# ---- fetch_queue ----
fetch_queue/wire_density.png
The die is cut into 33 by 33 equal tiles; dark blue is low, red is high, scaled to the fullest tile. Values are wire area over tile area, all layers added.
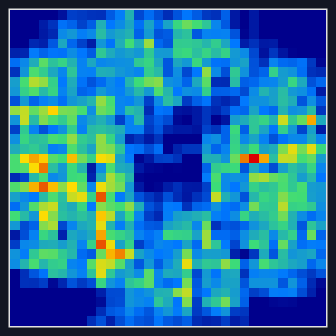

**src/rtl/fetch_queue.sv**
```systemverilog
// Instruction fetch queue between the imem port and IF/ID.
// Buffers {pc, instr}; flush on redirect discards all entries.
module fetch_queue #(
  parameter int DATAW = 32,
  parameter int ADDRW = 32,
  parameter int DEPTH = 4
) (
  input  logic                     clk,
  input  logic                     rst,
  input  logic                     flush,
  input  logic                     in_valid,
  output logic                     in_ready,
  input  logic [ADDRW-1:0]         in_pc,
  input  logic [DATAW-1:0]         in_instr,
  output logic                     out_valid,
  input  logic                     out_ready,
  output logic [ADDRW-1:0]         out_pc,
  output logic [DATAW-1:0]         out_instr,
  output logic [$clog2(DEPTH):0]   count
);

  localparam int IW = $clog2(DEPTH);
  localparam int PW = IW + 1;

  typedef struct packed {
    logic [ADDRW-1:0] pc;
    logic [DATAW-1:0] instr;
  } entry_t;

  entry_t          mem [DEPTH];
  logic [PW-1:0]   wp;
  logic [PW-1:0]   rp;
  logic            empty;
  logic            full;
  logic            push;
  logic            pop;
  logic [IW-1:0]   wi;
  logic [IW-1:0]   ri;

  assign wi    = wp[IW-1:0];
  assign ri    = rp[IW-1:0];
  assign empty = (wp == rp);
  assign full  = (wi == ri) && (wp[IW] != rp[IW]);

  assign in_ready  = !full;
  assign out_valid = !empty;
  assign push      = in_valid & in_ready & !flush;
  assign pop       = out_valid & out_ready & !flush;

  assign out_pc    = mem[ri].pc;
  assign out_instr = mem[ri].instr;
  assign count     = wp - rp;

  // Pointer update; flush rewinds both, dropping same-cycle push/pop.
  always_ff @(posedge clk or negedge rst) begin
    if (!rst) begin
      wp <= '0;
      rp <= '0;
    end else if (flush) begin
      wp <= '0;
      rp <= '0;
    end else begin
      if (push) wp <= wp + PW'(1);
      if (pop)  rp <= rp + PW'(1);
    end
  end

  // Entry storage; cleared on reset so the head reads zero.
  always_ff @(posedge clk or negedge rst) begin
    if (!rst) begin
      for (int i = 0; i < DEPTH; i++)
        mem[i] <= '0;
    end else if (push) begin
      mem[wi] <= '{pc: in_pc, instr: in_instr};
    end
  end

endmodule

```
**config.mk**
```make
export PLATFORM = sky130hd
export DESIGN_NAME = fetch_queue
export DESIGN_NICKNAME = d
export VERILOG_FILES = /design/src/rtl/fetch_queue.sv
export SDC_FILE = /design/constraint.sdc
export NUM_CORES = 1
export LEC_CHECK = 0
export CELL_PAD_IN_SITES_DETAIL_PLACEMENT = 1
export CELL_PAD_IN_SITES_GLOBAL_PLACEMENT = 1
export CORE_UTILIZATION = 43
export CTS_BUF_LIST = sky130_fd_sc_hd__clkbuf_16
export CTS_CLUSTER_SIZE = 30
export DETAILED_ROUTE_END_ITERATION = 12
export GPL_ROUTABILITY_DRIVEN = 0
export PLACE_DENSITY = 0.83
export SLEW_MARGIN = 0
export SYNTH_ARGS = -nofsm -noshare
export SYNTH_HDL_FRONTEND = slang
export SYNTH_SLANG_ARGS = --single-unit
```
**constraint.sdc**
```tcl
create_clock -name clk -period 2.4 [get_ports clk]
set_input_delay 0.48 -clock clk [delete_from_list [all_inputs] [get_ports clk]]
set_output_delay 0.48 -clock clk [all_outputs]
set_load 0.01 [all_outputs]
```
# ---- limn2600_mem_arbiter ----
$ cat src/rtl/limn2600_mem_pkg.sv
// Shared types and defaults for the Limn2600 memory arbiter.
package limn2600_mem_pkg;

    typedef enum logic [1:0] {
        IDLE,
        ISSUE,
        WAIT,
        RESP
    } arb_state_t;

    typedef enum logic {
        PORT_I,
        PORT_D
    } port_t;

    localparam int DEFAULT_MAX_WAIT   = 15;
    localparam int DEFAULT_DATA_WIDTH = 32;

endpackage

$ cat src/rtl/limn2600_rr_arb2.sv
// Combinational two-way round-robin picker: a lone requester always wins,
// a conflict goes to the port that was not granted last.
module limn2600_rr_arb2
    import limn2600_mem_pkg::*;
(
    input  logic  req_i,
    input  logic  req_d,
    input  port_t last,
    output port_t grant,
    output logic  valid
);

    always_comb begin
        valid = req_i | req_d;
        grant = PORT_I;
        if (req_i && req_d) begin
            grant = (last == PORT_I) ? PORT_D : PORT_I;
        end else if (req_d) begin
            grant = PORT_D;
        end
    end

endmodule

$ cat src/rtl/limn2600_mem_arbiter.sv
// Shares the single SRAM bank between the instruction-fetch and data ports:
// round-robin grant, one cs cycle, wait for rdy (with timeout), one-cycle ack.
//
// state | meaning
// IDLE  | no access in flight; grant and latch a request if any
// ISSUE | mem_cs high for exactly this cycle
// WAIT  | waiting for mem_rdy or the timeout count
// RESP  | ack/rdata/err driven to the granted port
module limn2600_mem_arbiter
    import limn2600_mem_pkg::*;
#(
    parameter int DATA_WIDTH = DEFAULT_DATA_WIDTH,
    parameter int MAX_WAIT   = DEFAULT_MAX_WAIT
) (
    input  logic                  clk,
    input  logic                  rst,

    input  logic                  i_req,
    input  logic [31:0]           i_addr,
    output logic                  i_ack,
    output logic [DATA_WIDTH-1:0] i_rdata,
    output logic                  i_err,

    input  logic                  d_req,
    input  logic                  d_we,
    input  logic [31:0]           d_addr,
    input  logic [DATA_WIDTH-1:0] d_wdata,
    output logic                  d_ack,
    output logic [DATA_WIDTH-1:0] d_rdata,
    output logic                  d_err,

    output logic                  mem_cs,
    output logic                  mem_we,
    output logic [31:0]           mem_addr,
    output logic [DATA_WIDTH-1:0] mem_wdata,
    input  logic [DATA_WIDTH-1:0] mem_rdata,
    input  logic                  mem_rdy
);

    localparam int              CNT_W   = $clog2(MAX_WAIT + 1);
    localparam logic [CNT_W-1:0] CNT_MAX = CNT_W'(MAX_WAIT);

    arb_state_t            state;
    arb_state_t            state_nxt;
    port_t                 last_grant;
    port_t                 pick_grant;
    logic                  pick_valid;
    logic                  load;

    logic [31:0]           addr_q;
    logic                  we_q;
    logic [DATA_WIDTH-1:0] wdata_q;
    logic [DATA_WIDTH-1:0] rdata_q;
    logic                  err_q;
    logic [CNT_W-1:0]      cnt;
    logic                  timeout;
    logic                  resp;

    limn2600_rr_arb2 u_arb (
        .req_i (i_req),
        .req_d (d_req),
        .last  (last_grant),
        .grant (pick_grant),
        .valid (pick_valid)
    );

    assign timeout = (cnt == CNT_MAX);

    always_comb begin
        state_nxt = state;
        load      = 1'b0;
        case (state)
            IDLE: begin
                if (pick_valid) begin
                    load      = 1'b1;
                    state_nxt = ISSUE;
                end
            end
            ISSUE: state_nxt = WAIT;
            // rdy wins over a simultaneous timeout
            WAIT: begin
                if (mem_rdy || timeout) begin
                    state_nxt = RESP;
                end
            end
            RESP:    state_nxt = IDLE;
            default: state_nxt = IDLE;
        endcase
    end

    always_ff @(posedge clk or posedge rst) begin
        if (rst) begin
            state      <= IDLE;
            last_grant <= PORT_I;
            addr_q     <= '0;
            we_q       <= 1'b0;
            wdata_q    <= '0;
            rdata_q    <= '0;
            err_q      <= 1'b0;
            cnt        <= '0;
        end else begin
            state <= state_nxt;

            if (load) begin
                last_grant <= pick_grant;
                addr_q     <= (pick_grant == PORT_D) ? d_addr : i_addr;
                we_q       <= (pick_grant == PORT_D) && d_we;
                wdata_q    <= (pick_grant == PORT_D) ? d_wdata : '0;
            end

            if (state == ISSUE) begin
                cnt <= '0;
            end else if (state == WAIT && !mem_rdy && !timeout) begin
                cnt <= cnt + 1'b1;
            end

            if (state == WAIT) begin
                if (mem_rdy) begin
                    rdata_q <= we_q ? '0 : mem_rdata;
                    err_q   <= 1'b0;
                end else if (timeout) begin
                    rdata_q <= '0;
                    err_q   <= 1'b1;
                end
            end
        end
    end

    assign resp = (state == RESP);

    assign i_ack   = resp && (last_grant == PORT_I);
    assign i_rdata = i_ack ? rdata_q : '0;
    assign i_err   = i_ack && err_q;

    assign d_ack   = resp && (last_grant == PORT_D);
    assign d_rdata = d_ack ? rdata_q : '0;
    assign d_err   = d_ack && err_q;

    assign mem_cs    = (state == ISSUE);
    assign mem_we    = we_q;
    assign mem_addr  = addr_q;
    assign mem_wdata = wdata_q;

endmodule

$ cat config.mk
export PLATFORM = sky130hd
export DESIGN_NAME = limn2600_mem_arbiter
export DESIGN_NICKNAME = d
export VERILOG_FILES = /design/src/rtl/limn2600_mem_pkg.sv /design/src/rtl/limn2600_rr_arb2.sv /design/src/rtl/limn2600_mem_arbiter.sv
export SDC_FILE = /design/constraint.sdc
export NUM_CORES = 1
export LEC_CHECK = 0
export ABC_CLOCK_PERIOD_IN_PS = 4950
export CORE_MARGIN = 3
export CORE_UTILIZATION = 41
export CTS_CLUSTER_DIAMETER = 150
export CTS_CLUSTER_SIZE = 40
export DETAILED_ROUTE_END_ITERATION = 7
export HOLD_SLACK_MARGIN = 0.06
export PLACE_DENSITY = 0.86
export SETUP_SLACK_MARGIN = 0.15
export SYNTH_ARGS = -nofsm -noshare
export SYNTH_HDL_FRONTEND = slang
export SYNTH_SLANG_ARGS = --single-unit
$ cat constraint.sdc
create_clock -name clk -period 4.95 [get_ports clk]
set_input_delay 0.7425 -clock clk [delete_from_list [all_inputs] [get_ports clk]]
set_output_delay 0.7425 -clock clk [all_outputs]
set_load 0.03 [all_outputs]
limn2600_mem_arbiter/clock_map.png
Bar = 20 um.
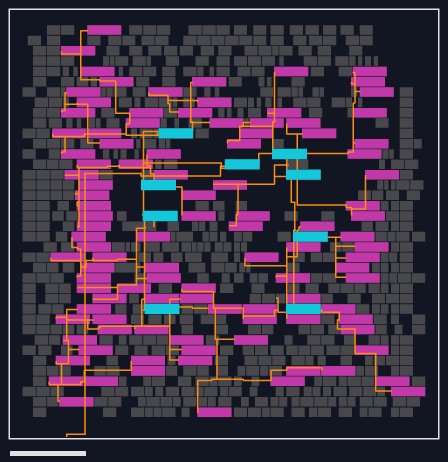
Key: cyan = cells driving clock nets [count 9]; orange = clock wires [length 1140 um]; magenta = flip-flops [count 105]
Position of the flops: widely spread. There are 10 routed clock nets.
power in the clock group: 678 uW
clk latency late pin: 0.34 ns
Clk pwr share: 0.148

==> run_results.csv, limn2600_mem_arbiter <==
group,metric,value,unit
cells_and_area,comb_cells,264,
clock_network,postCtsHoldBufs,0,
route,drtAntennaViolNets,0,
floorplanning,die_area,12710,sq um
critical_path,worst_ep_required_time,4.21,ns
sta,drv_slew,0,
logic_synthesis,yosysMostFrequentCell,"dfrtp_1",
cells_and_area,clk_share,0.03739,
critical_path,path_depth,5,
route,routed_wl,14.45,mm
grt,use_met3,0.03957,
cells_and_area,drive_above_1_share,0.04236,
clock_network,htreeDepth,3,
critical_path,cp_max_fo,35,
run_status,outcome,"complete, no violations",
grt,grt_use_met2,0.3894,
logic_synthesis,topCellsByArea,"dfrtp_1, a22o_1, mux2i_1",
grt,grt_pass1_vias,4315,
route,wl_met1,5.714,mm
power,powerComb,2.37,mW
sta,rsz0062_at_grt,"no",
critical_path,crit_slowest_cell,"ha_1",
floorplanning,fp.dieH,112.7,um
placement,finalWeightedCongestion,0.8532,
grt,grt.overflow.total,0,
grt,grt_use_total,0.2247,
logic_synthesis,async_flop_share,1.000,
logic_synthesis,synthAdderAreaFrac,0.01339,
hold_path,holdCritStartpoint,"mem_addr[31]",
fetch_queue/clock_map.png
Bar = 50 um.
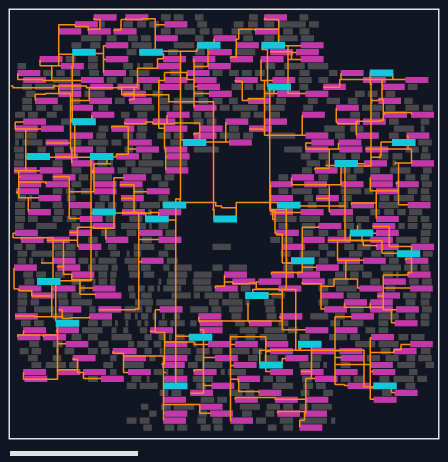
Key: magenta = flip-flops [count 262]; cyan = cells driving clock nets [count 28]; orange = clock wires [length 3340 um]
Position of the flops: widely spread. There are 29 routed clock nets.
power in the clock group: 4.33 mW
Clk pwr share: 0.248
clk latency late pin: 0.53 ns
Post-Route Skew: 0.009179 ns

## Picture notes: fetch_queue/wire_density.png
14% of the tiles are over half the peak. The densest ninth of the die: left middle. The fullest tile reaches 0.54. 13% of the tiles are nearly empty.
final WL: 28.04 mm
via count: 6642
routed len/inst: 23.23 um
GRT Overall Usage: 0.2096

==> run_results.csv, fetch_queue <==
group,metric,value,unit
floorplanning,fp.dieH,167.5,um
clock_network,clk_pin_slew,0.06,ns
route,first_pass_iters,4,
logic_synthesis,yosysTopAreaCell,"dfrtp_1",
placement,port_buffers,137,
logic_synthesis,yosys.area_share.xor_xnor,0.003826,
sta,min_period_over_period,1.043,
critical_path,startpoint,"rp[0]",
sta,setup_ws,-0.1023,ns
critical_path,worstSetupEndpoint,"out_pc[12]",
floorplanning,core_area,26880,sq um
power,p_sw_frac,0.2781,
critical_path,cp-start-kind,"register",
cells_and_area,design.seq.count,262,
route,drt_iter0_drc,296,
sta,worstMarginPinSlew,0.7926,ns
route,highest_layer,"met5",
placement,hpwl,16.65,mm
clock_network,postCtsSetupRepairBufs,16,
critical_path,path_cells,"buf_6 > buf_16 > mux4_2 > buf_2",
critical_path,reg2reg_to,"mem[100]",
cells_and_area,largest_register_ffs,256,
grt,use_met1,0.2706,
sta,finalSetupViolCount,68,
clock_network,cts_root_buffer,"clkbuf_16",
run,maxCapViolations,0,
route,wl_met1,11.65,mm
logic_synthesis,yosys_warnings,0,
clock_network,ctsLongestPathBuffers,3,
run_status,outcome,"finished, violations left",
cells_and_area,n_all_inverters,8,
run_status,violations,"setup timing",
critical_path,cp_max_fo,8,
logic_synthesis,synth_flop_count,262,
critical_path,critPathTopFamily,"multiplexers",
clock_network,postCtsHoldBufs,1,

==> screenshots <==
The clock network.
image #1
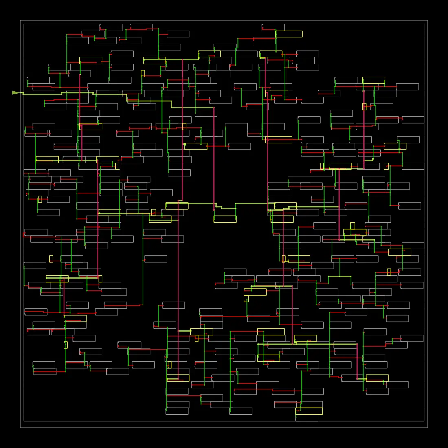
image #2
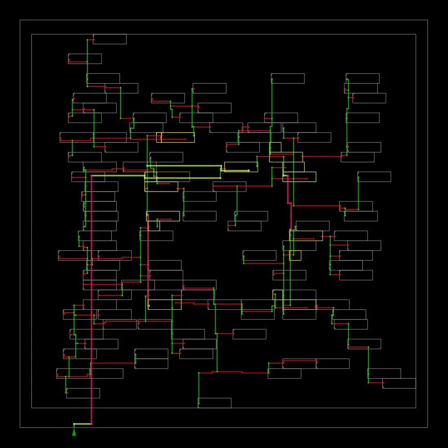
Image #2 comes from limn2600_mem_arbiter.
Image #1 comes from fetch_queue.
- most sequential cells: image #1


# ---- fetch_unit ----
fetch_unit/wire_density.png
The die is cut into 32 by 32 equal tiles; dark blue is low, red is high, scaled to the fullest tile. Values are wire area over tile area, all layers added.
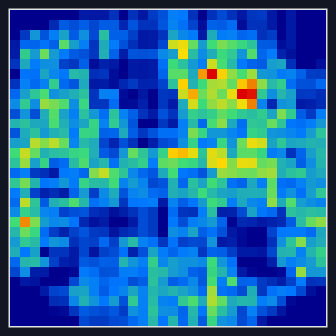

## config.mk

```make
export PLATFORM = sky130hd
export DESIGN_NAME = fetch_unit
export DESIGN_NICKNAME = d
export VERILOG_FILES = /design/src/rtl/fetch_unit.sv
export SDC_FILE = /design/constraint.sdc
export NUM_CORES = 1
export LEC_CHECK = 0
export CORE_MARGIN = 4
export CORE_UTILIZATION = 31
export DETAILED_ROUTE_END_ITERATION = 7
export GPL_TIMING_DRIVEN = 1
export HOLD_SLACK_MARGIN = 0.1
export PLACE_DENSITY = 0.59
export SYNTH_ARGS = -nofsm -noshare
export SYNTH_HDL_FRONTEND = slang
export SYNTH_SLANG_ARGS = --single-unit
```

## constraint.sdc

```tcl
create_clock -name clk -period 8.4 [get_ports clk]
set_input_delay 2.1 -clock clk [delete_from_list [all_inputs] [get_ports clk]]
set_output_delay 2.1 -clock clk [all_outputs]
set_load 0.05 [all_outputs]
```

## src/rtl/fetch_unit.sv

```systemverilog
// Instruction-fetch stage: PC register, async ROM addressing, IF/ID pipeline register,
// stall/flush/redirect handling, halt/resume and sticky fetch-fault detection.
module fetch_unit #(
    parameter int unsigned                ADDRESS_WIDTH = 32,
    parameter logic [ADDRESS_WIDTH-1:0]   RESET_PC      = '0,
    parameter int unsigned                ROM_ADDR_BITS = 12,
    parameter logic [31:0]                NOP_INSTR     = 32'h0000_0013
) (
    input  logic                     clk,
    input  logic                     rst_n,
    input  logic                     stall_i,
    input  logic                     flush_i,
    input  logic                     pc_src_i,
    input  logic [ADDRESS_WIDTH-1:0] pc_target_i,
    input  logic                     halt_i,
    input  logic                     resume_i,
    output logic [ADDRESS_WIDTH-1:0] rom_pc_o,
    input  logic [31:0]              rom_instr_i,
    output logic [31:0]              id_instr_o,
    output logic [ADDRESS_WIDTH-1:0] id_pc_o,
    output logic [ADDRESS_WIDTH-1:0] id_pc_plus4_o,
    output logic                     id_valid_o,
    output logic                     fault_o,
    output logic [1:0]               fault_cause_o,
    output logic [31:0]              fetch_count_o
);

    typedef enum logic [1:0] {
        S_RUN    = 2'd0,
        S_HALTED = 2'd1,
        S_FAULT  = 2'd2
    } state_t;

    localparam logic [1:0] CAUSE_MISALIGNED = 2'b01;
    localparam logic [1:0] CAUSE_RANGE      = 2'b10;

    // ROM size in bytes, one bit wider than the PC so 2**ADDRESS_WIDTH is representable.
    localparam logic [ADDRESS_WIDTH:0] ROM_BYTES =
        {{ADDRESS_WIDTH{1'b0}}, 1'b1} << ROM_ADDR_BITS;

    state_t                   state;
    logic [ADDRESS_WIDTH-1:0] pc;
    logic [ADDRESS_WIDTH-1:0] pc_plus4;
    logic [ADDRESS_WIDTH:0]   pc_last_byte;
    logic                     target_misaligned;
    logic                     pc_out_of_range;

    assign rom_pc_o          = pc;
    assign pc_plus4          = pc + ADDRESS_WIDTH'(4);
    // A word fetch touches bytes PC..PC+3; the last one must still lie inside the ROM.
    assign pc_last_byte      = {1'b0, pc} + (ADDRESS_WIDTH+1)'(3);
    assign pc_out_of_range   = pc_last_byte >= ROM_BYTES;
    assign target_misaligned = pc_target_i[1:0] != 2'b00;

    // NOTE: all state here uses non-blocking assignments so every register samples pre-edge values;
    // the reset branch is the first test inside the clocked block, which makes it synchronous.
    always_ff @(posedge clk) begin
        if (!rst_n) begin
            state         <= S_RUN;
            pc            <= RESET_PC;
            id_instr_o    <= NOP_INSTR;
            id_pc_o       <= '0;
            id_pc_plus4_o <= '0;
            id_valid_o    <= 1'b0;
            fault_o       <= 1'b0;
            fault_cause_o <= 2'b00;
            fetch_count_o <= '0;
        end else begin
            case (state)
                S_RUN: begin
                    if (pc_src_i && target_misaligned) begin
                        state         <= S_FAULT;
                        fault_o       <= 1'b1;
                        fault_cause_o <= CAUSE_MISALIGNED;
                        id_instr_o    <= NOP_INSTR;
                        id_pc_o       <= '0;
                        id_pc_plus4_o <= '0;
                        id_valid_o    <= 1'b0;
                    end else if (pc_src_i) begin
                        // Redirect beats stall; a simultaneous halt takes effect after the PC moves.
                        pc            <= pc_target_i;
                        id_instr_o    <= NOP_INSTR;
                        id_pc_o       <= '0;
                        id_pc_plus4_o <= '0;
                        id_valid_o    <= 1'b0;
                        if (halt_i) begin
                            state <= S_HALTED;
                        end
                    end else if (halt_i) begin
                        state         <= S_HALTED;
                        id_instr_o    <= NOP_INSTR;
                        id_pc_o       <= '0;
                        id_pc_plus4_o <= '0;
                        id_valid_o    <= 1'b0;
                    end else if (stall_i) begin
                        if (flush_i) begin
                            id_instr_o    <= NOP_INSTR;
                            id_pc_o       <= '0;
                            id_pc_plus4_o <= '0;
                            id_valid_o    <= 1'b0;
                        end
                    end else if (pc_out_of_range) begin
                        state         <= S_FAULT;
                        fault_o       <= 1'b1;
                        fault_cause_o <= CAUSE_RANGE;
                        id_instr_o    <= NOP_INSTR;
                        id_pc_o       <= '0;
                        id_pc_plus4_o <= '0;
                        id_valid_o    <= 1'b0;
                    end else begin
                        pc <= pc_plus4;
                        if (flush_i) begin
                            id_instr_o    <= NOP_INSTR;
                            id_pc_o       <= '0;
                            id_pc_plus4_o <= '0;
                            id_valid_o    <= 1'b0;
                        end else begin
                            id_instr_o    <= rom_instr_i;
                            id_pc_o       <= pc;
                            id_pc_plus4_o <= pc_plus4;
                            id_valid_o    <= 1'b1;
                            fetch_count_o <= fetch_count_o + 32'd1;
                        end
                    end
                end

                S_HALTED: begin
                    id_instr_o    <= NOP_INSTR;
                    id_pc_o       <= '0;
                    id_pc_plus4_o <= '0;
                    id_valid_o    <= 1'b0;
                    if (pc_src_i) begin
                        pc <= pc_target_i;
                    end
                    if (resume_i) begin
                        state <= S_RUN;
                    end
                end

                S_FAULT: begin
                    // Sticky: only reset leaves this state.
                    id_instr_o    <= NOP_INSTR;
                    id_pc_o       <= '0;
                    id_pc_plus4_o <= '0;
                    id_valid_o    <= 1'b0;
                end

                default: begin
                    state <= S_FAULT;
                end
            endcase
        end
    end

endmodule
```

# ---- alu_shift_pipe ----
==> config.mk <==
export PLATFORM = sky130hd
export DESIGN_NAME = alu_shift_pipe
export DESIGN_NICKNAME = d
export VERILOG_FILES = /design/src/rtl/alu_pkg.sv /design/src/rtl/shift_unit.sv /design/src/rtl/alu_shift_pipe.sv
export SDC_FILE = /design/constraint.sdc
export NUM_CORES = 1
export LEC_CHECK = 0
export CAP_MARGIN = 30
export CORE_ASPECT_RATIO = 1.1
export CORE_MARGIN = 2
export CORE_UTILIZATION = 59
export DETAILED_ROUTE_END_ITERATION = 7
export GPL_ROUTABILITY_DRIVEN = 0
export PLACE_DENSITY = 0.86
export SLEW_MARGIN = 20
export SYNTH_ARGS = -nofsm -noshare
export SYNTH_HDL_FRONTEND = slang
export SYNTH_SLANG_ARGS = --single-unit
==> constraint.sdc <==
create_clock -name clk -period 6.2 [get_ports clk]
set_input_delay 0.93 -clock clk [delete_from_list [all_inputs] [get_ports clk]]
set_output_delay 0.93 -clock clk [all_outputs]
set_load 0.005 [all_outputs]
==> src/rtl/alu_pkg.sv <==
// Shared encodings for the shift-then-ALU pipeline: ALU ops, shift modes and
// NZCV flag bit positions.
package alu_pkg;

  typedef enum logic [2:0] {
    ALU_ADD   = 3'b000,
    ALU_SUB   = 3'b001,
    ALU_AND   = 3'b010,
    ALU_OR    = 3'b011,
    ALU_XOR   = 3'b100,
    ALU_PASS  = 3'b101,
    ALU_ZERO0 = 3'b110,
    ALU_ZERO1 = 3'b111
  } alu_op_e;

  typedef enum logic [1:0] {
    SH_LSL = 2'b00,
    SH_LSR = 2'b01,
    SH_ASR = 2'b10,
    SH_ROR = 2'b11
  } shift_mode_e;

  localparam int FLAG_N = 3;
  localparam int FLAG_Z = 2;
  localparam int FLAG_C = 1;
  localparam int FLAG_V = 0;

endpackage

==> src/rtl/shift_unit.sv <==
// Combinational barrel shifter applied to operand a ahead of the ALU.
// Over-range amounts (non-power-of-2 WIDTH) flush LSL/LSR to 0 and ASR to sign.
module shift_unit
  import alu_pkg::*;
#(
  parameter  int WIDTH = 8,
  localparam int SHW   = $clog2(WIDTH)
) (
  input  logic [WIDTH-1:0] a,
  input  logic [SHW-1:0]   shamt,
  input  shift_mode_e      mode,
  output logic [WIDTH-1:0] y
);

  logic [SHW-1:0]     rot;
  logic [2*WIDTH-1:0] dbl;

  // Rotation wraps modulo WIDTH; a doubled copy turns it into a plain shift.
  assign rot = SHW'(int'(shamt) % WIDTH);
  assign dbl = {a, a} >> rot;

  always_comb begin
    y = a;
    case (mode)
      SH_LSL:  y = a << shamt;
      SH_LSR:  y = a >> shamt;
      SH_ASR:  y = $signed(a) >>> shamt;
      SH_ROR:  y = dbl[WIDTH-1:0];
      default: y = a;
    endcase
  end

endmodule

==> src/rtl/alu_shift_pipe.sv <==
// Two-stage shift-then-ALU pipeline with valid/ready backpressure and a sticky
// NZCV register loaded on the output handshake of flag-writing ops.
module alu_shift_pipe
  import alu_pkg::*;
#(
  parameter  int WIDTH = 8,
  localparam int SHW   = $clog2(WIDTH)
) (
  input  logic             clk,
  input  logic             reset,
  input  logic             in_valid,
  output logic             in_ready,
  input  logic [WIDTH-1:0] a,
  input  logic [WIDTH-1:0] b,
  input  logic [2:0]       alu_control,
  input  logic [SHW-1:0]   shamt,
  input  logic [1:0]       shift_mode,
  input  logic             flags_we,
  output logic             out_valid,
  input  logic             out_ready,
  output logic [WIDTH-1:0] result,
  output logic [3:0]       alu_flags,
  output logic [3:0]       nzcv
);

  // Handshake: a transfer happens on a rising edge where valid and ready are
  // both high; a producer holds valid and payload steady until that edge, and
  // ready may depend combinationally on the downstream ready (no skid buffer).

  logic             s1_valid;
  logic [WIDTH-1:0] s1_sa;
  logic [WIDTH-1:0] s1_b;
  alu_op_e          s1_op;
  logic             s1_we;

  logic             s2_valid;
  logic             s2_we;

  logic             s1_adv;
  logic             s2_adv;
  logic [WIDTH-1:0] sa;

  logic [WIDTH-1:0] b_op;
  logic             cin;
  logic [WIDTH:0]   sum;
  logic [WIDTH-1:0] alu_res;
  logic             c_flag;
  logic             v_flag;
  logic [3:0]       flags;

  assign s2_adv    = ~s2_valid | out_ready;
  assign s1_adv    = ~s1_valid | s2_adv;
  assign in_ready  = s1_adv & ~reset;
  assign out_valid = s2_valid;

  shift_unit #(.WIDTH(WIDTH)) u_shift (
    .a     (a),
    .shamt (shamt),
    .mode  (shift_mode_e'(shift_mode)),
    .y     (sa)
  );

  always_comb begin
    b_op    = s1_b;
    cin     = 1'b0;
    alu_res = '0;
    c_flag  = 1'b0;
    v_flag  = 1'b0;
    // Subtraction reuses the adder as sa + ~b + 1, so C=1 means no borrow.
    if (s1_op == ALU_SUB) begin
      b_op = ~s1_b;
      cin  = 1'b1;
    end
    sum = {1'b0, s1_sa} + {1'b0, b_op} + {{WIDTH{1'b0}}, cin};
    case (s1_op)
      ALU_ADD, ALU_SUB: begin
        alu_res = sum[WIDTH-1:0];
        c_flag  = sum[WIDTH];
        v_flag  = (s1_sa[WIDTH-1] == b_op[WIDTH-1]) &&
                  (alu_res[WIDTH-1] != s1_sa[WIDTH-1]);
      end
      ALU_AND:  alu_res = s1_sa & s1_b;
      ALU_OR:   alu_res = s1_sa | s1_b;
      ALU_XOR:  alu_res = s1_sa ^ s1_b;
      ALU_PASS: alu_res = s1_sa;
      default:  alu_res = '0;
    endcase
    flags         = 4'b0000;
    flags[FLAG_N] = alu_res[WIDTH-1];
    flags[FLAG_Z] = (alu_res == '0);
    flags[FLAG_C] = c_flag;
    flags[FLAG_V] = v_flag;
  end

  always_ff @(posedge clk or posedge reset) begin
    if (reset) begin
      s1_valid  <= 1'b0;
      s1_sa     <= '0;
      s1_b      <= '0;
      s1_op     <= ALU_ADD;
      s1_we     <= 1'b0;
      s2_valid  <= 1'b0;
      s2_we     <= 1'b0;
      result    <= '0;
      alu_flags <= 4'b0000;
      nzcv      <= 4'b0000;
    end else begin
      if (s1_adv) begin
        s1_valid <= in_valid;
        if (in_valid) begin
          s1_sa <= sa;
          s1_b  <= b;
          s1_op <= alu_op_e'(alu_control);
          s1_we <= flags_we;
        end
      end
      if (s2_adv) begin
        s2_valid <= s1_valid;
        if (s1_valid) begin
          result    <= alu_res;
          alu_flags <= flags;
          s2_we     <= s1_we;
        end
      end
      if (s2_valid && out_ready && s2_we) begin
        nzcv <= alu_flags;
      end
    end
  end

endmodule

# ---- jzjpcc_memory_stage_port ----
File: config.mk
export PLATFORM = sky130hd
export DESIGN_NAME = jzjpcc_memory_stage_port
export DESIGN_NICKNAME = d
export VERILOG_FILES = /design/src/rtl/jzjpcc_memory_stage_port.sv
export SDC_FILE = /design/constraint.sdc
export NUM_CORES = 1
export LEC_CHECK = 0
export CORE_ASPECT_RATIO = 0.7
export CORE_UTILIZATION = 34
export DETAILED_ROUTE_END_ITERATION = 7
export PLACE_DENSITY = 0.95
export SLEW_MARGIN = 20
export SYNTH_ARGS = -nofsm -noshare
export SYNTH_HDL_FRONTEND = slang
export SYNTH_SLANG_ARGS = --single-unit
File: constraint.sdc
create_clock -name clock -period 4.08 [get_ports clock]
set_input_delay 0.408 -clock clock [delete_from_list [all_inputs] [get_ports clock]]
set_output_delay 0.408 -clock clock [all_outputs]
set_load 0.02 [all_outputs]
File: src/rtl/jzjpcc_memory_stage_port.sv
// jzjpcc_memory_stage_port: memory-stage load/store initiator on SRAM port B.
// Converts CPU byte order to SRAM lane order (byte at 4n+k in word n, bits
// [31-8k:24-8k]), builds byte write masks and returns extended load data one
// cycle after the final SRAM read.
// Optional build macro JZJPCC_MISALIGNED_SPLIT_EN: split misaligned accesses
// over two consecutive words instead of faulting them.
module jzjpcc_memory_stage_port #(
    parameter int unsigned RAM_A_WIDTH = 12
) (
    input  logic                   clock,
    input  logic                   reset,
    input  logic                   req_valid,
    output logic                   req_ready,
    input  logic                   req_write,
    input  logic [2:0]             req_funct3,
    input  logic [31:0]            req_address,
    input  logic [31:0]            req_store_data,
    output logic                   resp_valid,
    output logic [31:0]            resp_load_data,
    output logic                   resp_fault,
    output logic [RAM_A_WIDTH-1:0] addressB,
    input  logic [31:0]            readB,
    output logic                   writeEnableB,
    output logic [3:0]             byteWriteMaskB,
    output logic [31:0]            writeB
);

`ifdef JZJPCC_MISALIGNED_SPLIT_EN
    typedef enum logic {IDLE, SECOND} state_t;
`else
    typedef enum logic {IDLE} state_t;
`endif

    state_t state, next_state;

    function automatic logic [31:0] bswap(input logic [31:0] d);
        return {d[7:0], d[15:8], d[23:16], d[31:24]};
    endfunction

    // request decode
    logic [1:0]             req_off;
    logic [RAM_A_WIDTH-1:0] req_word;
    logic [3:0]             size_mask;
    logic                   illegal;
    logic                   misaligned;
    logic                   fault_req;
    logic                   accept;
    logic                   write_now;
    logic [3:0]             mask_now;
    logic [31:0]            data_now;
    logic                   unused_addr_bits;

    assign req_off          = req_address[1:0];
    assign req_word         = req_address[RAM_A_WIDTH+1:2];
    assign unused_addr_bits = ^req_address[31:RAM_A_WIDTH+2];
    assign illegal          = (req_funct3 == 3'b011) || (req_funct3[2:1] == 2'b11);
    assign misaligned       = ((req_funct3[1:0] == 2'b01) && req_off[0]) ||
                              ((req_funct3[1:0] == 2'b10) && (req_off != 2'b00));
    assign size_mask        = (req_funct3[1:0] == 2'b00) ? 4'b1000 :
                              (req_funct3[1:0] == 2'b01) ? 4'b1100 : 4'b1111;
    assign accept           = reset && req_valid && (state == IDLE);

`ifdef JZJPCC_MISALIGNED_SPLIT_EN
    // Upper half addresses word n, lower half spills into word n+1.
    logic [7:0]  lane_mask8;
    logic [63:0] lane_data64;
    logic        split_req;

    assign lane_mask8  = {size_mask, 4'b0000} >> req_off;
    assign lane_data64 = {bswap(req_store_data), 32'h0} >> {req_off, 3'b000};
    assign split_req   = misaligned && !illegal;
    assign fault_req   = illegal;
    assign mask_now    = lane_mask8[7:4];
    assign data_now    = lane_data64[63:32];

    logic [RAM_A_WIDTH-1:0] sec_word;
    logic                   sec_write;
    logic [3:0]             sec_mask;
    logic [31:0]            sec_data;
    logic [2:0]             sec_funct3;
    logic [1:0]             sec_off;
    logic                   rsp_split;
    logic [31:0]            lo_word;
`else
    assign fault_req = illegal || misaligned;
    assign mask_now  = size_mask >> req_off;
    assign data_now  = bswap(req_store_data) >> {req_off, 3'b000};
`endif

    assign write_now = accept && req_write && !fault_req;

    // response pipeline registers
    logic       rsp_pend;
    logic       rsp_fault;
    logic       rsp_load;
    logic [2:0] rsp_funct3;
    logic [1:0] rsp_off;

    // state register
    always_ff @(posedge clock or negedge reset) begin
        if (!reset) state <= IDLE;
        else        state <= next_state;
    end

    // next state and SRAM port B drive
    always_comb begin
        next_state     = IDLE;
        req_ready      = (state == IDLE);
        addressB       = '0;
        writeEnableB   = 1'b0;
        byteWriteMaskB = '0;
        writeB         = '0;
        if (state == IDLE) begin
            if (accept) begin
                addressB = req_word;
                if (write_now) begin
                    writeEnableB   = 1'b1;
                    byteWriteMaskB = mask_now;
                    writeB         = data_now;
                end
`ifdef JZJPCC_MISALIGNED_SPLIT_EN
                if (split_req) next_state = SECOND;
`endif
            end
        end
`ifdef JZJPCC_MISALIGNED_SPLIT_EN
        else begin
            addressB = sec_word;
            if (sec_write) begin
                writeEnableB   = 1'b1;
                byteWriteMaskB = sec_mask;
                writeB         = sec_data;
            end
        end
`endif
    end

    // capture request attributes for the response and the second half
    always_ff @(posedge clock or negedge reset) begin
        if (!reset) begin
            rsp_pend   <= 1'b0;
            rsp_fault  <= 1'b0;
            rsp_load   <= 1'b0;
            rsp_funct3 <= '0;
            rsp_off    <= '0;
`ifdef JZJPCC_MISALIGNED_SPLIT_EN
            rsp_split  <= 1'b0;
            lo_word    <= '0;
            sec_word   <= '0;
            sec_write  <= 1'b0;
            sec_mask   <= '0;
            sec_data   <= '0;
            sec_funct3 <= '0;
            sec_off    <= '0;
`endif
        end else begin
            rsp_pend  <= 1'b0;
            rsp_fault <= 1'b0;
`ifdef JZJPCC_MISALIGNED_SPLIT_EN
            if (state == SECOND) begin
                // readB now holds word n; word n+1 arrives next cycle
                rsp_pend   <= 1'b1;
                rsp_load   <= !sec_write;
                rsp_funct3 <= sec_funct3;
                rsp_off    <= sec_off;
                rsp_split  <= 1'b1;
                lo_word    <= readB;
            end else
`endif
            if (accept) begin
                rsp_load   <= !req_write;
                rsp_funct3 <= req_funct3;
                rsp_off    <= req_off;
`ifdef JZJPCC_MISALIGNED_SPLIT_EN
                rsp_pend   <= !split_req;
                rsp_fault  <= fault_req;
                rsp_split  <= 1'b0;
                sec_word   <= req_word + 1'b1;
                sec_write  <= req_write;
                sec_mask   <= lane_mask8[3:0];
                sec_data   <= lane_data64[31:0];
                sec_funct3 <= req_funct3;
                sec_off    <= req_off;
`else
                rsp_pend   <= 1'b1;
                rsp_fault  <= fault_req;
`endif
            end
        end
    end

    logic [4:0]  load_shift;
    logic [31:0] load_window;
    logic [31:0] load_cpu;

    assign load_shift = {rsp_off, 3'b000};
    assign resp_valid = rsp_pend;
    assign resp_fault = rsp_fault;

    // align, byte-swap and extend the returned load data
    always_comb begin
        load_window = readB << load_shift;
`ifdef JZJPCC_MISALIGNED_SPLIT_EN
        if (rsp_split)
            load_window = (lo_word << load_shift) | (readB >> (6'd32 - {1'b0, load_shift}));
`endif
        load_cpu       = bswap(load_window);
        resp_load_data = '0;
        if (rsp_pend && rsp_load && !rsp_fault) begin
            case (rsp_funct3)
                3'b000:  resp_load_data = {{24{load_cpu[7]}}, load_cpu[7:0]};
                3'b001:  resp_load_data = {{16{load_cpu[15]}}, load_cpu[15:0]};
                3'b010:  resp_load_data = load_cpu;
                3'b100:  resp_load_data = {24'h0, load_cpu[7:0]};
                3'b101:  resp_load_data = {16'h0, load_cpu[15:0]};
                default: resp_load_data = '0;
            endcase
        end
    end

endmodule
# ---- stopwatch_ctrl ----
**config.mk**
```make
export PLATFORM = sky130hd
export DESIGN_NAME = stopwatch_ctrl
export DESIGN_NICKNAME = d
export VERILOG_FILES = /design/src/rtl/stopwatch_ctrl.sv
export SDC_FILE = /design/constraint.sdc
export NUM_CORES = 1
export LEC_CHECK = 0
export CAP_MARGIN = 10
export CORE_MARGIN = 3
export CORE_UTILIZATION = 35
export DETAILED_ROUTE_END_ITERATION = 8
export GPL_TIMING_DRIVEN = 0
export PLACE_DENSITY = 0.67
export RECOVER_POWER = 25
export SETUP_SLACK_MARGIN = 0.2
export SYNTH_ARGS = -nofsm -noshare
export SYNTH_HDL_FRONTEND = slang
export SYNTH_SLANG_ARGS = --single-unit
```
**constraint.sdc**
```tcl
create_clock -name CLK -period 2.35 [get_ports CLK]
set_input_delay 0.47 -clock CLK [delete_from_list [all_inputs] [get_ports CLK]]
set_output_delay 0.47 -clock CLK [all_outputs]
set_load 0.02 [all_outputs]
```
**src/rtl/stopwatch_ctrl.sv**
```systemverilog
// stopwatch_ctrl: button-driven run/pause/lap/done sequencer for the stopwatch counter chain (STOPWATCH_LAP_COUNT_EN adds LAP_CNT)
module stopwatch_ctrl #(
  parameter int NUM_DIGITS = 4,
  parameter int LAP_MAX    = 9
) (
  input  logic                    CLK,
  input  logic                    SCLR,
  input  logic                    TICK,
  input  logic                    BTN_SS,
  input  logic                    BTN_LR,
  input  logic                    AT_LIMIT,
  input  logic [4*NUM_DIGITS-1:0] DIGITS_IN,
  output logic                    CE_OUT,
  output logic                    CLR_OUT,
  output logic [4*NUM_DIGITS-1:0] DIGITS_OUT,
  output logic [2:0]              STATE
`ifdef STOPWATCH_LAP_COUNT_EN
  ,
  output logic [3:0]              LAP_CNT
`endif
);
  typedef enum logic [2:0] {IDLE = 3'd0, RUN = 3'd1, PAUSED = 3'd2, LAP = 3'd3, DONE = 3'd4} state_t;
  state_t state, state_d;
  logic [4*NUM_DIGITS-1:0] hold;
  logic ss_prev, lr_prev, clr_q, clr_d, cap, ss_ev, lr_ev, counting;
  assign ss_ev    = BTN_SS & ~ss_prev;
  assign lr_ev    = BTN_LR & ~lr_prev;
  assign counting = (state == RUN) | (state == LAP);
  always_ff @(posedge CLK) begin
    if (SCLR) begin
      state   <= IDLE;
      hold    <= '0;
      ss_prev <= 1'b1;
      lr_prev <= 1'b1;
      clr_q   <= 1'b0;
    end else begin
      state   <= state_d;
      ss_prev <= BTN_SS;
      lr_prev <= BTN_LR;
      clr_q   <= clr_d;
      if (cap) hold <= DIGITS_IN;
    end
  end
  // the limit check outranks every button; ss outranks lr
  always_comb begin
    state_d = state;
    cap     = 1'b0;
    clr_d   = 1'b0;
    if (counting && AT_LIMIT) state_d = DONE;
    else if (ss_ev) state_d = (state == IDLE || state == PAUSED) ? RUN : counting ? PAUSED : state;
    else if (lr_ev) begin
      if (state == RUN) begin
        state_d = LAP;
        cap     = 1'b1;
      end else if (state == LAP) state_d = RUN;
      else begin
        state_d = IDLE;
        clr_d   = 1'b1;
      end
    end
  end
  assign CE_OUT     = TICK & counting & ~AT_LIMIT;
  assign CLR_OUT    = SCLR | clr_q;
  assign DIGITS_OUT = (state == LAP) ? hold : DIGITS_IN;
  assign STATE      = state;
`ifdef STOPWATCH_LAP_COUNT_EN
  always_ff @(posedge CLK) begin
    if (SCLR || clr_q) LAP_CNT <= 4'd0;
    else if (cap && LAP_CNT != 4'(LAP_MAX)) LAP_CNT <= LAP_CNT + 4'd1;
  end
`endif
endmodule

```
fetch_unit/met4.png
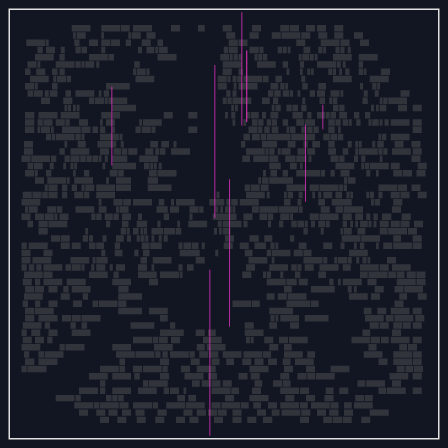
The longest straight run is 61.9 um. The layer carries 309 um of wire. The wires run mostly vertical.
via count: 6665
final WL: 22.30 mm

## Picture notes: fetch_unit/wire_density.png
The densest ninth of the die: right middle. The mean over all tiles is 0.14. 10% of the tiles are nearly empty. 12% of the tiles are over half the peak. The fullest tile reaches 0.52.
routed len/inst: 16.84 um
GRT Overall Usage: 0.1703

==> run_results.csv, fetch_unit <==
group,metric,value,unit
logic_synthesis,postSynthSeqShare,0.4555,
clock_network,ctsLongestPathBuffers,2,
sta,rsz0062_at_grt,"no",
grt,grt_pass1_vias,6388,
cells_and_area,postLayoutCellArea,10240,sq um
power,power,2.241,mW
grt,grt_pass1_wl,35.98,mm
floorplanning,fp-utilization,0.3165,
critical_path,critPathKind,"in -> reg",
critical_path,worstSetupEndpoint,"id_instr_o[29]",
route,highest_layer,"met4",
critical_path,critPathTopFamily,"simple AND/OR/NAND/NOR gates",
power,power_density,218.8,nW/um^2
logic_synthesis,synth_area,7208,sq um
sta,clock_skew,0.01501,ns
route,wl_met2,9.937,mm
sta,fin_crit,4.622,ns
critical_path,worst-r2r-setup-slack,4.01,ns
cells_and_area,fin_cells,1324,
sta,drv_slew,0,
floorplanning,row_count,55,
critical_path,reg2reg_to,"id_pc_o[11]",
route,drt_iter0_drc,493,
cells_and_area,fin_nets,1075,
floorplanning,die-width,160.5,um
logic_synthesis,ys_cells,811,
run_status,outcome,"complete, no violations",
logic_synthesis,edf_count,0,
grt,busiest_layer,"met2",
critical_path,regToRegStartpoint,"rom_pc_o[2]",
clock_network,cts_resized,0,
logic_synthesis,yosysTopAreaCell,"dfxtp_1",
route,wl_met3,1.619,mm
grt,use_met3,0.05414,
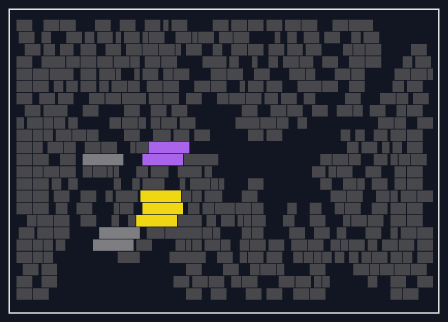
jzjpcc_memory_stage_port/registers.png
Other sequential cells in the stronger grey, the rest of the logic in the fainter grey.
Key: purple = rsp_off [placed flops 2]; yellow = rsp_funct3 [placed flops 3]
register area: 200.2 sq um
final core occ: 0.6477
sequential cell area share: 0.05317

==> run_results.csv, jzjpcc_memory_stage_port <==
group,metric,value,unit
floorplanning,taps,75,
critical_path,worst-r2r-setup-slack,2.94,ns
route,drt_iter0_drc,125,
logic_synthesis,synth_flop_count,8,
hold_path,hold_end,"rsp_load",
power,internal_power,348.9,uW
placement,port_buffers,167,
grt,grt_use_total,0.2441,
cells_and_area,design.seq.count,8,
logic_synthesis,ys_area,2073,sq um
cells_and_area,n_all_inverters,3,
floorplanning,row_count,23,
critical_path,crit_slowest_cell,"dfrtp_1",
cells_and_area,comb_cells,214,
critical_path,critPathTopFamily,"buffers and inverters",
route,highest_layer,"met4",
sta,slew_headroom,0.3059,
route,wl_met2,4.128,mm
sta,hold_viol,0,
run_status,outcome,"complete, no violations",
placement,finalWeightedCongestion,0.8304,
logic_synthesis,yosysTopAreaCell,"mux2i_1",
placement,hpwl,6.405,mm
cells_and_area,fin_cells,476,
logic_synthesis,ys_cells,258,
grt,grt_pass1_wl,12.43,mm
cells_and_area,nFillCells,498,
critical_path,cp-start-kind,"register",
route,first_pass_iters,4,
sta,finalSetupViolCount,0,
critical_path,path_cells,"buf_4 > mux2_2 > o22ai_2 > o21ai_0 > clkdlybuf4s50_1",
route,wl_met1,3.578,mm
sta,clock_skew,0,ns
power,p_leak,1.325,nW
cells_and_area,area_growth,81.59,%
sta,setup_ws,0.6772,ns
logic_synthesis,top_cell_area_share,0.1545,
hold_path,holdCritStartpoint,"rsp_load",
route,drtAntennaViolNets,0,
route,drc,0,
sta,holdWs,0.4942,ns
critical_path,critPathKind,"reg -> out",
clock_network,cts_num_sinks,8,
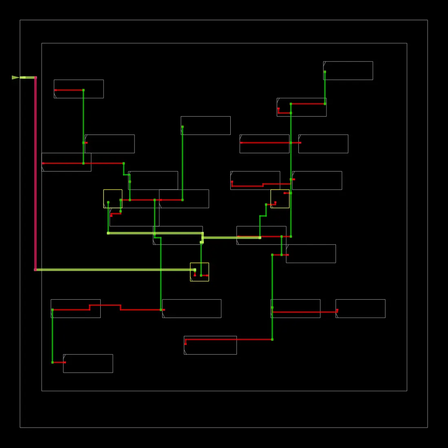
stopwatch_ctrl/final_clocks.png
CTS sink count: 22
number of CTS-inserted buffers: 3
power in the clock group: 170 uW

==> run_results.csv, stopwatch_ctrl <==
group,metric,value,unit
power,power.switching,170.0,uW
floorplanning,core_area,2805,sq um
grt,grt_use_total,0.1478,
power,p_comb_frac,0.194,
cells_and_area,clkbuf_count,3,
critical_path,crit_slowest_cell,"dlygate4sd3_1",
logic_synthesis,ys_cells,99,
logic_synthesis,common_cells,"dfxtp_1, nor2_1, mux2_2, mux2i_1, or2_2",
cells_and_area,clk_share,0.01437,
route,highest_layer,"met4",
grt,use_met1,0.1910,
critical_path,cp-start-kind,"input pin",
cells_and_area,comb-cell-share,0.3583,
critical_path,worst-r2r-setup-slack,0.53,ns
power,top_power_group,"registers",
cells_and_area,drive_above_1_share,0.3243,
run_status,outcome,"complete, no violations",
route,wl_met1,1.072,mm
sta,fin_crit,2.121,ns
power,power_frac_clock,0.249,
alu_shift_pipe/wire_density.png
The die is cut into 15 by 16 equal tiles; dark blue is low, red is high, scaled to the fullest tile. Values are wire area over tile area, all layers added.
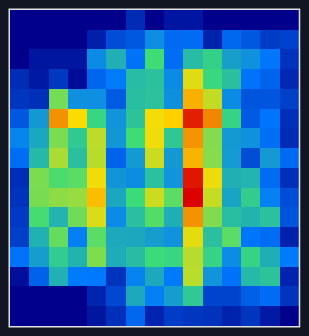
The fullest tile reaches 0.61. 20% of the tiles are over half the peak. The emptiest ninth of the die: top left. The mean over all tiles is 0.19. 11% of the tiles are nearly empty. The densest ninth of the die: middle.
final WL: 7.321 mm
via count: 2759
routed len/inst: 15.92 um
GRT Overall Usage: 0.2635

==> run_results.csv, alu_shift_pipe <==
group,metric,value,unit
cells_and_area,clkbuf_count,6,
cells_and_area,area_growth,20.35,%
cells_and_area,nonClkBufAreaFrac,0.1316,
power,p_leak,1.680,nW
route,first_pass_iters,4,
grt,grt_pass1_vias,2696,
clock_network,postCtsHoldBufs,0,
logic_synthesis,postSynthSeqShare,0.3003,
grt,use_met1,0.2949,
floorplanning,core_area,5101,sq um
power,power,1.094,mW
floorplanning,fp-utilization,0.6208,
cells_and_area,seq_share,0.2495,
floorplanning,die_area,5970,sq um
floorplanning,fp.dieH,80.84,um
clock_network,ctsLongestPathBuffers,2,
cells_and_area,layout_top_cell,"clkdlybuf4s50_1",
critical_path,critPathMaxStageDelay,0.55,ns
sta,setup_tns,0,ns
logic_synthesis,yosys.area_share.aoi,0.1889,
grt,busiest_layer,"met2",
route,wl_met3,293,um
cells_and_area,largest_registers,"result (8), s1_b (8), s1_sa (8)",
critical_path,regToRegStartpoint,"s1_op[1]",
clock_network,cts_resized,0,
sta,drv_slew,0,
power,power_density,287.1,nW/um^2
power,p_sw_frac,0.3374,
logic_synthesis,synth-simple-area-share,0.1576,
floorplanning,ios,47,
critical_path,path_depth,10,
route,drt_iter0_drc,185,
critical_path,crit_arrival,3.60,ns
cells_and_area,post-route-util,0.7471,
clock_network,cts_num_sinks,38,
run_status,outcome,"complete, no violations",
logic_synthesis,topCellsByArea,"dfrtp_1, ha_1, mux2_2",
power,power.switching,369.2,uW
grt,grt_antenna_before_repair,0,
route,drtAntennaViolNets,0,
critical_path,startpoint,"s1_op[1]",
route,highest_layer,"met4",

==> notes/layouts.md <==
Pictures saved along the way, in no particular order.

Cells coloured by class.
(a)
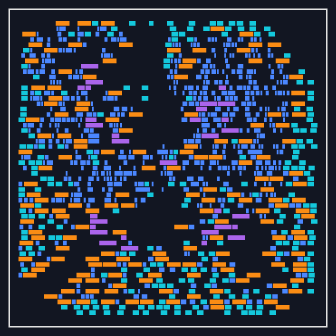
(b)
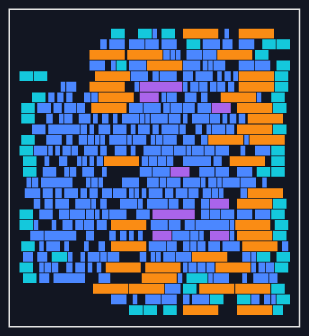
(c)
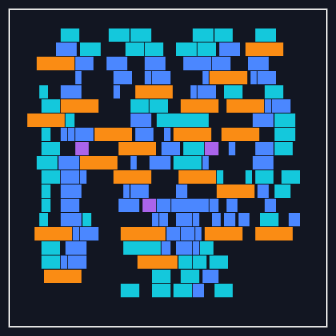
(d)
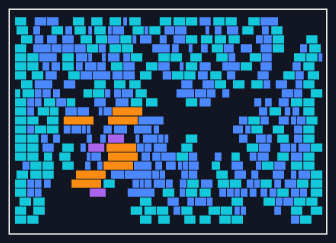
- alu_shift_pipe = (b)
- stopwatch_ctrl = (c)
- jzjpcc_memory_stage_port = (d)
- fetch_unit = (a)
The one with the lowest utilization is (a).
The one with the fewest sequential cells is (d).


# ---- ucsbece154a_mc_controller ----
ucsbece154a_mc_controller/clock_map.png
Bar = 10 um.
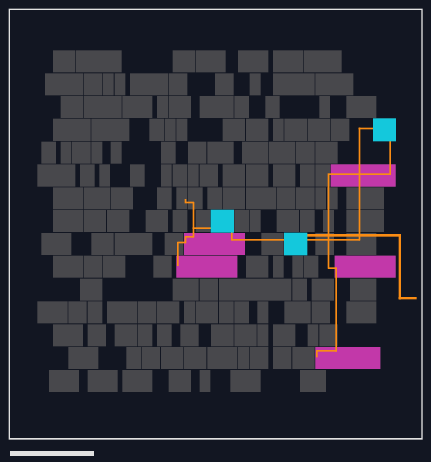

`config.mk`:
```
export PLATFORM = sky130hd
export DESIGN_NAME = ucsbece154a_mc_controller
export DESIGN_NICKNAME = d
export VERILOG_FILES = /design/src/rtl/ucsbece154a_mc_controller_pkg.sv /design/src/rtl/ucsbece154a_mc_controller_aludec.sv /design/src/rtl/ucsbece154a_mc_controller.sv
export SDC_FILE = /design/constraint.sdc
export NUM_CORES = 1
export LEC_CHECK = 0
export ABC_CLOCK_PERIOD_IN_PS = 2350
export CAP_MARGIN = 20
export CORE_AREA = 3 3 46 48
export DETAILED_ROUTE_END_ITERATION = 7
export DIE_AREA = 0 0 49 51
export PLACE_DENSITY_LB_ADDON = 0.15
export RECOVER_POWER = 100
export SKIP_CTS_REPAIR_TIMING = 1
export SYNTH_ARGS = -nofsm -noshare
export SYNTH_HDL_FRONTEND = slang
export SYNTH_SLANG_ARGS = --single-unit
```
`constraint.sdc`:
```
create_clock -name clk -period 2.35 [get_ports clk]
set_input_delay 0.47 -clock clk [delete_from_list [all_inputs] [get_ports clk]]
set_output_delay 0.47 -clock clk [all_outputs]
set_load 0.005 [all_outputs]
```
`src/rtl/ucsbece154a_mc_controller_pkg.sv`:
```
// Shared definitions for the multicycle MIPS controller: FSM state encodings,
// opcode/funct constants, ALU control encodings, mux-select encodings and a
// helper that tells whether an R-type funct is implemented.
package ucsbece154a_mc_controller_pkg;

  typedef enum logic [3:0] {
    S_FETCH  = 4'd0,
    S_DECODE = 4'd1,
    S_MEMADR = 4'd2,
    S_MEMRD  = 4'd3,
    S_MEMWB  = 4'd4,
    S_MEMWR  = 4'd5,
    S_EXEC   = 4'd6,
    S_ALUWB  = 4'd7,
    S_BRANCH = 4'd8,
    S_ADDIEX = 4'd9,
    S_ADDIWB = 4'd10,
    S_JUMP   = 4'd11
  } state_t;

  localparam logic [5:0] OP_RTYPE = 6'h00;
  localparam logic [5:0] OP_J     = 6'h02;
  localparam logic [5:0] OP_BEQ   = 6'h04;
  localparam logic [5:0] OP_BNE   = 6'h05;
  localparam logic [5:0] OP_ADDI  = 6'h08;
  localparam logic [5:0] OP_LW    = 6'h23;
  localparam logic [5:0] OP_SW    = 6'h2b;

  localparam logic [5:0] FN_ADD = 6'h20;
  localparam logic [5:0] FN_SUB = 6'h22;
  localparam logic [5:0] FN_AND = 6'h24;
  localparam logic [5:0] FN_OR  = 6'h25;
  localparam logic [5:0] FN_SLT = 6'h2a;

  localparam logic [2:0] ALU_ADD = 3'b010;
  localparam logic [2:0] ALU_SUB = 3'b110;
  localparam logic [2:0] ALU_AND = 3'b000;
  localparam logic [2:0] ALU_OR  = 3'b001;
  localparam logic [2:0] ALU_SLT = 3'b111;

  // ALU operation class handed to the ALU decoder
  localparam logic [1:0] ALUOP_ADD   = 2'b00;
  localparam logic [1:0] ALUOP_SUB   = 2'b01;
  localparam logic [1:0] ALUOP_FUNCT = 2'b10;

  localparam logic [1:0] SRCB_REG   = 2'b00;
  localparam logic [1:0] SRCB_FOUR  = 2'b01;
  localparam logic [1:0] SRCB_IMM   = 2'b10;
  localparam logic [1:0] SRCB_IMMSH = 2'b11;

  localparam logic [1:0] PCSRC_ALU    = 2'b00;
  localparam logic [1:0] PCSRC_ALUOUT = 2'b01;
  localparam logic [1:0] PCSRC_JUMP   = 2'b10;

  function automatic logic funct_legal(input logic [5:0] funct);
    return (funct == FN_ADD) || (funct == FN_SUB) || (funct == FN_AND) ||
           (funct == FN_OR)  || (funct == FN_SLT);
  endfunction

endpackage

```
`src/rtl/ucsbece154a_mc_controller_aludec.sv`:
```
// ALU decoder: maps the operation class and R-type funct to ALUControl.
//   aluop_i      in  2  00 add, 01 sub, 10 use funct
//   funct_i      in  6  instr[5:0]
//   alucontrol_o out 3  ALU operation select
module ucsbece154a_mc_controller_aludec
  import ucsbece154a_mc_controller_pkg::*;
(
  input  logic [1:0] aluop_i,
  input  logic [5:0] funct_i,
  output logic [2:0] alucontrol_o
);

  always_comb begin
    alucontrol_o = ALU_ADD;
    unique case (aluop_i)
      ALUOP_SUB: alucontrol_o = ALU_SUB;
      ALUOP_FUNCT: begin
        // Unsupported functs never reach EXEC, so add is a safe fallback
        case (funct_i)
          FN_SUB:  alucontrol_o = ALU_SUB;
          FN_AND:  alucontrol_o = ALU_AND;
          FN_OR:   alucontrol_o = ALU_OR;
          FN_SLT:  alucontrol_o = ALU_SLT;
          default: alucontrol_o = ALU_ADD;
        endcase
      end
      default: alucontrol_o = ALU_ADD;
    endcase
  end

endmodule

```
`src/rtl/ucsbece154a_mc_controller.sv`:
```
// Multicycle MIPS control unit (shared instruction/data memory).
// Sequences each instruction through the FSM and drives datapath controls.
//   clk, reset (sync, active-low)
//   op_i, funct_i, zero_i              instruction fields and ALU zero flag
//   pcen_o, iord_o, memwrite_o, irwrite_o, regdst_o, memtoreg_o, regwrite_o,
//   alusrca_o, alusrcb_o, alucontrol_o, pcsrc_o   datapath controls
//   illegal_o                          pulses in DECODE on unsupported op/funct
module ucsbece154a_mc_controller
  import ucsbece154a_mc_controller_pkg::*;
#(
  parameter bit ENABLE_BNE = 1'b1
) (
  input  logic       clk,
  input  logic       reset,
  input  logic [5:0] op_i,
  input  logic [5:0] funct_i,
  input  logic       zero_i,
  output logic       pcen_o,
  output logic       iord_o,
  output logic       memwrite_o,
  output logic       irwrite_o,
  output logic       regdst_o,
  output logic       memtoreg_o,
  output logic       regwrite_o,
  output logic       alusrca_o,
  output logic [1:0] alusrcb_o,
  output logic [2:0] alucontrol_o,
  output logic [1:0] pcsrc_o,
  output logic       illegal_o
);

  state_t     state_q, state_d, state_eff;
  logic       is_bne_q, is_bne_d;
  logic       pcwrite, branch;
  logic [1:0] aluop;
  logic       op_legal, decode_illegal;

  always_ff @(posedge clk) begin
    if (!reset) begin
      state_q  <= S_FETCH;
      is_bne_q <= 1'b0;
    end else begin
      state_q  <= state_d;
      is_bne_q <= is_bne_d;
    end
  end

  always_comb begin
    case (op_i)
      OP_RTYPE, OP_J, OP_BEQ, OP_ADDI, OP_LW, OP_SW: op_legal = 1'b1;
      OP_BNE:  op_legal = ENABLE_BNE;
      default: op_legal = 1'b0;
    endcase
    decode_illegal = !op_legal || ((op_i == OP_RTYPE) && !funct_legal(funct_i));
  end

  // Next state; the branch sense is captured in DECODE so BRANCH need not re-read op
  always_comb begin
    state_d  = S_FETCH;
    is_bne_d = is_bne_q;
    unique case (state_q)
      S_FETCH: state_d = S_DECODE;
      S_DECODE: begin
        is_bne_d = ENABLE_BNE && (op_i == OP_BNE);
        if (decode_illegal) state_d = S_FETCH;
        else begin
          case (op_i)
            OP_LW, OP_SW:   state_d = S_MEMADR;
            OP_RTYPE:       state_d = S_EXEC;
            OP_BEQ, OP_BNE: state_d = S_BRANCH;
            OP_ADDI:        state_d = S_ADDIEX;
            OP_J:           state_d = S_JUMP;
            default:        state_d = S_FETCH;
          endcase
        end
      end
      S_MEMADR: state_d = (op_i == OP_SW) ? S_MEMWR : S_MEMRD;
      S_MEMRD:  state_d = S_MEMWB;
      S_EXEC:   state_d = S_ALUWB;
      S_ADDIEX: state_d = S_ADDIWB;
      default:  state_d = S_FETCH;
    endcase
  end

  // Output decode; while reset is low the outputs look like FETCH with all
  // state-changing enables suppressed
  always_comb begin
    state_eff  = reset ? state_q : S_FETCH;
    pcwrite    = 1'b0;
    branch     = 1'b0;
    iord_o     = 1'b0;
    memwrite_o = 1'b0;
    irwrite_o  = 1'b0;
    regdst_o   = 1'b0;
    memtoreg_o = 1'b0;
    regwrite_o = 1'b0;
    alusrca_o  = 1'b0;
    alusrcb_o  = SRCB_REG;
    aluop      = ALUOP_ADD;
    pcsrc_o    = PCSRC_ALU;
    illegal_o  = 1'b0;
    unique case (state_eff)
      S_FETCH: begin
        alusrcb_o = SRCB_FOUR;
        irwrite_o = reset;
        pcwrite   = reset;
      end
      S_DECODE: begin
        alusrcb_o = SRCB_IMMSH;
        illegal_o = decode_illegal;
      end
      S_MEMADR, S_ADDIEX: begin
        alusrca_o = 1'b1;
        alusrcb_o = SRCB_IMM;
      end
      S_MEMRD: iord_o = 1'b1;
      // Address stays on ALUOut through write-back so the memory read is undisturbed
      S_MEMWB: begin
        iord_o     = 1'b1;
        memtoreg_o = 1'b1;
        regwrite_o = 1'b1;
      end
      S_MEMWR: begin
        iord_o     = 1'b1;
        memwrite_o = 1'b1;
      end
      S_EXEC: begin
        alusrca_o = 1'b1;
        aluop     = ALUOP_FUNCT;
      end
      S_ALUWB: begin
        regdst_o   = 1'b1;
        regwrite_o = 1'b1;
      end
      S_BRANCH: begin
        alusrca_o = 1'b1;
        aluop     = ALUOP_SUB;
        pcsrc_o   = PCSRC_ALUOUT;
        branch    = 1'b1;
      end
      S_ADDIWB: regwrite_o = 1'b1;
      S_JUMP: begin
        pcsrc_o = PCSRC_JUMP;
        pcwrite = 1'b1;
      end
      default: ;
    endcase
  end

  assign pcen_o = pcwrite | (branch & (zero_i ^ is_bne_q));

  ucsbece154a_mc_controller_aludec u_aludec (
    .aluop_i      (aluop),
    .funct_i      (funct_i),
    .alucontrol_o (alucontrol_o)
  );

endmodule

```
# ---- mem_arbiter ----
## src/rtl/lc3b_types.sv

```systemverilog
// Shared LC-3b type definitions: address word, cache line and the memory
// arbiter state encoding.
package lc3b_types;

    typedef logic [15:0]  lc3b_word;
    typedef logic [127:0] lc3b_data;

    typedef enum logic [1:0] {
        IDLE    = 2'd0,
        SERVE_I = 2'd1,
        SERVE_D = 2'd2
    } lc3b_arb_state;

    function automatic lc3b_word line_align(input lc3b_word addr);
        return {addr[15:4], 4'b0000};
    endfunction

endpackage

```

## src/rtl/sat_counter.sv

```systemverilog
// Saturating up-counter advancing by 0..2 per cycle; clears only on reset.
module sat_counter #(
    parameter int WIDTH = 16
) (
    input  logic             clk,
    input  logic             rst_n,
    input  logic [1:0]       inc,
    output logic [WIDTH-1:0] count
);

    logic [WIDTH:0] sum;

    always_comb begin
        sum = {1'b0, count} + {{(WIDTH-1){1'b0}}, inc};
    end

    // NOTE: sequential state uses non-blocking assignments so every register
    // samples pre-edge values regardless of process ordering.
    always_ff @(posedge clk or negedge rst_n) begin
        if (!rst_n) begin
            count <= '0;
        end else if (sum[WIDTH]) begin
            count <= '1;
        end else begin
            count <= sum[WIDTH-1:0];
        end
    end

endmodule

```

## src/rtl/mem_arbiter.sv

```systemverilog
// Arbitrates the single physical-memory line port between I-cache and D-cache,
// D first with a starvation guard for fetch; grant is held until pmem_resp.
module mem_arbiter
    import lc3b_types::*;
#(
    parameter int STARVE_LIMIT = 4
) (
    input  logic         clk,
    input  logic         rst_n,
    input  logic         icache_read,
    input  logic [15:0]  icache_address,
    output logic [127:0] icache_rdata,
    output logic         icache_resp,
    input  logic         dcache_read,
    input  logic         dcache_write,
    input  logic [15:0]  dcache_address,
    input  logic [127:0] dcache_wdata,
    output logic [127:0] dcache_rdata,
    output logic         dcache_resp,
    output logic         pmem_read,
    output logic         pmem_write,
    output logic [15:0]  pmem_address,
    output logic [127:0] pmem_wdata,
    input  logic [127:0] pmem_rdata,
    input  logic         pmem_resp,
    output logic [15:0]  wait_count
);

    localparam logic [3:0] STREAK_MAX = 4'(STARVE_LIMIT);

    lc3b_arb_state state, next_state;
    logic [3:0]    d_streak;
    logic          is_write;
    logic          d_req;
    logic          grant_i, grant_d;
    logic          i_wait, d_wait;
    logic [1:0]    wait_inc;

    assign d_req        = dcache_read | dcache_write;
    assign icache_rdata = pmem_rdata;
    assign dcache_rdata = pmem_rdata;

    // NOTE: every signal written here gets a default first, so no path can
    // leave one unassigned and infer a latch.
    always_comb begin
        next_state  = state;
        grant_i     = 1'b0;
        grant_d     = 1'b0;
        pmem_read   = 1'b0;
        pmem_write  = 1'b0;
        icache_resp = 1'b0;
        dcache_resp = 1'b0;
        unique case (state)
            IDLE: begin
                // D wins unless fetch has already lost STARVE_LIMIT times in a row.
                if (d_req && !(icache_read && d_streak == STREAK_MAX)) begin
                    next_state = SERVE_D;
                    grant_d    = 1'b1;
                end else if (icache_read) begin
                    next_state = SERVE_I;
                    grant_i    = 1'b1;
                end
            end
            SERVE_I: begin
                pmem_read = 1'b1;
                if (pmem_resp) begin
                    icache_resp = 1'b1;
                    next_state  = IDLE;
                end
            end
            SERVE_D: begin
                pmem_write = is_write;
                pmem_read  = ~is_write;
                if (pmem_resp) begin
                    dcache_resp = 1'b1;
                    next_state  = IDLE;
                end
            end
            default: next_state = IDLE;
        endcase
    end

    // NOTE: the 128-bit write-data register is reset along with the control
    // state so pmem_wdata reads zero out of reset.
    always_ff @(posedge clk or negedge rst_n) begin
        if (!rst_n) begin
            state        <= IDLE;
            d_streak     <= '0;
            is_write     <= 1'b0;
            pmem_address <= '0;
            pmem_wdata   <= '0;
        end else begin
            state <= next_state;
            if (grant_i) begin
                pmem_address <= line_align(icache_address);
                is_write     <= 1'b0;
                d_streak     <= '0;
            end
            if (grant_d) begin
                pmem_address <= line_align(dcache_address);
                is_write     <= dcache_write;
                if (dcache_write) begin
                    pmem_wdata <= dcache_wdata;
                end
                if (icache_read && d_streak != STREAK_MAX) begin
                    d_streak <= d_streak + 4'd1;
                end
            end
        end
    end

    // A requester waits in any cycle it asserts but is not the one being served.
    always_comb begin
        i_wait   = icache_read && (state != SERVE_I);
        d_wait   = d_req && (state != SERVE_D);
        wait_inc = {1'b0, i_wait} + {1'b0, d_wait};
    end

    sat_counter #(.WIDTH(16)) u_wait_counter (
        .clk   (clk),
        .rst_n (rst_n),
        .inc   (wait_inc),
        .count (wait_count)
    );

endmodule

```

## config.mk

```make
export PLATFORM = sky130hd
export DESIGN_NAME = mem_arbiter
export DESIGN_NICKNAME = d
export VERILOG_FILES = /design/src/rtl/lc3b_types.sv /design/src/rtl/sat_counter.sv /design/src/rtl/mem_arbiter.sv
export SDC_FILE = /design/constraint.sdc
export NUM_CORES = 1
export LEC_CHECK = 0
export ABC_AREA = 0
export CORE_AREA = 8 8 270 272
export CTS_CLUSTER_DIAMETER = 30
export DETAILED_ROUTE_END_ITERATION = 10
export DIE_AREA = 0 0 278 280
export PLACE_DENSITY_LB_ADDON = 0.3
export SLEW_MARGIN = 30
export SYNTH_ARGS = -nofsm -noshare
export SYNTH_HDL_FRONTEND = slang
export SYNTH_SLANG_ARGS = --single-unit
```

## constraint.sdc

```tcl
create_clock -name clk -period 2.5 [get_ports clk]
set_input_delay 0.375 -clock clk [delete_from_list [all_inputs] [get_ports clk]]
set_output_delay 0.375 -clock clk [all_outputs]
set_load 0.05 [all_outputs]
```

mem_arbiter/final_clocks.png
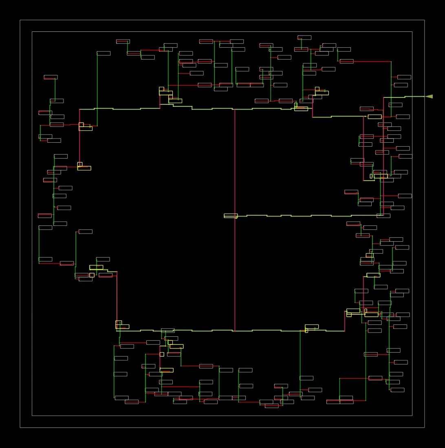
clk latency late pin: 0.47 ns
CTS sink count: 163
# clk buffers: 20
seq_cells: 163

==> run_results.csv, mem_arbiter <==
group,metric,value,unit
hold_path,holdCritStartpoint,"pmem_address[10]",
run_status,outcome,"complete, no violations",
logic_synthesis,postSynthSeqShare,0.4549,
critical_path,cp-start-kind,"register",
logic_synthesis,synthFlopType,"dfrtp_1",
clock_network,cts_root_buffer,"clkbuf_16",
power,power_density,1504,nW/um^2
hold_path,hp-class,"reg -> reg",
route,vias_per_cell,2.978,
cells_and_area,largest_registers,"pmem_wdata (128), u_wait_counter.count (16), pmem_address (12)",
logic_synthesis,synthAdderAreaFrac,0.01061,
run,warning_count,37,
grt,use_met3,0.04298,
power,power.switching,8.483,mW
sta,worstMarginPinSlew,0.6458,ns
grt,grt_pass1_wl,38.40,mm
critical_path,crit_slowest_cell,"dlygate4sd2_1",
cells_and_area,fin_nets,1103,
clock_network,postCtsSetupRepairBufs,0,
logic_synthesis,common_cells,"buf_4, dfrtp_1, mux2_4",
cells_and_area,ff_latch_area,4079,sq um
logic_synthesis,netlist_instances,709,
critical_path,path_cells,"inv_1 > ha_1 > and2_1 > dlygate4sd2_1",
clock_network,cts_tree,"done",
placement,finalWeightedCongestion,0.6923,
critical_path,reg2reg_to,"u_wait_counter.count[5]",
logic_synthesis,avgSynthCellArea,12.65,sq um
cells_and_area,seq_share,0.3393,
sta,finalSetupViolCount,0,
power,power_frac_clock,0.142,
route,first_pass_iters,4,
ucsbece154a_mc_controller/wire_density.png
The die is cut into 10 by 10 equal tiles; dark blue is low, red is high, scaled to the fullest tile. Values are wire area over tile area, all layers added.
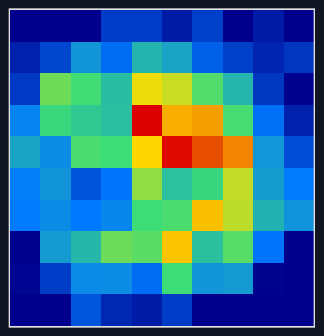
The densest ninth of the die: middle. 26% of the tiles are over half the peak. The fullest tile reaches 0.46. The emptiest ninth of the die: top right. 17% of the tiles are nearly empty. The mean over all tiles is 0.15.
GRT Overall Usage: 0.1827
via count: 993

## Picture notes: ucsbece154a_mc_controller/clock_map.png
Key: orange = clock wires [length 110 um]; magenta = flip-flops [count 5]; cyan = cells driving clock nets [count 3]
There are 4 routed clock nets.
Post-Route Skew: 0.007042 ns
clk latency late pin: 0.25 ns
Clk pwr share: 0.316
power in the clock group: 104 uW

==> run_results.csv, ucsbece154a_mc_controller <==
group,metric,value,unit
critical_path,critPathTopFamily,"buffers and inverters",
grt,use_met1,0.1909,
cells_and_area,fin_nets,181,
power,power.switching,99.20,uW
power,power,327.6,uW
placement,dpl_cell_area,1192,sq um
power,powerComb,133,uW
power,p_comb_frac,0.405,
grt,grt_use_met2,0.3597,
cells_and_area,comb_cells,95,
run_status,outcome,"complete, no violations",
grt,grt_pass1_vias,897,
critical_path,startpoint,"funct_i[1]",
power,pwr-share-seq,0.279,
power,power_density,257.9,nW/um^2
critical_path,reg2reg_to,"state_q[2]",
cells_and_area,clk_share,0.02069,

# ---- ac_writeback_ctrl ----
ac_writeback_ctrl/final_clocks.png
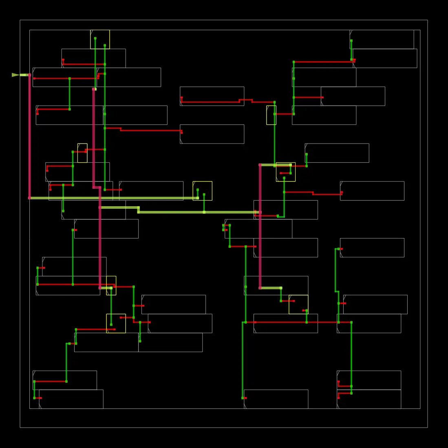

--- src/rtl/ac_writeback_ctrl.sv ---
// Accumulator register and command sequencer wrapped around the combinational ALU.
// Optional macro DIV0_TRAP_EN builds a TRAP state that catches divide/mod by zero.
`timescale 1ns/1ps

module ac_writeback_ctrl #(
  parameter int                DATA_W = 16,
  parameter logic [DATA_W-1:0] AC_RST = '0
) (
  input  logic              clk,
  input  logic              rst_n,
  input  logic              cmd_valid,
  output logic              cmd_ready,
  input  logic [2:0]        cmd_op,
  input  logic [DATA_W-1:0] cmd_operand,
  input  logic              ac_clr,
  input  logic              err_clr,
  output logic [2:0]        alu_op,
  output logic [DATA_W-1:0] alu_in_bus,
  output logic [DATA_W-1:0] alu_in_ac,
  input  logic [DATA_W-1:0] alu_result,
  output logic [DATA_W-1:0] ac_out,
  output logic              done,
  output logic              zero,
  output logic              err
);

  // state | meaning
  // IDLE  | waiting for a command or ac_clr
  // EXEC  | ALU settling on registered operands; write-back on next edge
  // TRAP  | divide/mod by zero caught, waiting for err_clr
`ifdef DIV0_TRAP_EN
  typedef enum logic [1:0] {IDLE = 2'd0, EXEC = 2'd1, TRAP = 2'd2} state_t;
`else
  typedef enum logic [1:0] {IDLE = 2'd0, EXEC = 2'd1} state_t;
`endif

  state_t            state_q;
  logic [DATA_W-1:0] ac_q;
  logic [2:0]        op_q;
  logic [DATA_W-1:0] bus_q;
  logic              done_q;
  logic              zero_q;
  logic              div0;
  logic [DATA_W-1:0] wb_val;

  assign div0 = ((op_q == 3'd4) || (op_q == 3'd5)) && (bus_q == '0);

  always_comb begin
    wb_val = alu_result;
`ifndef DIV0_TRAP_EN
    // The ALU output is undefined for a zero divisor, so substitute fixed results.
    if (div0) begin
      if (op_q == 3'd4) wb_val = {DATA_W{1'b1}};
      else              wb_val = ac_q;
    end
`endif
  end

`ifdef DIV0_TRAP_EN
  logic err_q;
  assign err = err_q;
`else
  logic unused_err_clr;
  assign unused_err_clr = err_clr;
  assign err = 1'b0;
`endif

  always_ff @(posedge clk or negedge rst_n) begin
    if (!rst_n) begin
      state_q <= IDLE;
      ac_q    <= AC_RST;
      op_q    <= '0;
      bus_q   <= '0;
      done_q  <= 1'b0;
      zero_q  <= (AC_RST == '0);
`ifdef DIV0_TRAP_EN
      err_q   <= 1'b0;
`endif
    end else begin
      done_q <= 1'b0;
      case (state_q)
        IDLE: begin
          if (ac_clr) begin
            ac_q   <= AC_RST;
            zero_q <= (AC_RST == '0);
          end else if (cmd_valid) begin
            op_q    <= cmd_op;
            bus_q   <= cmd_operand;
            state_q <= EXEC;
          end
        end
        EXEC: begin
`ifdef DIV0_TRAP_EN
          if (div0) begin
            err_q   <= 1'b1;
            state_q <= TRAP;
          end else begin
            ac_q    <= wb_val;
            zero_q  <= (wb_val == '0);
            done_q  <= 1'b1;
            state_q <= IDLE;
          end
`else
          ac_q    <= wb_val;
          zero_q  <= (wb_val == '0);
          done_q  <= 1'b1;
          state_q <= IDLE;
`endif
        end
`ifdef DIV0_TRAP_EN
        TRAP: begin
          if (err_clr) begin
            err_q   <= 1'b0;
            state_q <= IDLE;
          end
        end
`endif
        default: state_q <= IDLE;
      endcase
    end
  end

  assign cmd_ready  = (state_q == IDLE) && !ac_clr;
  assign alu_op     = op_q;
  assign alu_in_bus = bus_q;
  assign alu_in_ac  = ac_q;
  assign ac_out     = ac_q;
  assign done       = done_q;
  assign zero       = zero_q;

endmodule

--- config.mk ---
export PLATFORM = sky130hd
export DESIGN_NAME = ac_writeback_ctrl
export DESIGN_NICKNAME = d
export VERILOG_FILES = /design/src/rtl/ac_writeback_ctrl.sv
export SDC_FILE = /design/constraint.sdc
export NUM_CORES = 1
export LEC_CHECK = 0
export CAP_MARGIN = 10
export CORE_UTILIZATION = 55
export DETAILED_ROUTE_END_ITERATION = 10
export DONT_BUFFER_PORTS = 1
export PLACE_DENSITY_LB_ADDON = 0.08
export SLEW_MARGIN = 15
export SYNTH_ARGS = -nofsm -noshare
export SYNTH_HDL_FRONTEND = slang
export SYNTH_SLANG_ARGS = --single-unit
export TNS_END_PERCENT = 30
--- constraint.sdc ---
create_clock -name clk -period 1.6 [get_ports clk]
set_input_delay 0.24 -clock clk [delete_from_list [all_inputs] [get_ports clk]]
set_output_delay 0.24 -clock clk [all_outputs]
set_load 0.02 [all_outputs]
# ---- wb_stage ----
## src/rtl/wb_stage.sv

```systemverilog
// Write-back stage: MEM/WB pipeline register with stall/flush, load data formatting,
// write-back source select, register-file write port and retired-instruction counter.
module wb_stage #(
    parameter int XLEN  = 32,
    parameter int CNT_W = 32
) (
    input  logic                          clk,
    input  logic                          rst,
    input  logic                          in_valid,
    input  logic                          stall,
    input  logic                          flush,
    input  logic [XLEN-1:0]               alu,
    input  logic [XLEN-1:0]               dataB,
    input  logic [XLEN-1:0]               pc_4,
    input  logic [XLEN-1:0]               imm,
    input  logic [1:0]                    WBSel,
    input  logic [2:0]                    funct3,
    input  logic [$clog2(XLEN/8)-1:0]     addr_lo,
    input  logic [4:0]                    rd,
    input  logic                          RegWEn,
    output logic [XLEN-1:0]               wb,
    output logic [4:0]                    wb_rd,
    output logic                          wb_we,
    output logic                          wb_valid,
    output logic [CNT_W-1:0]              retired
);

    localparam int AW = $clog2(XLEN/8);

    logic              valid_q,   valid_d;
    logic [XLEN-1:0]   alu_q,     alu_d;
    logic [XLEN-1:0]   data_q,    data_d;
    logic [XLEN-1:0]   pc4_q,     pc4_d;
    logic [XLEN-1:0]   imm_q,     imm_d;
    logic [1:0]        wbsel_q,   wbsel_d;
    logic [2:0]        funct3_q,  funct3_d;
    logic [AW-1:0]     addr_lo_q, addr_lo_d;
    logic [4:0]        rd_q,      rd_d;
    logic              regwen_q,  regwen_d;
    logic [CNT_W-1:0]  retired_q, retired_d;

    // Flush only kills the incoming instruction, so the counter still sees the outgoing one.
    always_comb begin
        valid_d   = valid_q;
        alu_d     = alu_q;
        data_d    = data_q;
        pc4_d     = pc4_q;
        imm_d     = imm_q;
        wbsel_d   = wbsel_q;
        funct3_d  = funct3_q;
        addr_lo_d = addr_lo_q;
        rd_d      = rd_q;
        regwen_d  = regwen_q;
        retired_d = retired_q + CNT_W'(valid_q && !stall);
        if (flush) begin
            valid_d = 1'b0;
        end else if (!stall) begin
            valid_d   = in_valid;
            alu_d     = alu;
            data_d    = dataB;
            pc4_d     = pc_4;
            imm_d     = imm;
            wbsel_d   = WBSel;
            funct3_d  = funct3;
            addr_lo_d = addr_lo;
            rd_d      = rd;
            regwen_d  = RegWEn;
        end
    end

    always_ff @(posedge clk) begin
        if (rst) begin
            valid_q   <= 1'b0;
            alu_q     <= '0;
            data_q    <= '0;
            pc4_q     <= '0;
            imm_q     <= '0;
            wbsel_q   <= '0;
            funct3_q  <= '0;
            addr_lo_q <= '0;
            rd_q      <= '0;
            regwen_q  <= 1'b0;
            retired_q <= '0;
        end else begin
            valid_q   <= valid_d;
            alu_q     <= alu_d;
            data_q    <= data_d;
            pc4_q     <= pc4_d;
            imm_q     <= imm_d;
            wbsel_q   <= wbsel_d;
            funct3_q  <= funct3_d;
            addr_lo_q <= addr_lo_d;
            rd_q      <= rd_d;
            regwen_q  <= regwen_d;
            retired_q <= retired_d;
        end
    end

    logic [AW-1:0]   lane;
    logic [7:0]      ld_byte;
    logic [15:0]     ld_half;
    logic [31:0]     ld_word;
    logic [XLEN-1:0] ld_data;
    logic [XLEN-1:0] wb_src;

    // Lane is forced down to the access alignment; a dword always starts at lane 0.
    always_comb begin
        lane = addr_lo_q;
        case (funct3_q[1:0])
            2'b01:   lane = addr_lo_q & ~AW'(1);
            2'b10:   lane = addr_lo_q & ~AW'(3);
            2'b11:   lane = '0;
            default: lane = addr_lo_q;
        endcase
        ld_byte = 8'(data_q >> {lane, 3'b000});
        ld_half = 16'(data_q >> {lane, 3'b000});
        ld_word = 32'(data_q >> {lane, 3'b000});
        case (funct3_q)
            3'b000:  ld_data = XLEN'($signed(ld_byte));
            3'b100:  ld_data = XLEN'(ld_byte);
            3'b001:  ld_data = XLEN'($signed(ld_half));
            3'b101:  ld_data = XLEN'(ld_half);
            3'b010:  ld_data = XLEN'($signed(ld_word));
            3'b110:  ld_data = XLEN'(ld_word);
            default: ld_data = data_q;
        endcase
    end

    always_comb begin
        case (wbsel_q)
            2'b01:   wb_src = alu_q;
            2'b10:   wb_src = pc4_q;
            2'b11:   wb_src = imm_q;
            default: wb_src = ld_data;
        endcase
    end

    assign wb       = valid_q ? wb_src : '0;
    assign wb_rd    = valid_q ? rd_q : 5'd0;
    assign wb_we    = valid_q & regwen_q & (rd_q != 5'd0);
    assign wb_valid = valid_q;
    assign retired  = retired_q;

endmodule

```

## config.mk

```make
export PLATFORM = sky130hd
export DESIGN_NAME = wb_stage
export DESIGN_NICKNAME = d
export VERILOG_FILES = /design/src/rtl/wb_stage.sv
export SDC_FILE = /design/constraint.sdc
export NUM_CORES = 1
export LEC_CHECK = 0
export CORE_UTILIZATION = 48
export DETAILED_ROUTE_END_ITERATION = 7
export PLACE_DENSITY = 0.86
export SYNTH_ARGS = -nofsm -noshare
export SYNTH_HDL_FRONTEND = slang
export SYNTH_SLANG_ARGS = --single-unit
```

## constraint.sdc

```tcl
create_clock -name clk -period 2.7 [get_ports clk]
set_clock_uncertainty 0.2 [all_clocks]
set_input_delay 0.405 -clock clk [delete_from_list [all_inputs] [get_ports clk]]
set_output_delay 0.405 -clock clk [all_outputs]
set_load 0.03 [all_outputs]
```

# ---- bus_cycle_ctrl ----
<file path="src/rtl/bus_cycle_ctrl.sv">
`default_nettype none
// ============================================================================
// bus_cycle_ctrl : runs 8085 machine cycles (T1-T2-TW*-T3[-T4]) on the pins
// Revision 1.0
// ============================================================================
module bus_cycle_ctrl #(
  parameter int MAX_WAIT = 0
) (
  input  logic        clk,
  input  logic        rst,
  input  logic        req,
  input  logic [2:0]  req_type,
  input  logic [15:0] req_addr,
  input  logic [7:0]  req_wdata,
  output logic        req_ready,
  output logic        done,
  output logic [7:0]  rdata,
  output logic        timeout,
  input  logic        ready,
  input  logic [7:0]  ad_in,
  output logic [7:0]  ad_out,
  output logic        ad_oe,
  output logic [7:0]  a_hi,
  output logic        ale,
  output logic        rd_n,
  output logic        wr_n,
  output logic        io_m,
  output logic        s1,
  output logic        s0
);

  localparam int CNT_W = (MAX_WAIT > 1) ? $clog2(MAX_WAIT + 1) : 1;
  localparam logic [CNT_W-1:0] c_max_cnt = CNT_W'(MAX_WAIT);

  localparam logic [2:0] c_opfetch = 3'd0;
  localparam logic [2:0] c_mem_rd  = 3'd1;
  localparam logic [2:0] c_mem_wr  = 3'd2;
  localparam logic [2:0] c_io_rd   = 3'd3;
  localparam logic [2:0] c_io_wr   = 3'd4;

  typedef enum logic [2:0] {
    S_IDLE = 3'd0,
    S_T1   = 3'd1,
    S_T2   = 3'd2,
    S_TW   = 3'd3,
    S_T3   = 3'd4,
    S_T4   = 3'd5
  } state_t;

  state_t           r_state;
  logic [2:0]       r_type;
  logic [7:0]       r_wdata;
  logic [CNT_W-1:0] r_cnt;
  logic             r_to_armed;

  logic       w_accept;
  logic       w_cur_fetch;
  logic       w_cur_read;
  logic       w_new_io;
  logic       w_wait_expired;
  logic [2:0] w_new_status;

  assign w_accept       = req && req_ready && (req_type <= c_io_wr);
  assign w_cur_fetch    = (r_type == c_opfetch);
  assign w_cur_read     = w_cur_fetch || (r_type == c_mem_rd) || (r_type == c_io_rd);
  assign w_new_io       = (req_type == c_io_rd) || (req_type == c_io_wr);
  assign w_wait_expired = (MAX_WAIT > 0) && (r_cnt == c_max_cnt);

  // {io_m, s1, s0} for the cycle being launched
  always_comb begin
    w_new_status = 3'b000;
    case (req_type)
      c_opfetch: w_new_status = 3'b011;
      c_mem_rd:  w_new_status = 3'b010;
      c_mem_wr:  w_new_status = 3'b001;
      c_io_rd:   w_new_status = 3'b110;
      c_io_wr:   w_new_status = 3'b101;
      default:   w_new_status = 3'b000;
    endcase
  end

  always_ff @(posedge clk or negedge rst) begin
    if (!rst) begin
      r_state    <= S_IDLE;
      r_type     <= 3'd0;
      r_wdata    <= 8'h00;
      r_cnt      <= '0;
      r_to_armed <= 1'b0;
      req_ready  <= 1'b1;
      done       <= 1'b0;
      timeout    <= 1'b0;
      rdata      <= 8'h00;
      ad_out     <= 8'h00;
      ad_oe      <= 1'b0;
      a_hi       <= 8'h00;
      ale        <= 1'b0;
      rd_n       <= 1'b1;
      wr_n       <= 1'b1;
      {io_m, s1, s0} <= 3'b000;
    end else begin
      done    <= 1'b0;
      timeout <= 1'b0;
      case (r_state)
        S_T1: begin
          r_state <= S_T2;
          ale     <= 1'b0;
          if (w_cur_read) begin
            rd_n  <= 1'b0;
            ad_oe <= 1'b0;
          end else begin
            wr_n   <= 1'b0;
            ad_oe  <= 1'b1;
            ad_out <= r_wdata;
          end
        end
        S_T2: begin
          if (ready) begin
            r_state   <= S_T3;
            req_ready <= !w_cur_fetch;
          end else begin
            r_state <= S_TW;
            r_cnt   <= r_cnt + CNT_W'(1);
          end
        end
        S_TW: begin
          if (ready || w_wait_expired) begin
            r_state    <= S_T3;
            req_ready  <= !w_cur_fetch;
            r_to_armed <= !ready;
          end else begin
            r_cnt <= r_cnt + CNT_W'(1);
          end
        end
        S_T3: begin
          if (w_cur_read) rdata <= ad_in;
          done    <= 1'b1;
          timeout <= r_to_armed;
          rd_n    <= 1'b1;
          wr_n    <= 1'b1;
          ad_oe   <= 1'b0;
          if (w_cur_fetch) begin
            r_state   <= S_T4;
            req_ready <= 1'b1;
          end
        end
        default: ;
      endcase

      // Final states (IDLE, non-fetch T3, T4) either launch the next cycle or go idle;
      // these assignments deliberately override the T3 bus release above.
      if (req_ready) begin
        if (w_accept) begin
          r_state    <= S_T1;
          r_type     <= req_type;
          r_wdata    <= req_wdata;
          r_cnt      <= '0;
          r_to_armed <= 1'b0;
          req_ready  <= 1'b0;
          ale        <= 1'b1;
          ad_oe      <= 1'b1;
          ad_out     <= req_addr[7:0];
          a_hi       <= w_new_io ? req_addr[7:0] : req_addr[15:8];
          {io_m, s1, s0} <= w_new_status;
        end else begin
          r_state        <= S_IDLE;
          {io_m, s1, s0} <= 3'b000;
        end
      end
    end
  end

endmodule
`default_nettype wire

</file>
<file path="config.mk">
export PLATFORM = sky130hd
export DESIGN_NAME = bus_cycle_ctrl
export DESIGN_NICKNAME = d
export VERILOG_FILES = /design/src/rtl/bus_cycle_ctrl.sv
export SDC_FILE = /design/constraint.sdc
export NUM_CORES = 1
export LEC_CHECK = 0
export CAP_MARGIN = 20
export CORE_AREA = 2 2 74 111
export DETAILED_ROUTE_END_ITERATION = 10
export DIE_AREA = 0 0 76 113
export PLACE_DENSITY = 0.52
export RECOVER_POWER = 25
export SLEW_MARGIN = 10
export SYNTH_ARGS = -nofsm -noshare
export SYNTH_HDL_FRONTEND = slang
export SYNTH_SLANG_ARGS = --single-unit
</file>
<file path="constraint.sdc">
create_clock -name clk -period 1.8 [get_ports clk]
set_clock_uncertainty 0.1 [all_clocks]
set_input_delay 0.36 -clock clk [delete_from_list [all_inputs] [get_ports clk]]
set_output_delay 0.36 -clock clk [all_outputs]
set_load 0.02 [all_outputs]
</file>
ac_writeback_ctrl/met4.png
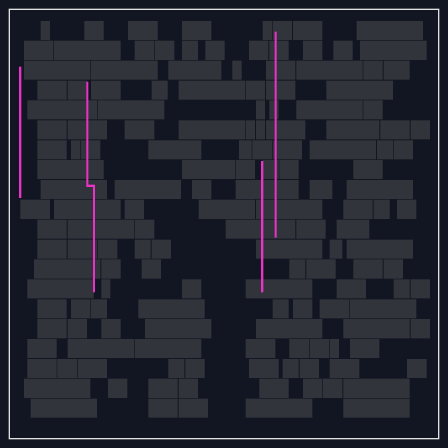
The layer holds 2.5% of the routed length. 3 nets have wire on it. The wires run mostly vertical. The longest straight run is 27.9 um.
via count: 1208
final WL: 3.780 mm

About ac_writeback_ctrl/final_clocks.png:
power in the clock group: 472 uW
# clk buffers: 8
clk latency late pin: 0.34 ns
number of CTS-inserted buffers: 5
Post-Route Skew: 0.01327 ns

==> run_results.csv, ac_writeback_ctrl <==
group,metric,value,unit
clock_network,postCtsSetupRepairBufs,0,
placement,dpl_cell_area,1962,sq um
cells_and_area,buffers,40,
power,vdd_drop_max,0.6598,mV
logic_synthesis,top_cell_area_share,0.5263,
logic_synthesis,avgSynthCellArea,13.64,sq um
critical_path,regToRegStartpoint,"alu_in_bus[0]",
cells_and_area,comb-cell-share,0.3219,
route,first_pass_iters,4,
sta,setup_ws,-0.1649,ns
route,vias_per_cell,6.010,
power,power_frac_clock,0.201,
hold_path,hold_end,"alu_in_bus[2]",
run_status,outcome,"finished, violations left",
route,wl_met3,339,um
sta,finalSetupViolCount,17,
power,top_power_group,"registers",
logic_synthesis,synth-simple-area-share,0.09459,
logic_synthesis,netlist_instances,129,
run_status,violations,"setup timing",
cells_and_area,area_growth,17.78,%
logic_synthesis,postSynthSeqShare,0.5413,
hold_path,hp-class,"in -> reg",
floorplanning,die-width,58.56,um
power,power,2.347,mW
critical_path,cp-end-kind,"register",
route,highest_layer,"met4",
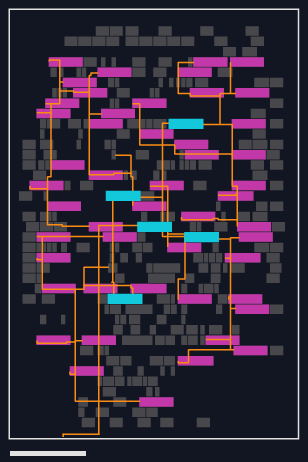
bus_cycle_ctrl/clock_map.png
Bar = 20 um.
Key: cyan = cells driving clock nets [count 5]; orange = clock wires [length 691 um]; magenta = flip-flops [count 49]
There are 6 routed clock nets. Position of the flops: widely spread.
clk latency late pin: 0.29 ns
power in the clock group: 926 uW
Clk pwr share: 0.422

bus_cycle_ctrl/cell_classes.png
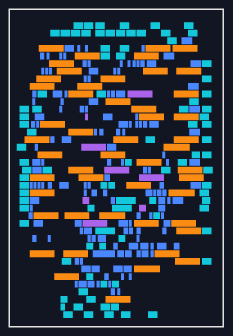
Key: purple = clock drivers and dummy loads [cells 8]; cyan = other buffers and delay cells [cells 89]; blue = all other logic [cells 145]; orange = flops [cells 49]
fin area: 3261 sq um
final core occ: 0.4311

==> run_results.csv, bus_cycle_ctrl <==
group,metric,value,unit
placement,dp.cells,384,
hold_path,hp-class,"reg -> reg",
logic_synthesis,synthFlopType,"dfrtp_1",
floorplanning,ios,73,
cells_and_area,seq_share,0.3776,
cells_and_area,buffers,89,
logic_synthesis,common_cells,"nand2_1, dfrtp_1, mux2i_1",
logic_synthesis,edf_count,0,
grt,grt.overflow.total,0,
placement,dpl_cell_area,3122,sq um
floorplanning,die_area,8588,sq um
grt,grt_use_met2,0.2357,
route,wl_met3,220,um
route,vias,1742,
route,drc,0,
run_status,outcome,"complete, no violations",
floorplanning,die-width,76,um
logic_synthesis,ys_types,40,
clock_network,cts_num_sinks,49,
wb_stage/wire_density.png
The die is cut into 26 by 26 equal tiles; dark blue is low, red is high, scaled to the fullest tile. Values are wire area over tile area, all layers added.
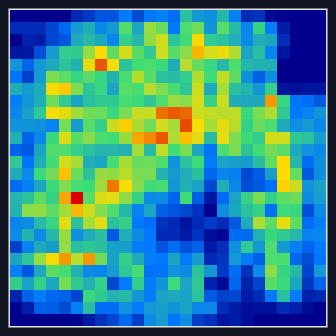
The fullest tile reaches 0.63. 28% of the tiles are over half the peak. 6.5% of the tiles are nearly empty. The mean over all tiles is 0.24.
GRT Overall Usage: 0.2913
final WL: 24.39 mm
routed len/inst: 16.82 um
via count: 7952

==> run_results.csv, wb_stage <==
group,metric,value,unit
hold_path,hold_end,"data_q[0]",
route,wl_met2,11.69,mm
grt,busiest_layer,"met2",
grt,grt.overflow.total,0,
grt,grt_pass1_wl,37.73,mm
grt,grt_antenna_before_repair,0,
cells_and_area,diodes,0,
critical_path,path_depth,6,
hold_path,hold_depth,2,
run_status,outcome,"finished, violations left",
cells_and_area,clkbuf_count,19,
sta,hold_viol,0,
sta,finalSetupViolCount,32,
power,internal_power,4.507,mW
sta,setup_ws,-0.3314,ns
sta,worstMarginPinSlew,0.5622,ns
logic_synthesis,logic_family,"simple AND/OR/NAND/NOR gates",
run_status,violations,"setup timing",
logic_synthesis,ys_cells,1008,
critical_path,worst-r2r-setup-slack,0.60,ns
logic_synthesis,synthFlopType,"dfxtp_1",
cells_and_area,postLayoutCellArea,11280,sq um
power,power_density,538.2,nW/um^2
route,wl_met1,10.26,mm
cells_and_area,drive_above_1_share,0.1418,
power,power_frac_clock,0.415,
power,power,6.072,mW
floorplanning,die_area,16890,sq um

# ---- bubble_out_sequencer ----
--- src/rtl/bubble_out_sequencer.sv ---
// Bubble data output sequencer: position counter, boot/page frame FSM and buffered data path.
// Optional BUBBLE_UNDERRUN_DETECT_EN adds buf_ready/underrun buffer starvation detection.

module bubble_out_sequencer #(
  parameter int unsigned N_CH       = 2,
  parameter int unsigned ADDR_W     = 11,
  parameter int unsigned N_POS      = 2053,
  parameter int unsigned POS_INIT   = 1464,
  parameter int unsigned BOOT_PRE   = 2640,
  parameter logic [7:0]  BOOT_SYNC  = 8'b0000_0111,
  parameter int unsigned BOOT_DATA  = 1920,
  parameter int unsigned BOOT_DUMMY = 6,
  parameter int unsigned BOOT_TAIL  = 3,
  parameter int unsigned PAGE_LEAD  = 100,
  parameter int unsigned PAGE_DATA  = 512,
  parameter int unsigned PAGE_TAIL  = 91
) (
  input  logic              master_clock,
  input  logic              reset,
  input  logic              bubble_module_enable,
  input  logic              position_change,
  input  logic              data_out_strobe,
  input  logic              position_latch,
  input  logic              page_select,
  input  logic              coil_run,
  input  logic              wr_en,
  input  logic [ADDR_W-1:0] wr_addr,
  input  logic [N_CH-1:0]   wr_data,
`ifdef BUBBLE_UNDERRUN_DETECT_EN
  input  logic              buf_ready,
  output logic              underrun,
`endif
  output logic [11:0]       bubble_position,
  output logic              convert,
  output logic              load_bootloader,
  output logic              load_page,
  output logic [12:0]       bit_count,
  output logic [N_CH-1:0]   bubble_out
);

  localparam logic [12:0] BootPreHi   = 13'(BOOT_PRE);
  localparam logic [12:0] BootSyncA   = 13'(BOOT_PRE + 1);
  localparam logic [12:0] BootSyncB   = 13'(BOOT_PRE + 2);
  localparam logic [12:0] BootDataLo  = 13'(BOOT_PRE + 3);
  localparam logic [12:0] BootDataHi  = 13'(BOOT_PRE + 2 + BOOT_DATA);
  localparam logic [12:0] BootDummyHi = 13'(BOOT_PRE + 2 + BOOT_DATA + BOOT_DUMMY);
  localparam logic [12:0] BootTotal   = 13'(BOOT_PRE + 2 + BOOT_DATA + BOOT_DUMMY + BOOT_TAIL);
  localparam logic [12:0] PageDataLo  = 13'(PAGE_LEAD + 1);
  localparam logic [12:0] PageDataHi  = 13'(PAGE_LEAD + PAGE_DATA);
  localparam logic [12:0] PageTotal   = 13'(PAGE_LEAD + PAGE_DATA + PAGE_TAIL);
  localparam logic [11:0] PosLast     = 12'(N_POS - 1);
  // Sync is sent upper half first; each half carries one bit per channel.
  localparam logic [N_CH-1:0] SyncStep0 = BOOT_SYNC[N_CH +: N_CH];
  localparam logic [N_CH-1:0] SyncStep1 = BOOT_SYNC[0 +: N_CH];

  typedef enum logic [1:0] {StIdle, StBoot, StPage, StHold} state_e;

  state_e              state_q, state_d;
  logic                boot_mode_q, boot_mode_d;
  logic                pos_chg_q, strobe_q;
  logic [11:0]         pos_q, pos_d;
  logic [12:0]         bit_count_q, bit_count_d, bit_count_inc;
  logic [ADDR_W-1:0]   rd_addr_q, rd_addr_d;
  logic [N_CH-1:0]     data_q, data_bits, out_q, out_d;
  logic                load_boot_q, load_page_q;
  logic [N_CH-1:0]     mem_q [2**ADDR_W];
  logic                pos_rise, strobe_rise, strobe_fall, in_frame, in_window, rd_fire;
  logic [12:0]         frame_total, win_lo, win_hi;
  logic                starved;

  assign pos_rise      = position_change & ~pos_chg_q;
  assign strobe_rise   = data_out_strobe & ~strobe_q;
  assign strobe_fall   = ~data_out_strobe & strobe_q;
  assign in_frame      = (state_q == StBoot) || (state_q == StPage);
  assign frame_total   = (state_q == StBoot) ? BootTotal : PageTotal;
  assign win_lo        = (state_q == StBoot) ? BootDataLo : PageDataLo;
  assign win_hi        = (state_q == StBoot) ? BootDataHi : PageDataHi;
  assign bit_count_inc = bit_count_q + 13'd1;
  assign in_window     = (bit_count_inc >= win_lo) && (bit_count_inc <= win_hi);
  assign rd_fire       = in_frame & strobe_rise & in_window;
  assign pos_d         = !pos_rise ? pos_q : (pos_q == PosLast) ? 12'd0 : pos_q + 12'd1;

  always_comb begin
    state_d     = state_q;
    boot_mode_d = boot_mode_q;
    bit_count_d = bit_count_q;
    rd_addr_d   = rd_addr_q;
    if (!coil_run) begin
      state_d     = StIdle;
      bit_count_d = '0;
      rd_addr_d   = '0;
    end else begin
      case (state_q)
        StIdle: begin
          if (!page_select || position_latch) begin
            state_d     = page_select ? StPage : StBoot;
            boot_mode_d = ~page_select;
            bit_count_d = '0;
            rd_addr_d   = '0;
          end
        end
        StBoot, StPage: begin
          if (strobe_fall && (bit_count_q != frame_total)) bit_count_d = bit_count_inc;
          if (rd_fire) rd_addr_d = rd_addr_q + 1'b1;
          if (bit_count_d == frame_total) state_d = StHold;
        end
        default: ;
      endcase
    end
  end

`ifdef BUBBLE_UNDERRUN_DETECT_EN
  logic underrun_q, underrun_d;

  always_comb begin
    underrun_d = underrun_q;
    if ((state_d == StIdle) && (state_q != StIdle)) begin
      underrun_d = 1'b0;
    end else if (rd_fire && (rd_addr_q == '0) && (bit_count_inc == win_lo) && !buf_ready) begin
      underrun_d = 1'b1;
    end
  end

  assign starved  = underrun_q;
  assign underrun = underrun_q;
`else
  assign starved = 1'b0;
`endif

  always_comb begin
    data_bits = starved ? '1 : ~data_q;
    out_d     = '1;
    if (bubble_module_enable) begin
      out_d = '0;
    end else if (bit_count_d == '0) begin
      out_d = '1;
    end else if (state_d == StBoot) begin
      if (bit_count_d <= BootPreHi)        out_d = '1;
      else if (bit_count_d == BootSyncA)   out_d = ~SyncStep0;
      else if (bit_count_d == BootSyncB)   out_d = ~SyncStep1;
      else if (bit_count_d <= BootDataHi)  out_d = data_bits;
      else if (bit_count_d <= BootDummyHi) out_d = '0;
    end else if (state_d == StPage) begin
      if ((bit_count_d >= PageDataLo) && (bit_count_d <= PageDataHi)) out_d = data_bits;
    end
  end

  // Buffer: read-before-write gives old data on a same-address collision.
  always_ff @(posedge master_clock) begin
    if (wr_en) mem_q[wr_addr] <= wr_data;
    if (rd_fire) data_q <= mem_q[rd_addr_q];
  end

  always_ff @(posedge master_clock or posedge reset) begin
    if (reset) begin
      state_q     <= StIdle;
      boot_mode_q <= 1'b0;
      pos_chg_q   <= 1'b0;
      strobe_q    <= 1'b0;
      pos_q       <= 12'(POS_INIT);
      bit_count_q <= '0;
      rd_addr_q   <= '0;
      out_q       <= '1;
      load_boot_q <= 1'b1;
      load_page_q <= 1'b1;
`ifdef BUBBLE_UNDERRUN_DETECT_EN
      underrun_q  <= 1'b0;
`endif
    end else begin
      state_q     <= state_d;
      boot_mode_q <= boot_mode_d;
      pos_chg_q   <= position_change;
      strobe_q    <= data_out_strobe;
      pos_q       <= pos_d;
      bit_count_q <= bit_count_d;
      rd_addr_q   <= rd_addr_d;
      out_q       <= out_d;
      load_boot_q <= ~((state_d == StBoot) || ((state_d == StHold) && boot_mode_d));
      load_page_q <= ~((state_d == StPage) || ((state_d == StHold) && !boot_mode_d));
`ifdef BUBBLE_UNDERRUN_DETECT_EN
      underrun_q  <= underrun_d;
`endif
    end
  end

  assign bubble_position = pos_q;
  assign convert         = position_latch & page_select;
  assign load_bootloader = load_boot_q;
  assign load_page       = load_page_q;
  assign bit_count       = bit_count_q;
  assign bubble_out      = out_q;

endmodule

--- config.mk ---
export PLATFORM = sky130hd
export DESIGN_NAME = bubble_out_sequencer
export DESIGN_NICKNAME = d
export VERILOG_FILES = /design/src/rtl/bubble_out_sequencer.sv
export SDC_FILE = /design/constraint.sdc
export NUM_CORES = 2
export LEC_CHECK = 0
export ABC_AREA = 1
export CORE_ASPECT_RATIO = 1.5
export CORE_MARGIN = 2
export CORE_UTILIZATION = 55
export CTS_BUF_LIST = sky130_fd_sc_hd__clkbuf_16
export DETAILED_ROUTE_END_ITERATION = 16
export GPL_ROUTABILITY_DRIVEN = 0
export PLACE_DENSITY = 0.73
export SLEW_MARGIN = 20
export SYNTH_ARGS = -nofsm -noshare
export SYNTH_HDL_FRONTEND = slang
export SYNTH_SLANG_ARGS = --single-unit
--- constraint.sdc ---
create_clock -name master_clock -period 2.7 [get_ports master_clock]
set_clock_uncertainty 0.05 [all_clocks]
set_input_delay 0.54 -clock master_clock [delete_from_list [all_inputs] [get_ports master_clock]]
set_output_delay 0.54 -clock master_clock [all_outputs]
set_load 0.02 [all_outputs]
# ---- split_head_scheduler ----
### config.mk
export PLATFORM = sky130hd
export DESIGN_NAME = split_head_scheduler
export DESIGN_NICKNAME = d
export VERILOG_FILES = /design/src/rtl/split_head_scheduler_pkg.sv /design/src/rtl/split_head_scheduler_rr_arbiter.sv /design/src/rtl/split_head_scheduler.sv
export SDC_FILE = /design/constraint.sdc
export NUM_CORES = 1
export LEC_CHECK = 0
export CAP_MARGIN = 25
export CORE_UTILIZATION = 35
export DETAILED_ROUTE_END_ITERATION = 10
export PLACE_DENSITY_LB_ADDON = 0.2
export SLEW_MARGIN = 20
export SYNTH_ARGS = -nofsm -noshare
export SYNTH_HDL_FRONTEND = slang
export SYNTH_SLANG_ARGS = --single-unit
### constraint.sdc
create_clock -name clk_p -period 2.8 [get_ports clk_p]
set_input_delay 0.42 -clock clk_p [delete_from_list [all_inputs] [get_ports clk_p]]
set_output_delay 0.42 -clock clk_p [all_outputs]
set_load 0.03 [all_outputs]
### src/rtl/split_head_scheduler_pkg.sv
// Shared types and width helpers for the head-split scheduler.
package split_head_scheduler_pkg;

  typedef enum logic [1:0] {
    ST_IDLE   = 2'd0,
    ST_LOAD   = 2'd1,
    ST_STREAM = 2'd2
  } state_e;

  // Index width for a count of n items, never narrower than one bit.
  function automatic int unsigned min1_clog2(input int unsigned n);
    return (n <= 1) ? 1 : $clog2(n);
  endfunction

endpackage

### src/rtl/split_head_scheduler_rr_arbiter.sv
// Combinational round-robin picker: first asserted request at or after ptr_i, wrapping.
module rr_arbiter #(
  parameter int unsigned NUM_REQ = 3,
  parameter int unsigned ID_W    = 2
) (
  input  logic [NUM_REQ-1:0] req_i,
  input  logic [ID_W-1:0]    ptr_i,
  output logic [NUM_REQ-1:0] gnt_o,
  output logic [ID_W-1:0]    id_o,
  output logic               valid_o
);

  int unsigned idx;

  // Scan from the pointer upward, wrapping once; first hit wins.
  always_comb begin
    gnt_o   = '0;
    id_o    = '0;
    valid_o = 1'b0;
    idx     = 0;
    for (int unsigned i = 0; i < NUM_REQ; i++) begin
      idx = 32'(ptr_i) + i;
      if (idx >= NUM_REQ) idx = idx - NUM_REQ;
      if (!valid_o && req_i[ID_W'(idx)]) begin
        valid_o              = 1'b1;
        gnt_o[ID_W'(idx)]    = 1'b1;
        id_o                 = ID_W'(idx);
      end
    end
  end

endmodule

### src/rtl/split_head_scheduler.sv
// Round-robin sequencer for the shared head-split unit: grant, load strobe, then
// one head-group beat per downstream acceptance.
module split_head_scheduler
  import split_head_scheduler_pkg::*;
#(
  parameter  int unsigned NUM_REQ         = 3,
  parameter  int unsigned HEAD_NUM        = 12,
  parameter  int unsigned HEADS_PER_GROUP = 4,
  localparam int unsigned GROUPS          = HEAD_NUM / HEADS_PER_GROUP,
  localparam int unsigned GRP_W           = min1_clog2(GROUPS),
  localparam int unsigned ID_W            = min1_clog2(NUM_REQ)
) (
  input  logic               clk_p,
  input  logic               rst_n,
  input  logic [NUM_REQ-1:0] req_n,
  output logic [NUM_REQ-1:0] grant_n,
  input  logic               flush_n,
  output logic               split_load_n,
  output logic [ID_W-1:0]    split_sel,
  output logic [GRP_W-1:0]   group_idx,
  output logic               out_valid_n,
  input  logic               out_ready_n,
  output logic [ID_W-1:0]    out_id,
  output logic               out_last,
  output logic               busy
);

  if ((HEADS_PER_GROUP == 0) || ((HEAD_NUM % HEADS_PER_GROUP) != 0) || (NUM_REQ < 1))
  begin : g_bad_cfg
    $error("split_head_scheduler: HEAD_NUM must be a multiple of HEADS_PER_GROUP and NUM_REQ >= 1");
  end

  state_e             state_q, state_d;
  logic [NUM_REQ-1:0] grant_n_q, grant_n_d;
  logic               split_load_n_q, split_load_n_d;
  logic [ID_W-1:0]    id_q, id_d;
  logic [GRP_W-1:0]   group_idx_q, group_idx_d;
  logic               out_valid_n_q, out_valid_n_d;
  logic               out_last_q, out_last_d;
  logic               busy_q, busy_d;
  logic [ID_W-1:0]    rr_ptr_q, rr_ptr_d;

  logic [NUM_REQ-1:0] arb_gnt;
  logic [ID_W-1:0]    arb_id;
  logic               arb_valid;
  logic [ID_W-1:0]    ptr_after_id;
  logic               last_grp;

  rr_arbiter #(
    .NUM_REQ (NUM_REQ),
    .ID_W    (ID_W)
  ) u_arb (
    .req_i   (~req_n),
    .ptr_i   (rr_ptr_q),
    .gnt_o   (arb_gnt),
    .id_o    (arb_id),
    .valid_o (arb_valid)
  );

  assign grant_n      = grant_n_q;
  assign split_load_n = split_load_n_q;
  assign split_sel    = id_q;
  assign out_id       = id_q;
  assign group_idx    = group_idx_q;
  assign out_valid_n  = out_valid_n_q;
  assign out_last     = out_last_q;
  assign busy         = busy_q;

  // Next-state and registered-output values; grant and load strobe are single-cycle pulses.
  always_comb begin
    state_d        = state_q;
    grant_n_d      = '1;
    split_load_n_d = 1'b1;
    id_d           = id_q;
    group_idx_d    = group_idx_q;
    out_valid_n_d  = out_valid_n_q;
    out_last_d     = out_last_q;
    busy_d         = busy_q;
    rr_ptr_d       = rr_ptr_q;

    ptr_after_id = (id_q == ID_W'(NUM_REQ - 1)) ? '0 : id_q + 1'b1;
    last_grp     = (group_idx_q == GRP_W'(GROUPS - 1));

    case (state_q)
      ST_IDLE: begin
        if (arb_valid) begin
          state_d        = ST_LOAD;
          grant_n_d      = ~arb_gnt;
          split_load_n_d = 1'b0;
          id_d           = arb_id;
          group_idx_d    = '0;
          out_last_d     = 1'b0;
          busy_d         = 1'b1;
        end
      end
      ST_LOAD: begin
        if (!flush_n) begin
          state_d       = ST_IDLE;
          out_valid_n_d = 1'b1;
          out_last_d    = 1'b0;
          busy_d        = 1'b0;
          rr_ptr_d      = ptr_after_id;
        end else begin
          state_d       = ST_STREAM;
          out_valid_n_d = 1'b0;
          out_last_d    = (GROUPS == 1);
        end
      end
      ST_STREAM: begin
        // Flush wins over a simultaneous acceptance: the beat is not counted.
        if (!flush_n) begin
          state_d       = ST_IDLE;
          out_valid_n_d = 1'b1;
          out_last_d    = 1'b0;
          busy_d        = 1'b0;
          rr_ptr_d      = ptr_after_id;
        end else if (!out_ready_n) begin
          if (last_grp) begin
            state_d       = ST_IDLE;
            out_valid_n_d = 1'b1;
            out_last_d    = 1'b0;
            busy_d        = 1'b0;
            rr_ptr_d      = ptr_after_id;
          end else begin
            group_idx_d = group_idx_q + 1'b1;
            out_last_d  = (group_idx_q == GRP_W'(GROUPS - 2));
          end
        end
      end
      default: begin
        state_d = ST_IDLE;
      end
    endcase
  end

  // State and output registers with asynchronous active-low reset.
  always_ff @(posedge clk_p or negedge rst_n) begin
    if (!rst_n) begin
      state_q        <= ST_IDLE;
      grant_n_q      <= '1;
      split_load_n_q <= 1'b1;
      id_q           <= '0;
      group_idx_q    <= '0;
      out_valid_n_q  <= 1'b1;
      out_last_q     <= 1'b0;
      busy_q         <= 1'b0;
      rr_ptr_q       <= '0;
    end else begin
      state_q        <= state_d;
      grant_n_q      <= grant_n_d;
      split_load_n_q <= split_load_n_d;
      id_q           <= id_d;
      group_idx_q    <= group_idx_d;
      out_valid_n_q  <= out_valid_n_d;
      out_last_q     <= out_last_d;
      busy_q         <= busy_d;
      rr_ptr_q       <= rr_ptr_d;
    end
  end

endmodule

# ---- cipher_cfg_loader ----
`src/rtl/cipher_cfg_loader_pkg.sv`:
```
// Shared definitions for the cipher configuration chain loader.
// Holds the default chain length and the loader state encoding.
package cipher_cfg_loader_pkg;

   localparam int M_DEFAULT = 40;

   typedef enum logic [1:0] {
      IDLE,
      LOAD,
      VERIFY,
      DONE
   } state_e;

endpackage

```
`src/rtl/cipher_cfg_loader.sv`:
```
// Serially loads an M-bit key into a cipher config chain, MSB first,
// with an optional readback pass that compares the chain against the key.
// Ports: clk, rst (async low), start/key/verify/abort requests,
// cfg_en/cfg_i drive the chain, cfg_o reads it, busy/done/match status.
module cipher_cfg_loader
   import cipher_cfg_loader_pkg::*;
#(
   parameter int M = M_DEFAULT
) (
   input  logic         clk,
   input  logic         rst,
   input  logic         start,
   input  logic [M-1:0] key,
   input  logic         verify,
   input  logic         abort,
   output logic         cfg_en,
   output logic         cfg_i,
   input  logic         cfg_o,
   output logic         busy,
   output logic         done,
   output logic         match
);

   localparam int CW = $clog2(M + 1);

   state_e        state_q;
   logic [M-1:0]  sr_q;
   logic [M-1:0]  key_q;
   logic [M-1:0]  rb_q;
   logic [M-1:0]  rb_d;
   logic [CW-1:0] cnt_q;
   logic          vfy_q;
   logic          cfg_en_q;
   logic          busy_q;
   logic          done_q;
   logic          match_q;
   logic          cnt_last;

   assign cnt_last = (cnt_q == CW'(M - 1));
   // readback value including the bit sampled on this edge
   assign rb_d     = {rb_q[M-2:0], cfg_o};

   assign cfg_en = cfg_en_q;
   assign cfg_i  = cfg_en_q & sr_q[M-1];
   assign busy   = busy_q;
   assign done   = done_q;
   assign match  = match_q;

   always_ff @(posedge clk or negedge rst) begin
      if (!rst) begin
         state_q  <= IDLE;
         sr_q     <= '0;
         key_q    <= '0;
         rb_q     <= '0;
         cnt_q    <= '0;
         vfy_q    <= 1'b0;
         cfg_en_q <= 1'b0;
         busy_q   <= 1'b0;
         done_q   <= 1'b0;
         match_q  <= 1'b0;
      end else begin
         done_q <= 1'b0;
         unique case (state_q)
            IDLE: begin
               // abort has priority over a coincident start
               if (start && !abort) begin
                  sr_q     <= key;
                  key_q    <= key;
                  vfy_q    <= verify;
                  cnt_q    <= '0;
                  rb_q     <= '0;
                  match_q  <= 1'b0;
                  cfg_en_q <= 1'b1;
                  busy_q   <= 1'b1;
                  state_q  <= LOAD;
               end
            end
            LOAD, VERIFY: begin
               if (abort) begin
                  cnt_q    <= '0;
                  cfg_en_q <= 1'b0;
                  busy_q   <= 1'b0;
                  match_q  <= 1'b0;
                  state_q  <= IDLE;
               end else begin
                  sr_q <= sr_q << 1;
                  if (state_q == VERIFY) rb_q <= rb_d;
                  if (!cnt_last) begin
                     cnt_q <= cnt_q + CW'(1);
                  end else begin
                     cnt_q <= '0;
                     if (state_q == LOAD && vfy_q) begin
                        // second pass re-shifts the key to push the
                        // loaded contents out through cfg_o
                        sr_q    <= key_q;
                        state_q <= VERIFY;
                     end else begin
                        cfg_en_q <= 1'b0;
                        busy_q   <= 1'b0;
                        done_q   <= 1'b1;
                        match_q  <= (state_q == LOAD) ? 1'b1
                                    : (rb_d == key_q);
                        state_q  <= DONE;
                     end
                  end
               end
            end
            DONE: begin
               state_q <= IDLE;
            end
            default: begin
               state_q <= IDLE;
            end
         endcase
      end
   end

endmodule
```
`config.mk`:
```
export PLATFORM = sky130hd
export DESIGN_NAME = cipher_cfg_loader
export DESIGN_NICKNAME = d
export VERILOG_FILES = /design/src/rtl/cipher_cfg_loader_pkg.sv /design/src/rtl/cipher_cfg_loader.sv
export SDC_FILE = /design/constraint.sdc
export NUM_CORES = 1
export LEC_CHECK = 0
export CAP_MARGIN = 20
export CORE_ASPECT_RATIO = 2
export CORE_UTILIZATION = 58
export CTS_CLUSTER_DIAMETER = 80
export CTS_CLUSTER_SIZE = 12
export DETAILED_ROUTE_END_ITERATION = 8
export PLACE_DENSITY = 0.8
export SLEW_MARGIN = 30
export SYNTH_ARGS = -nofsm -noshare
export SYNTH_HDL_FRONTEND = slang
export SYNTH_SLANG_ARGS = --single-unit
```
`constraint.sdc`:
```
create_clock -name clk -period 2.7 [get_ports clk]
set_clock_uncertainty 0.2 [all_clocks]
set_input_delay 0.54 -clock clk [delete_from_list [all_inputs] [get_ports clk]]
set_output_delay 0.54 -clock clk [all_outputs]
set_load 0.02 [all_outputs]
```

==> screenshots <==
The clock network.
Plate I
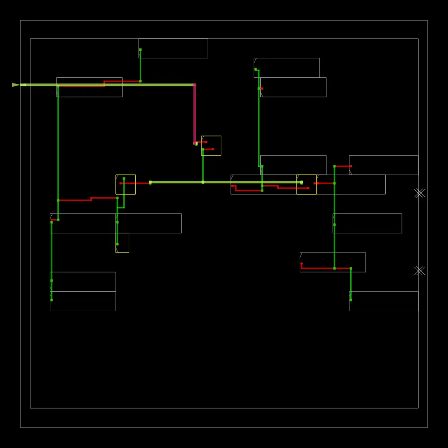
Plate II
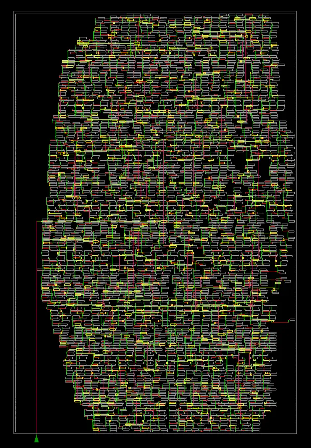
Plate III
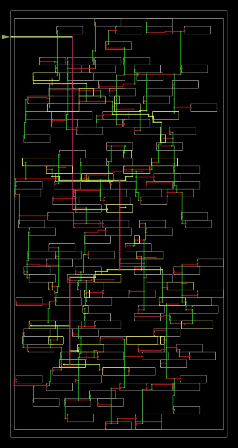
split_head_scheduler -> Plate I
bubble_out_sequencer -> Plate II
cipher_cfg_loader -> Plate III

cipher_cfg_loader/met4.png
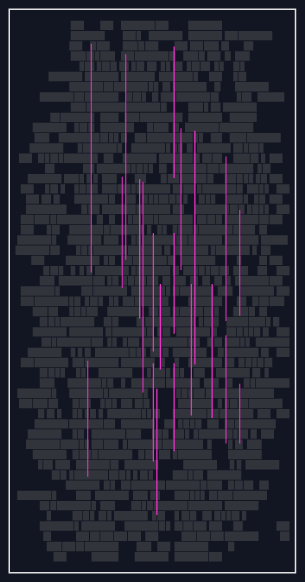
The wires run mostly vertical. The longest straight run is 61.9 um. The layer holds 4.8% of the routed length. 20 nets have wire on it. The layer carries 749 um of wire.
via count: 5170
final WL: 15.73 mm

==> run_results.csv, cipher_cfg_loader <==
group,metric,value,unit
power,p_leak,3.573,nW
clock_network,cts_resized,0,
logic_synthesis,logic_family,"simple AND/OR/NAND/NOR gates",
sta,hold_viol,0,
sta,finalSetupViolCount,0,
cells_and_area,fin_nets,748,
cells_and_area,seq_share,0.4305,
grt,grt.overflow.total,0,
floorplanning,row_count,53,
logic_synthesis,topCellsByArea,"dfrtp_1, nand2_1, mux2_2",
placement,dp.cells,814,
placement,dp_slack,0.2669,ns
placement,dpl_cell_area,6987,sq um
power,powerComb,2.59,mW
power,power.switching,2.798,mW
hold_path,hold_depth,1,
floorplanning,core_area,10540,sq um
cells_and_area,clkbuf_count,21,
power,pwr.group.sequential,3.20,mW
logic_synthesis,yosys.area_share.aoi,0.1366,
sta,worstMarginPinSlew,0.5222,ns
power,p_sw_frac,0.3410,
cells_and_area,dominant_cells,"registers",
floorplanning,ios,51,
route,vias_per_cell,6.104,
critical_path,path_cells,"inv_1 > ha_4 > nand2b_1 > a21oi_2 > buf_4 > o21ai_0 > a31oi_1 > a21o_1",
cells_and_area,fin_cells,847,
critical_path,worst_ep_required_time,2.85,ns
run,maxCapViolations,0,
floorplanning,die-width,75.81,um
critical_path,startpoint,"state_q[1]",
power,internal_power,5.407,mW
run_status,outcome,"complete, no violations",
hold_path,hp-class,"reg -> reg",
logic_synthesis,synth-simple-area-share,0.1701,
route,wire_per_inst,18.57,um
clock_network,clk-insertion-delay-late,0.41,ns
sta,slew_headroom,0.6519,
logic_synthesis,synthAdderAreaFrac,0.009899,
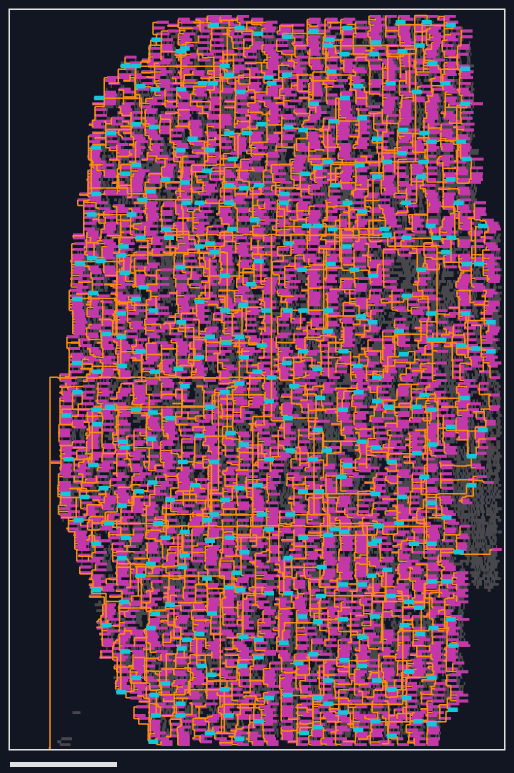
bubble_out_sequencer/clock_map.png
Bar = 100 um.
Key: cyan = cells driving clock nets [count 366]; magenta = flip-flops [count 4143]; orange = clock wires [length 42.2 mm]
Position of the flops: widely spread.
Clk pwr share: 0.365
power in the clock group: 52.0 mW
clk latency late pin: 0.95 ns

==> run_results.csv, bubble_out_sequencer <==
group,metric,value,unit
grt,grt_antenna_before_repair,10,
power,power_density,705.0,nW/um^2
sta,drv_slew,0,
clock_network,htreeDepth,5,
power,internal_power,106.5,mW
run_status,outcome,"finished, violations left",
hold_path,hold_end,"mem_q[184][0]",
run_status,violations,"setup timing",
clock_network,cts_num_sinks,4143,
cells_and_area,nonClkBufAreaFrac,0.07877,
critical_path,reg2reg_to,"data_q[0]",
critical_path,critPathMaxStageDelay,0.59,ns
cells_and_area,ff_latch_area,124200,sq um
clock_network,postCtsHoldBufs,3,
cells_and_area,post-route-util,0.6473,
sta,setup_ws,-0.7357,ns
route,routed_wl,530.3,mm
logic_synthesis,logic_family,"simple AND/OR/NAND/NOR gates",
placement,dp_slack,-1.239,ns
power,p_comb_frac,0.136,
grt,use_met3,0.06544,
logic_synthesis,synthAdderAreaFrac,0.001378,
clock_network,cts_buffers,366,
logic_synthesis,avgSynthCellArea,11.73,sq um
critical_path,critPathTopFamily,"buffers and inverters",
clock_network,postCtsSetupRepairBufs,43,
cells_and_area,top_register,"mem_q",
sta,finalSetupViolCount,17,
clock_network,clk_pin_slew,0.07,ns
power,vdd_drop_max,0.4787,mV
cells_and_area,n_all_inverters,146,
route,drt_iter0_drc,18510,
power,p_sw_frac,0.2514,
split_head_scheduler/wire_density.png
The die is cut into 11 by 11 equal tiles; dark blue is low, red is high, scaled to the fullest tile. Values are wire area over tile area, all layers added.
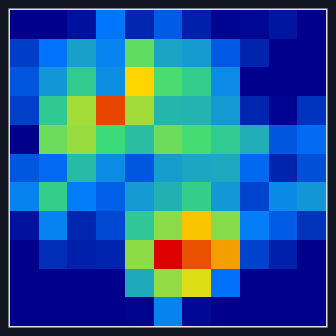
The mean over all tiles is 0.11. The fullest tile reaches 0.42. The emptiest ninth of the die: bottom left.
via count: 892
GRT Overall Usage: 0.1478
final WL: 2.206 mm
routed len/inst: 13.29 um

==> run_results.csv, split_head_scheduler <==
group,metric,value,unit
floorplanning,core_area,2805,sq um
route,drtAntennaViolNets,0,
grt,grt_pass1_wl,3.767,mm
clock_network,ctsLongestPathBuffers,2,
grt,grt_antenna_before_repair,0,
critical_path,critPathMaxStageDelay,0.46,ns
clock_network,postCtsHoldBufs,0,
route,drt_iter0_drc,28,
cells_and_area,largest_register_ffs,3,
cells_and_area,n_all_inverters,12,
run_status,violations,"DRC",
logic_synthesis,yosys.area_share.aoi,0.2331,
critical_path,cp_max_fo,10,
route,drc,4,
clock_network,cts_buffers,3,
run_status,outcome,"finished, violations left",
cells_and_area,fin_cells,166,
sta,rsz0062_at_grt,"no",
floorplanning,ios,20,
clock_network,htreeDepth,1,
logic_synthesis,synth-simple-area-share,0.1692,
critical_path,worst-path-buf-inv,1,


==> screenshots <==
Cells coloured by class.
panel A
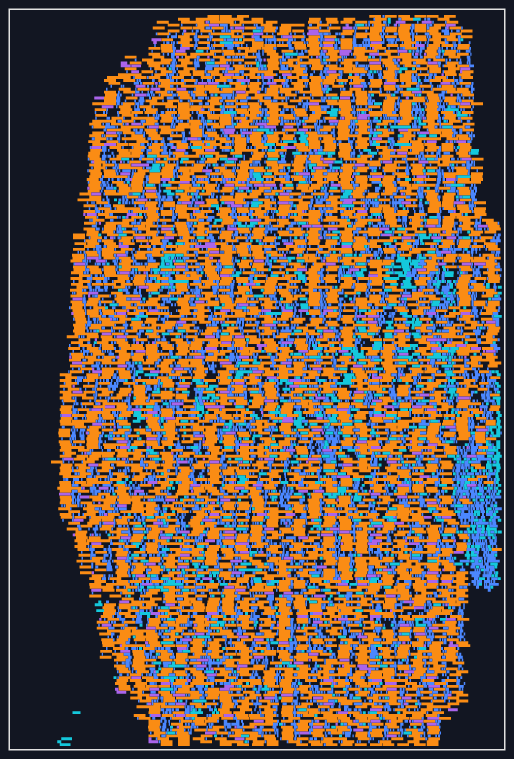
panel B
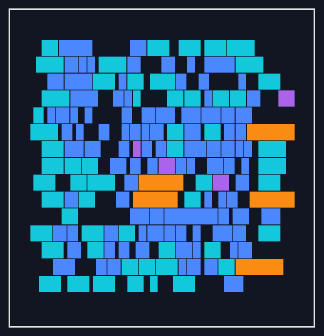
panel C
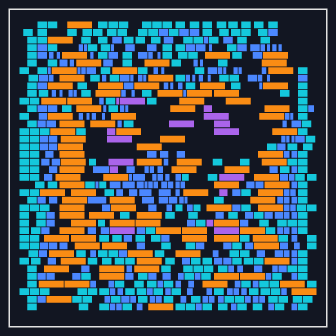
panel D
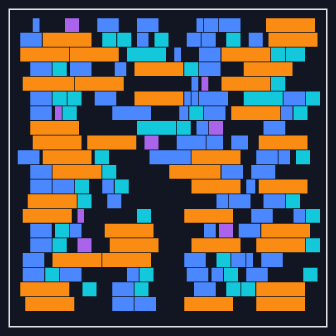
panel E
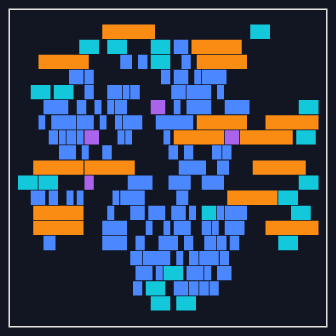
panel F
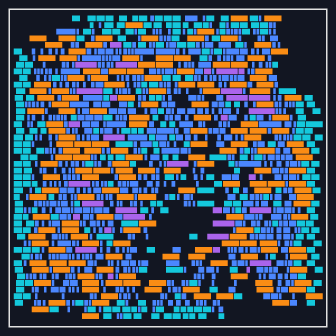
Panel A is bubble_out_sequencer.
Panel E is split_head_scheduler.
Panel C is limn2600_mem_arbiter.
Panel F is wb_stage.
Panel B is ucsbece154a_mc_controller.
Panel D is ac_writeback_ctrl.
The one with the most cells is panel A.
The one with the fewest sequential cells is panel B.

Key to panel C:
Key: purple = clock drivers and dummy loads [cells 16]; orange = flops [cells 105]; blue = all other logic [cells 267]; cyan = other buffers and delay cells [cells 273]


==> notes/layouts.md <==
Pictures saved along the way, in no particular order.

Cells coloured by class.
picture 1
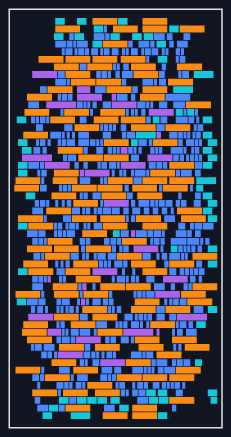
picture 2
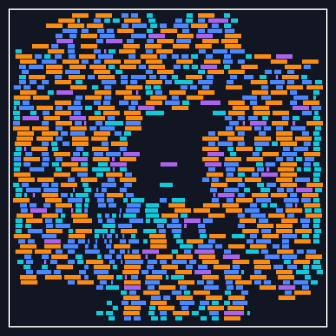
picture 3
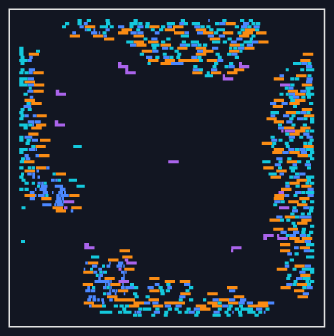
For cipher_cfg_loader, see picture 1.
For mem_arbiter, see picture 3.
For fetch_queue, see picture 2.
Of these, lowest utilization: picture 3
Of these, most cells: picture 3

Key to picture 1:
Key: blue = all other logic [cells 483]; purple = clock drivers and dummy loads [cells 32]; cyan = other buffers and delay cells [cells 64]; orange = flops [cells 131]

Power is estimated from default activity; no workload was simulated.
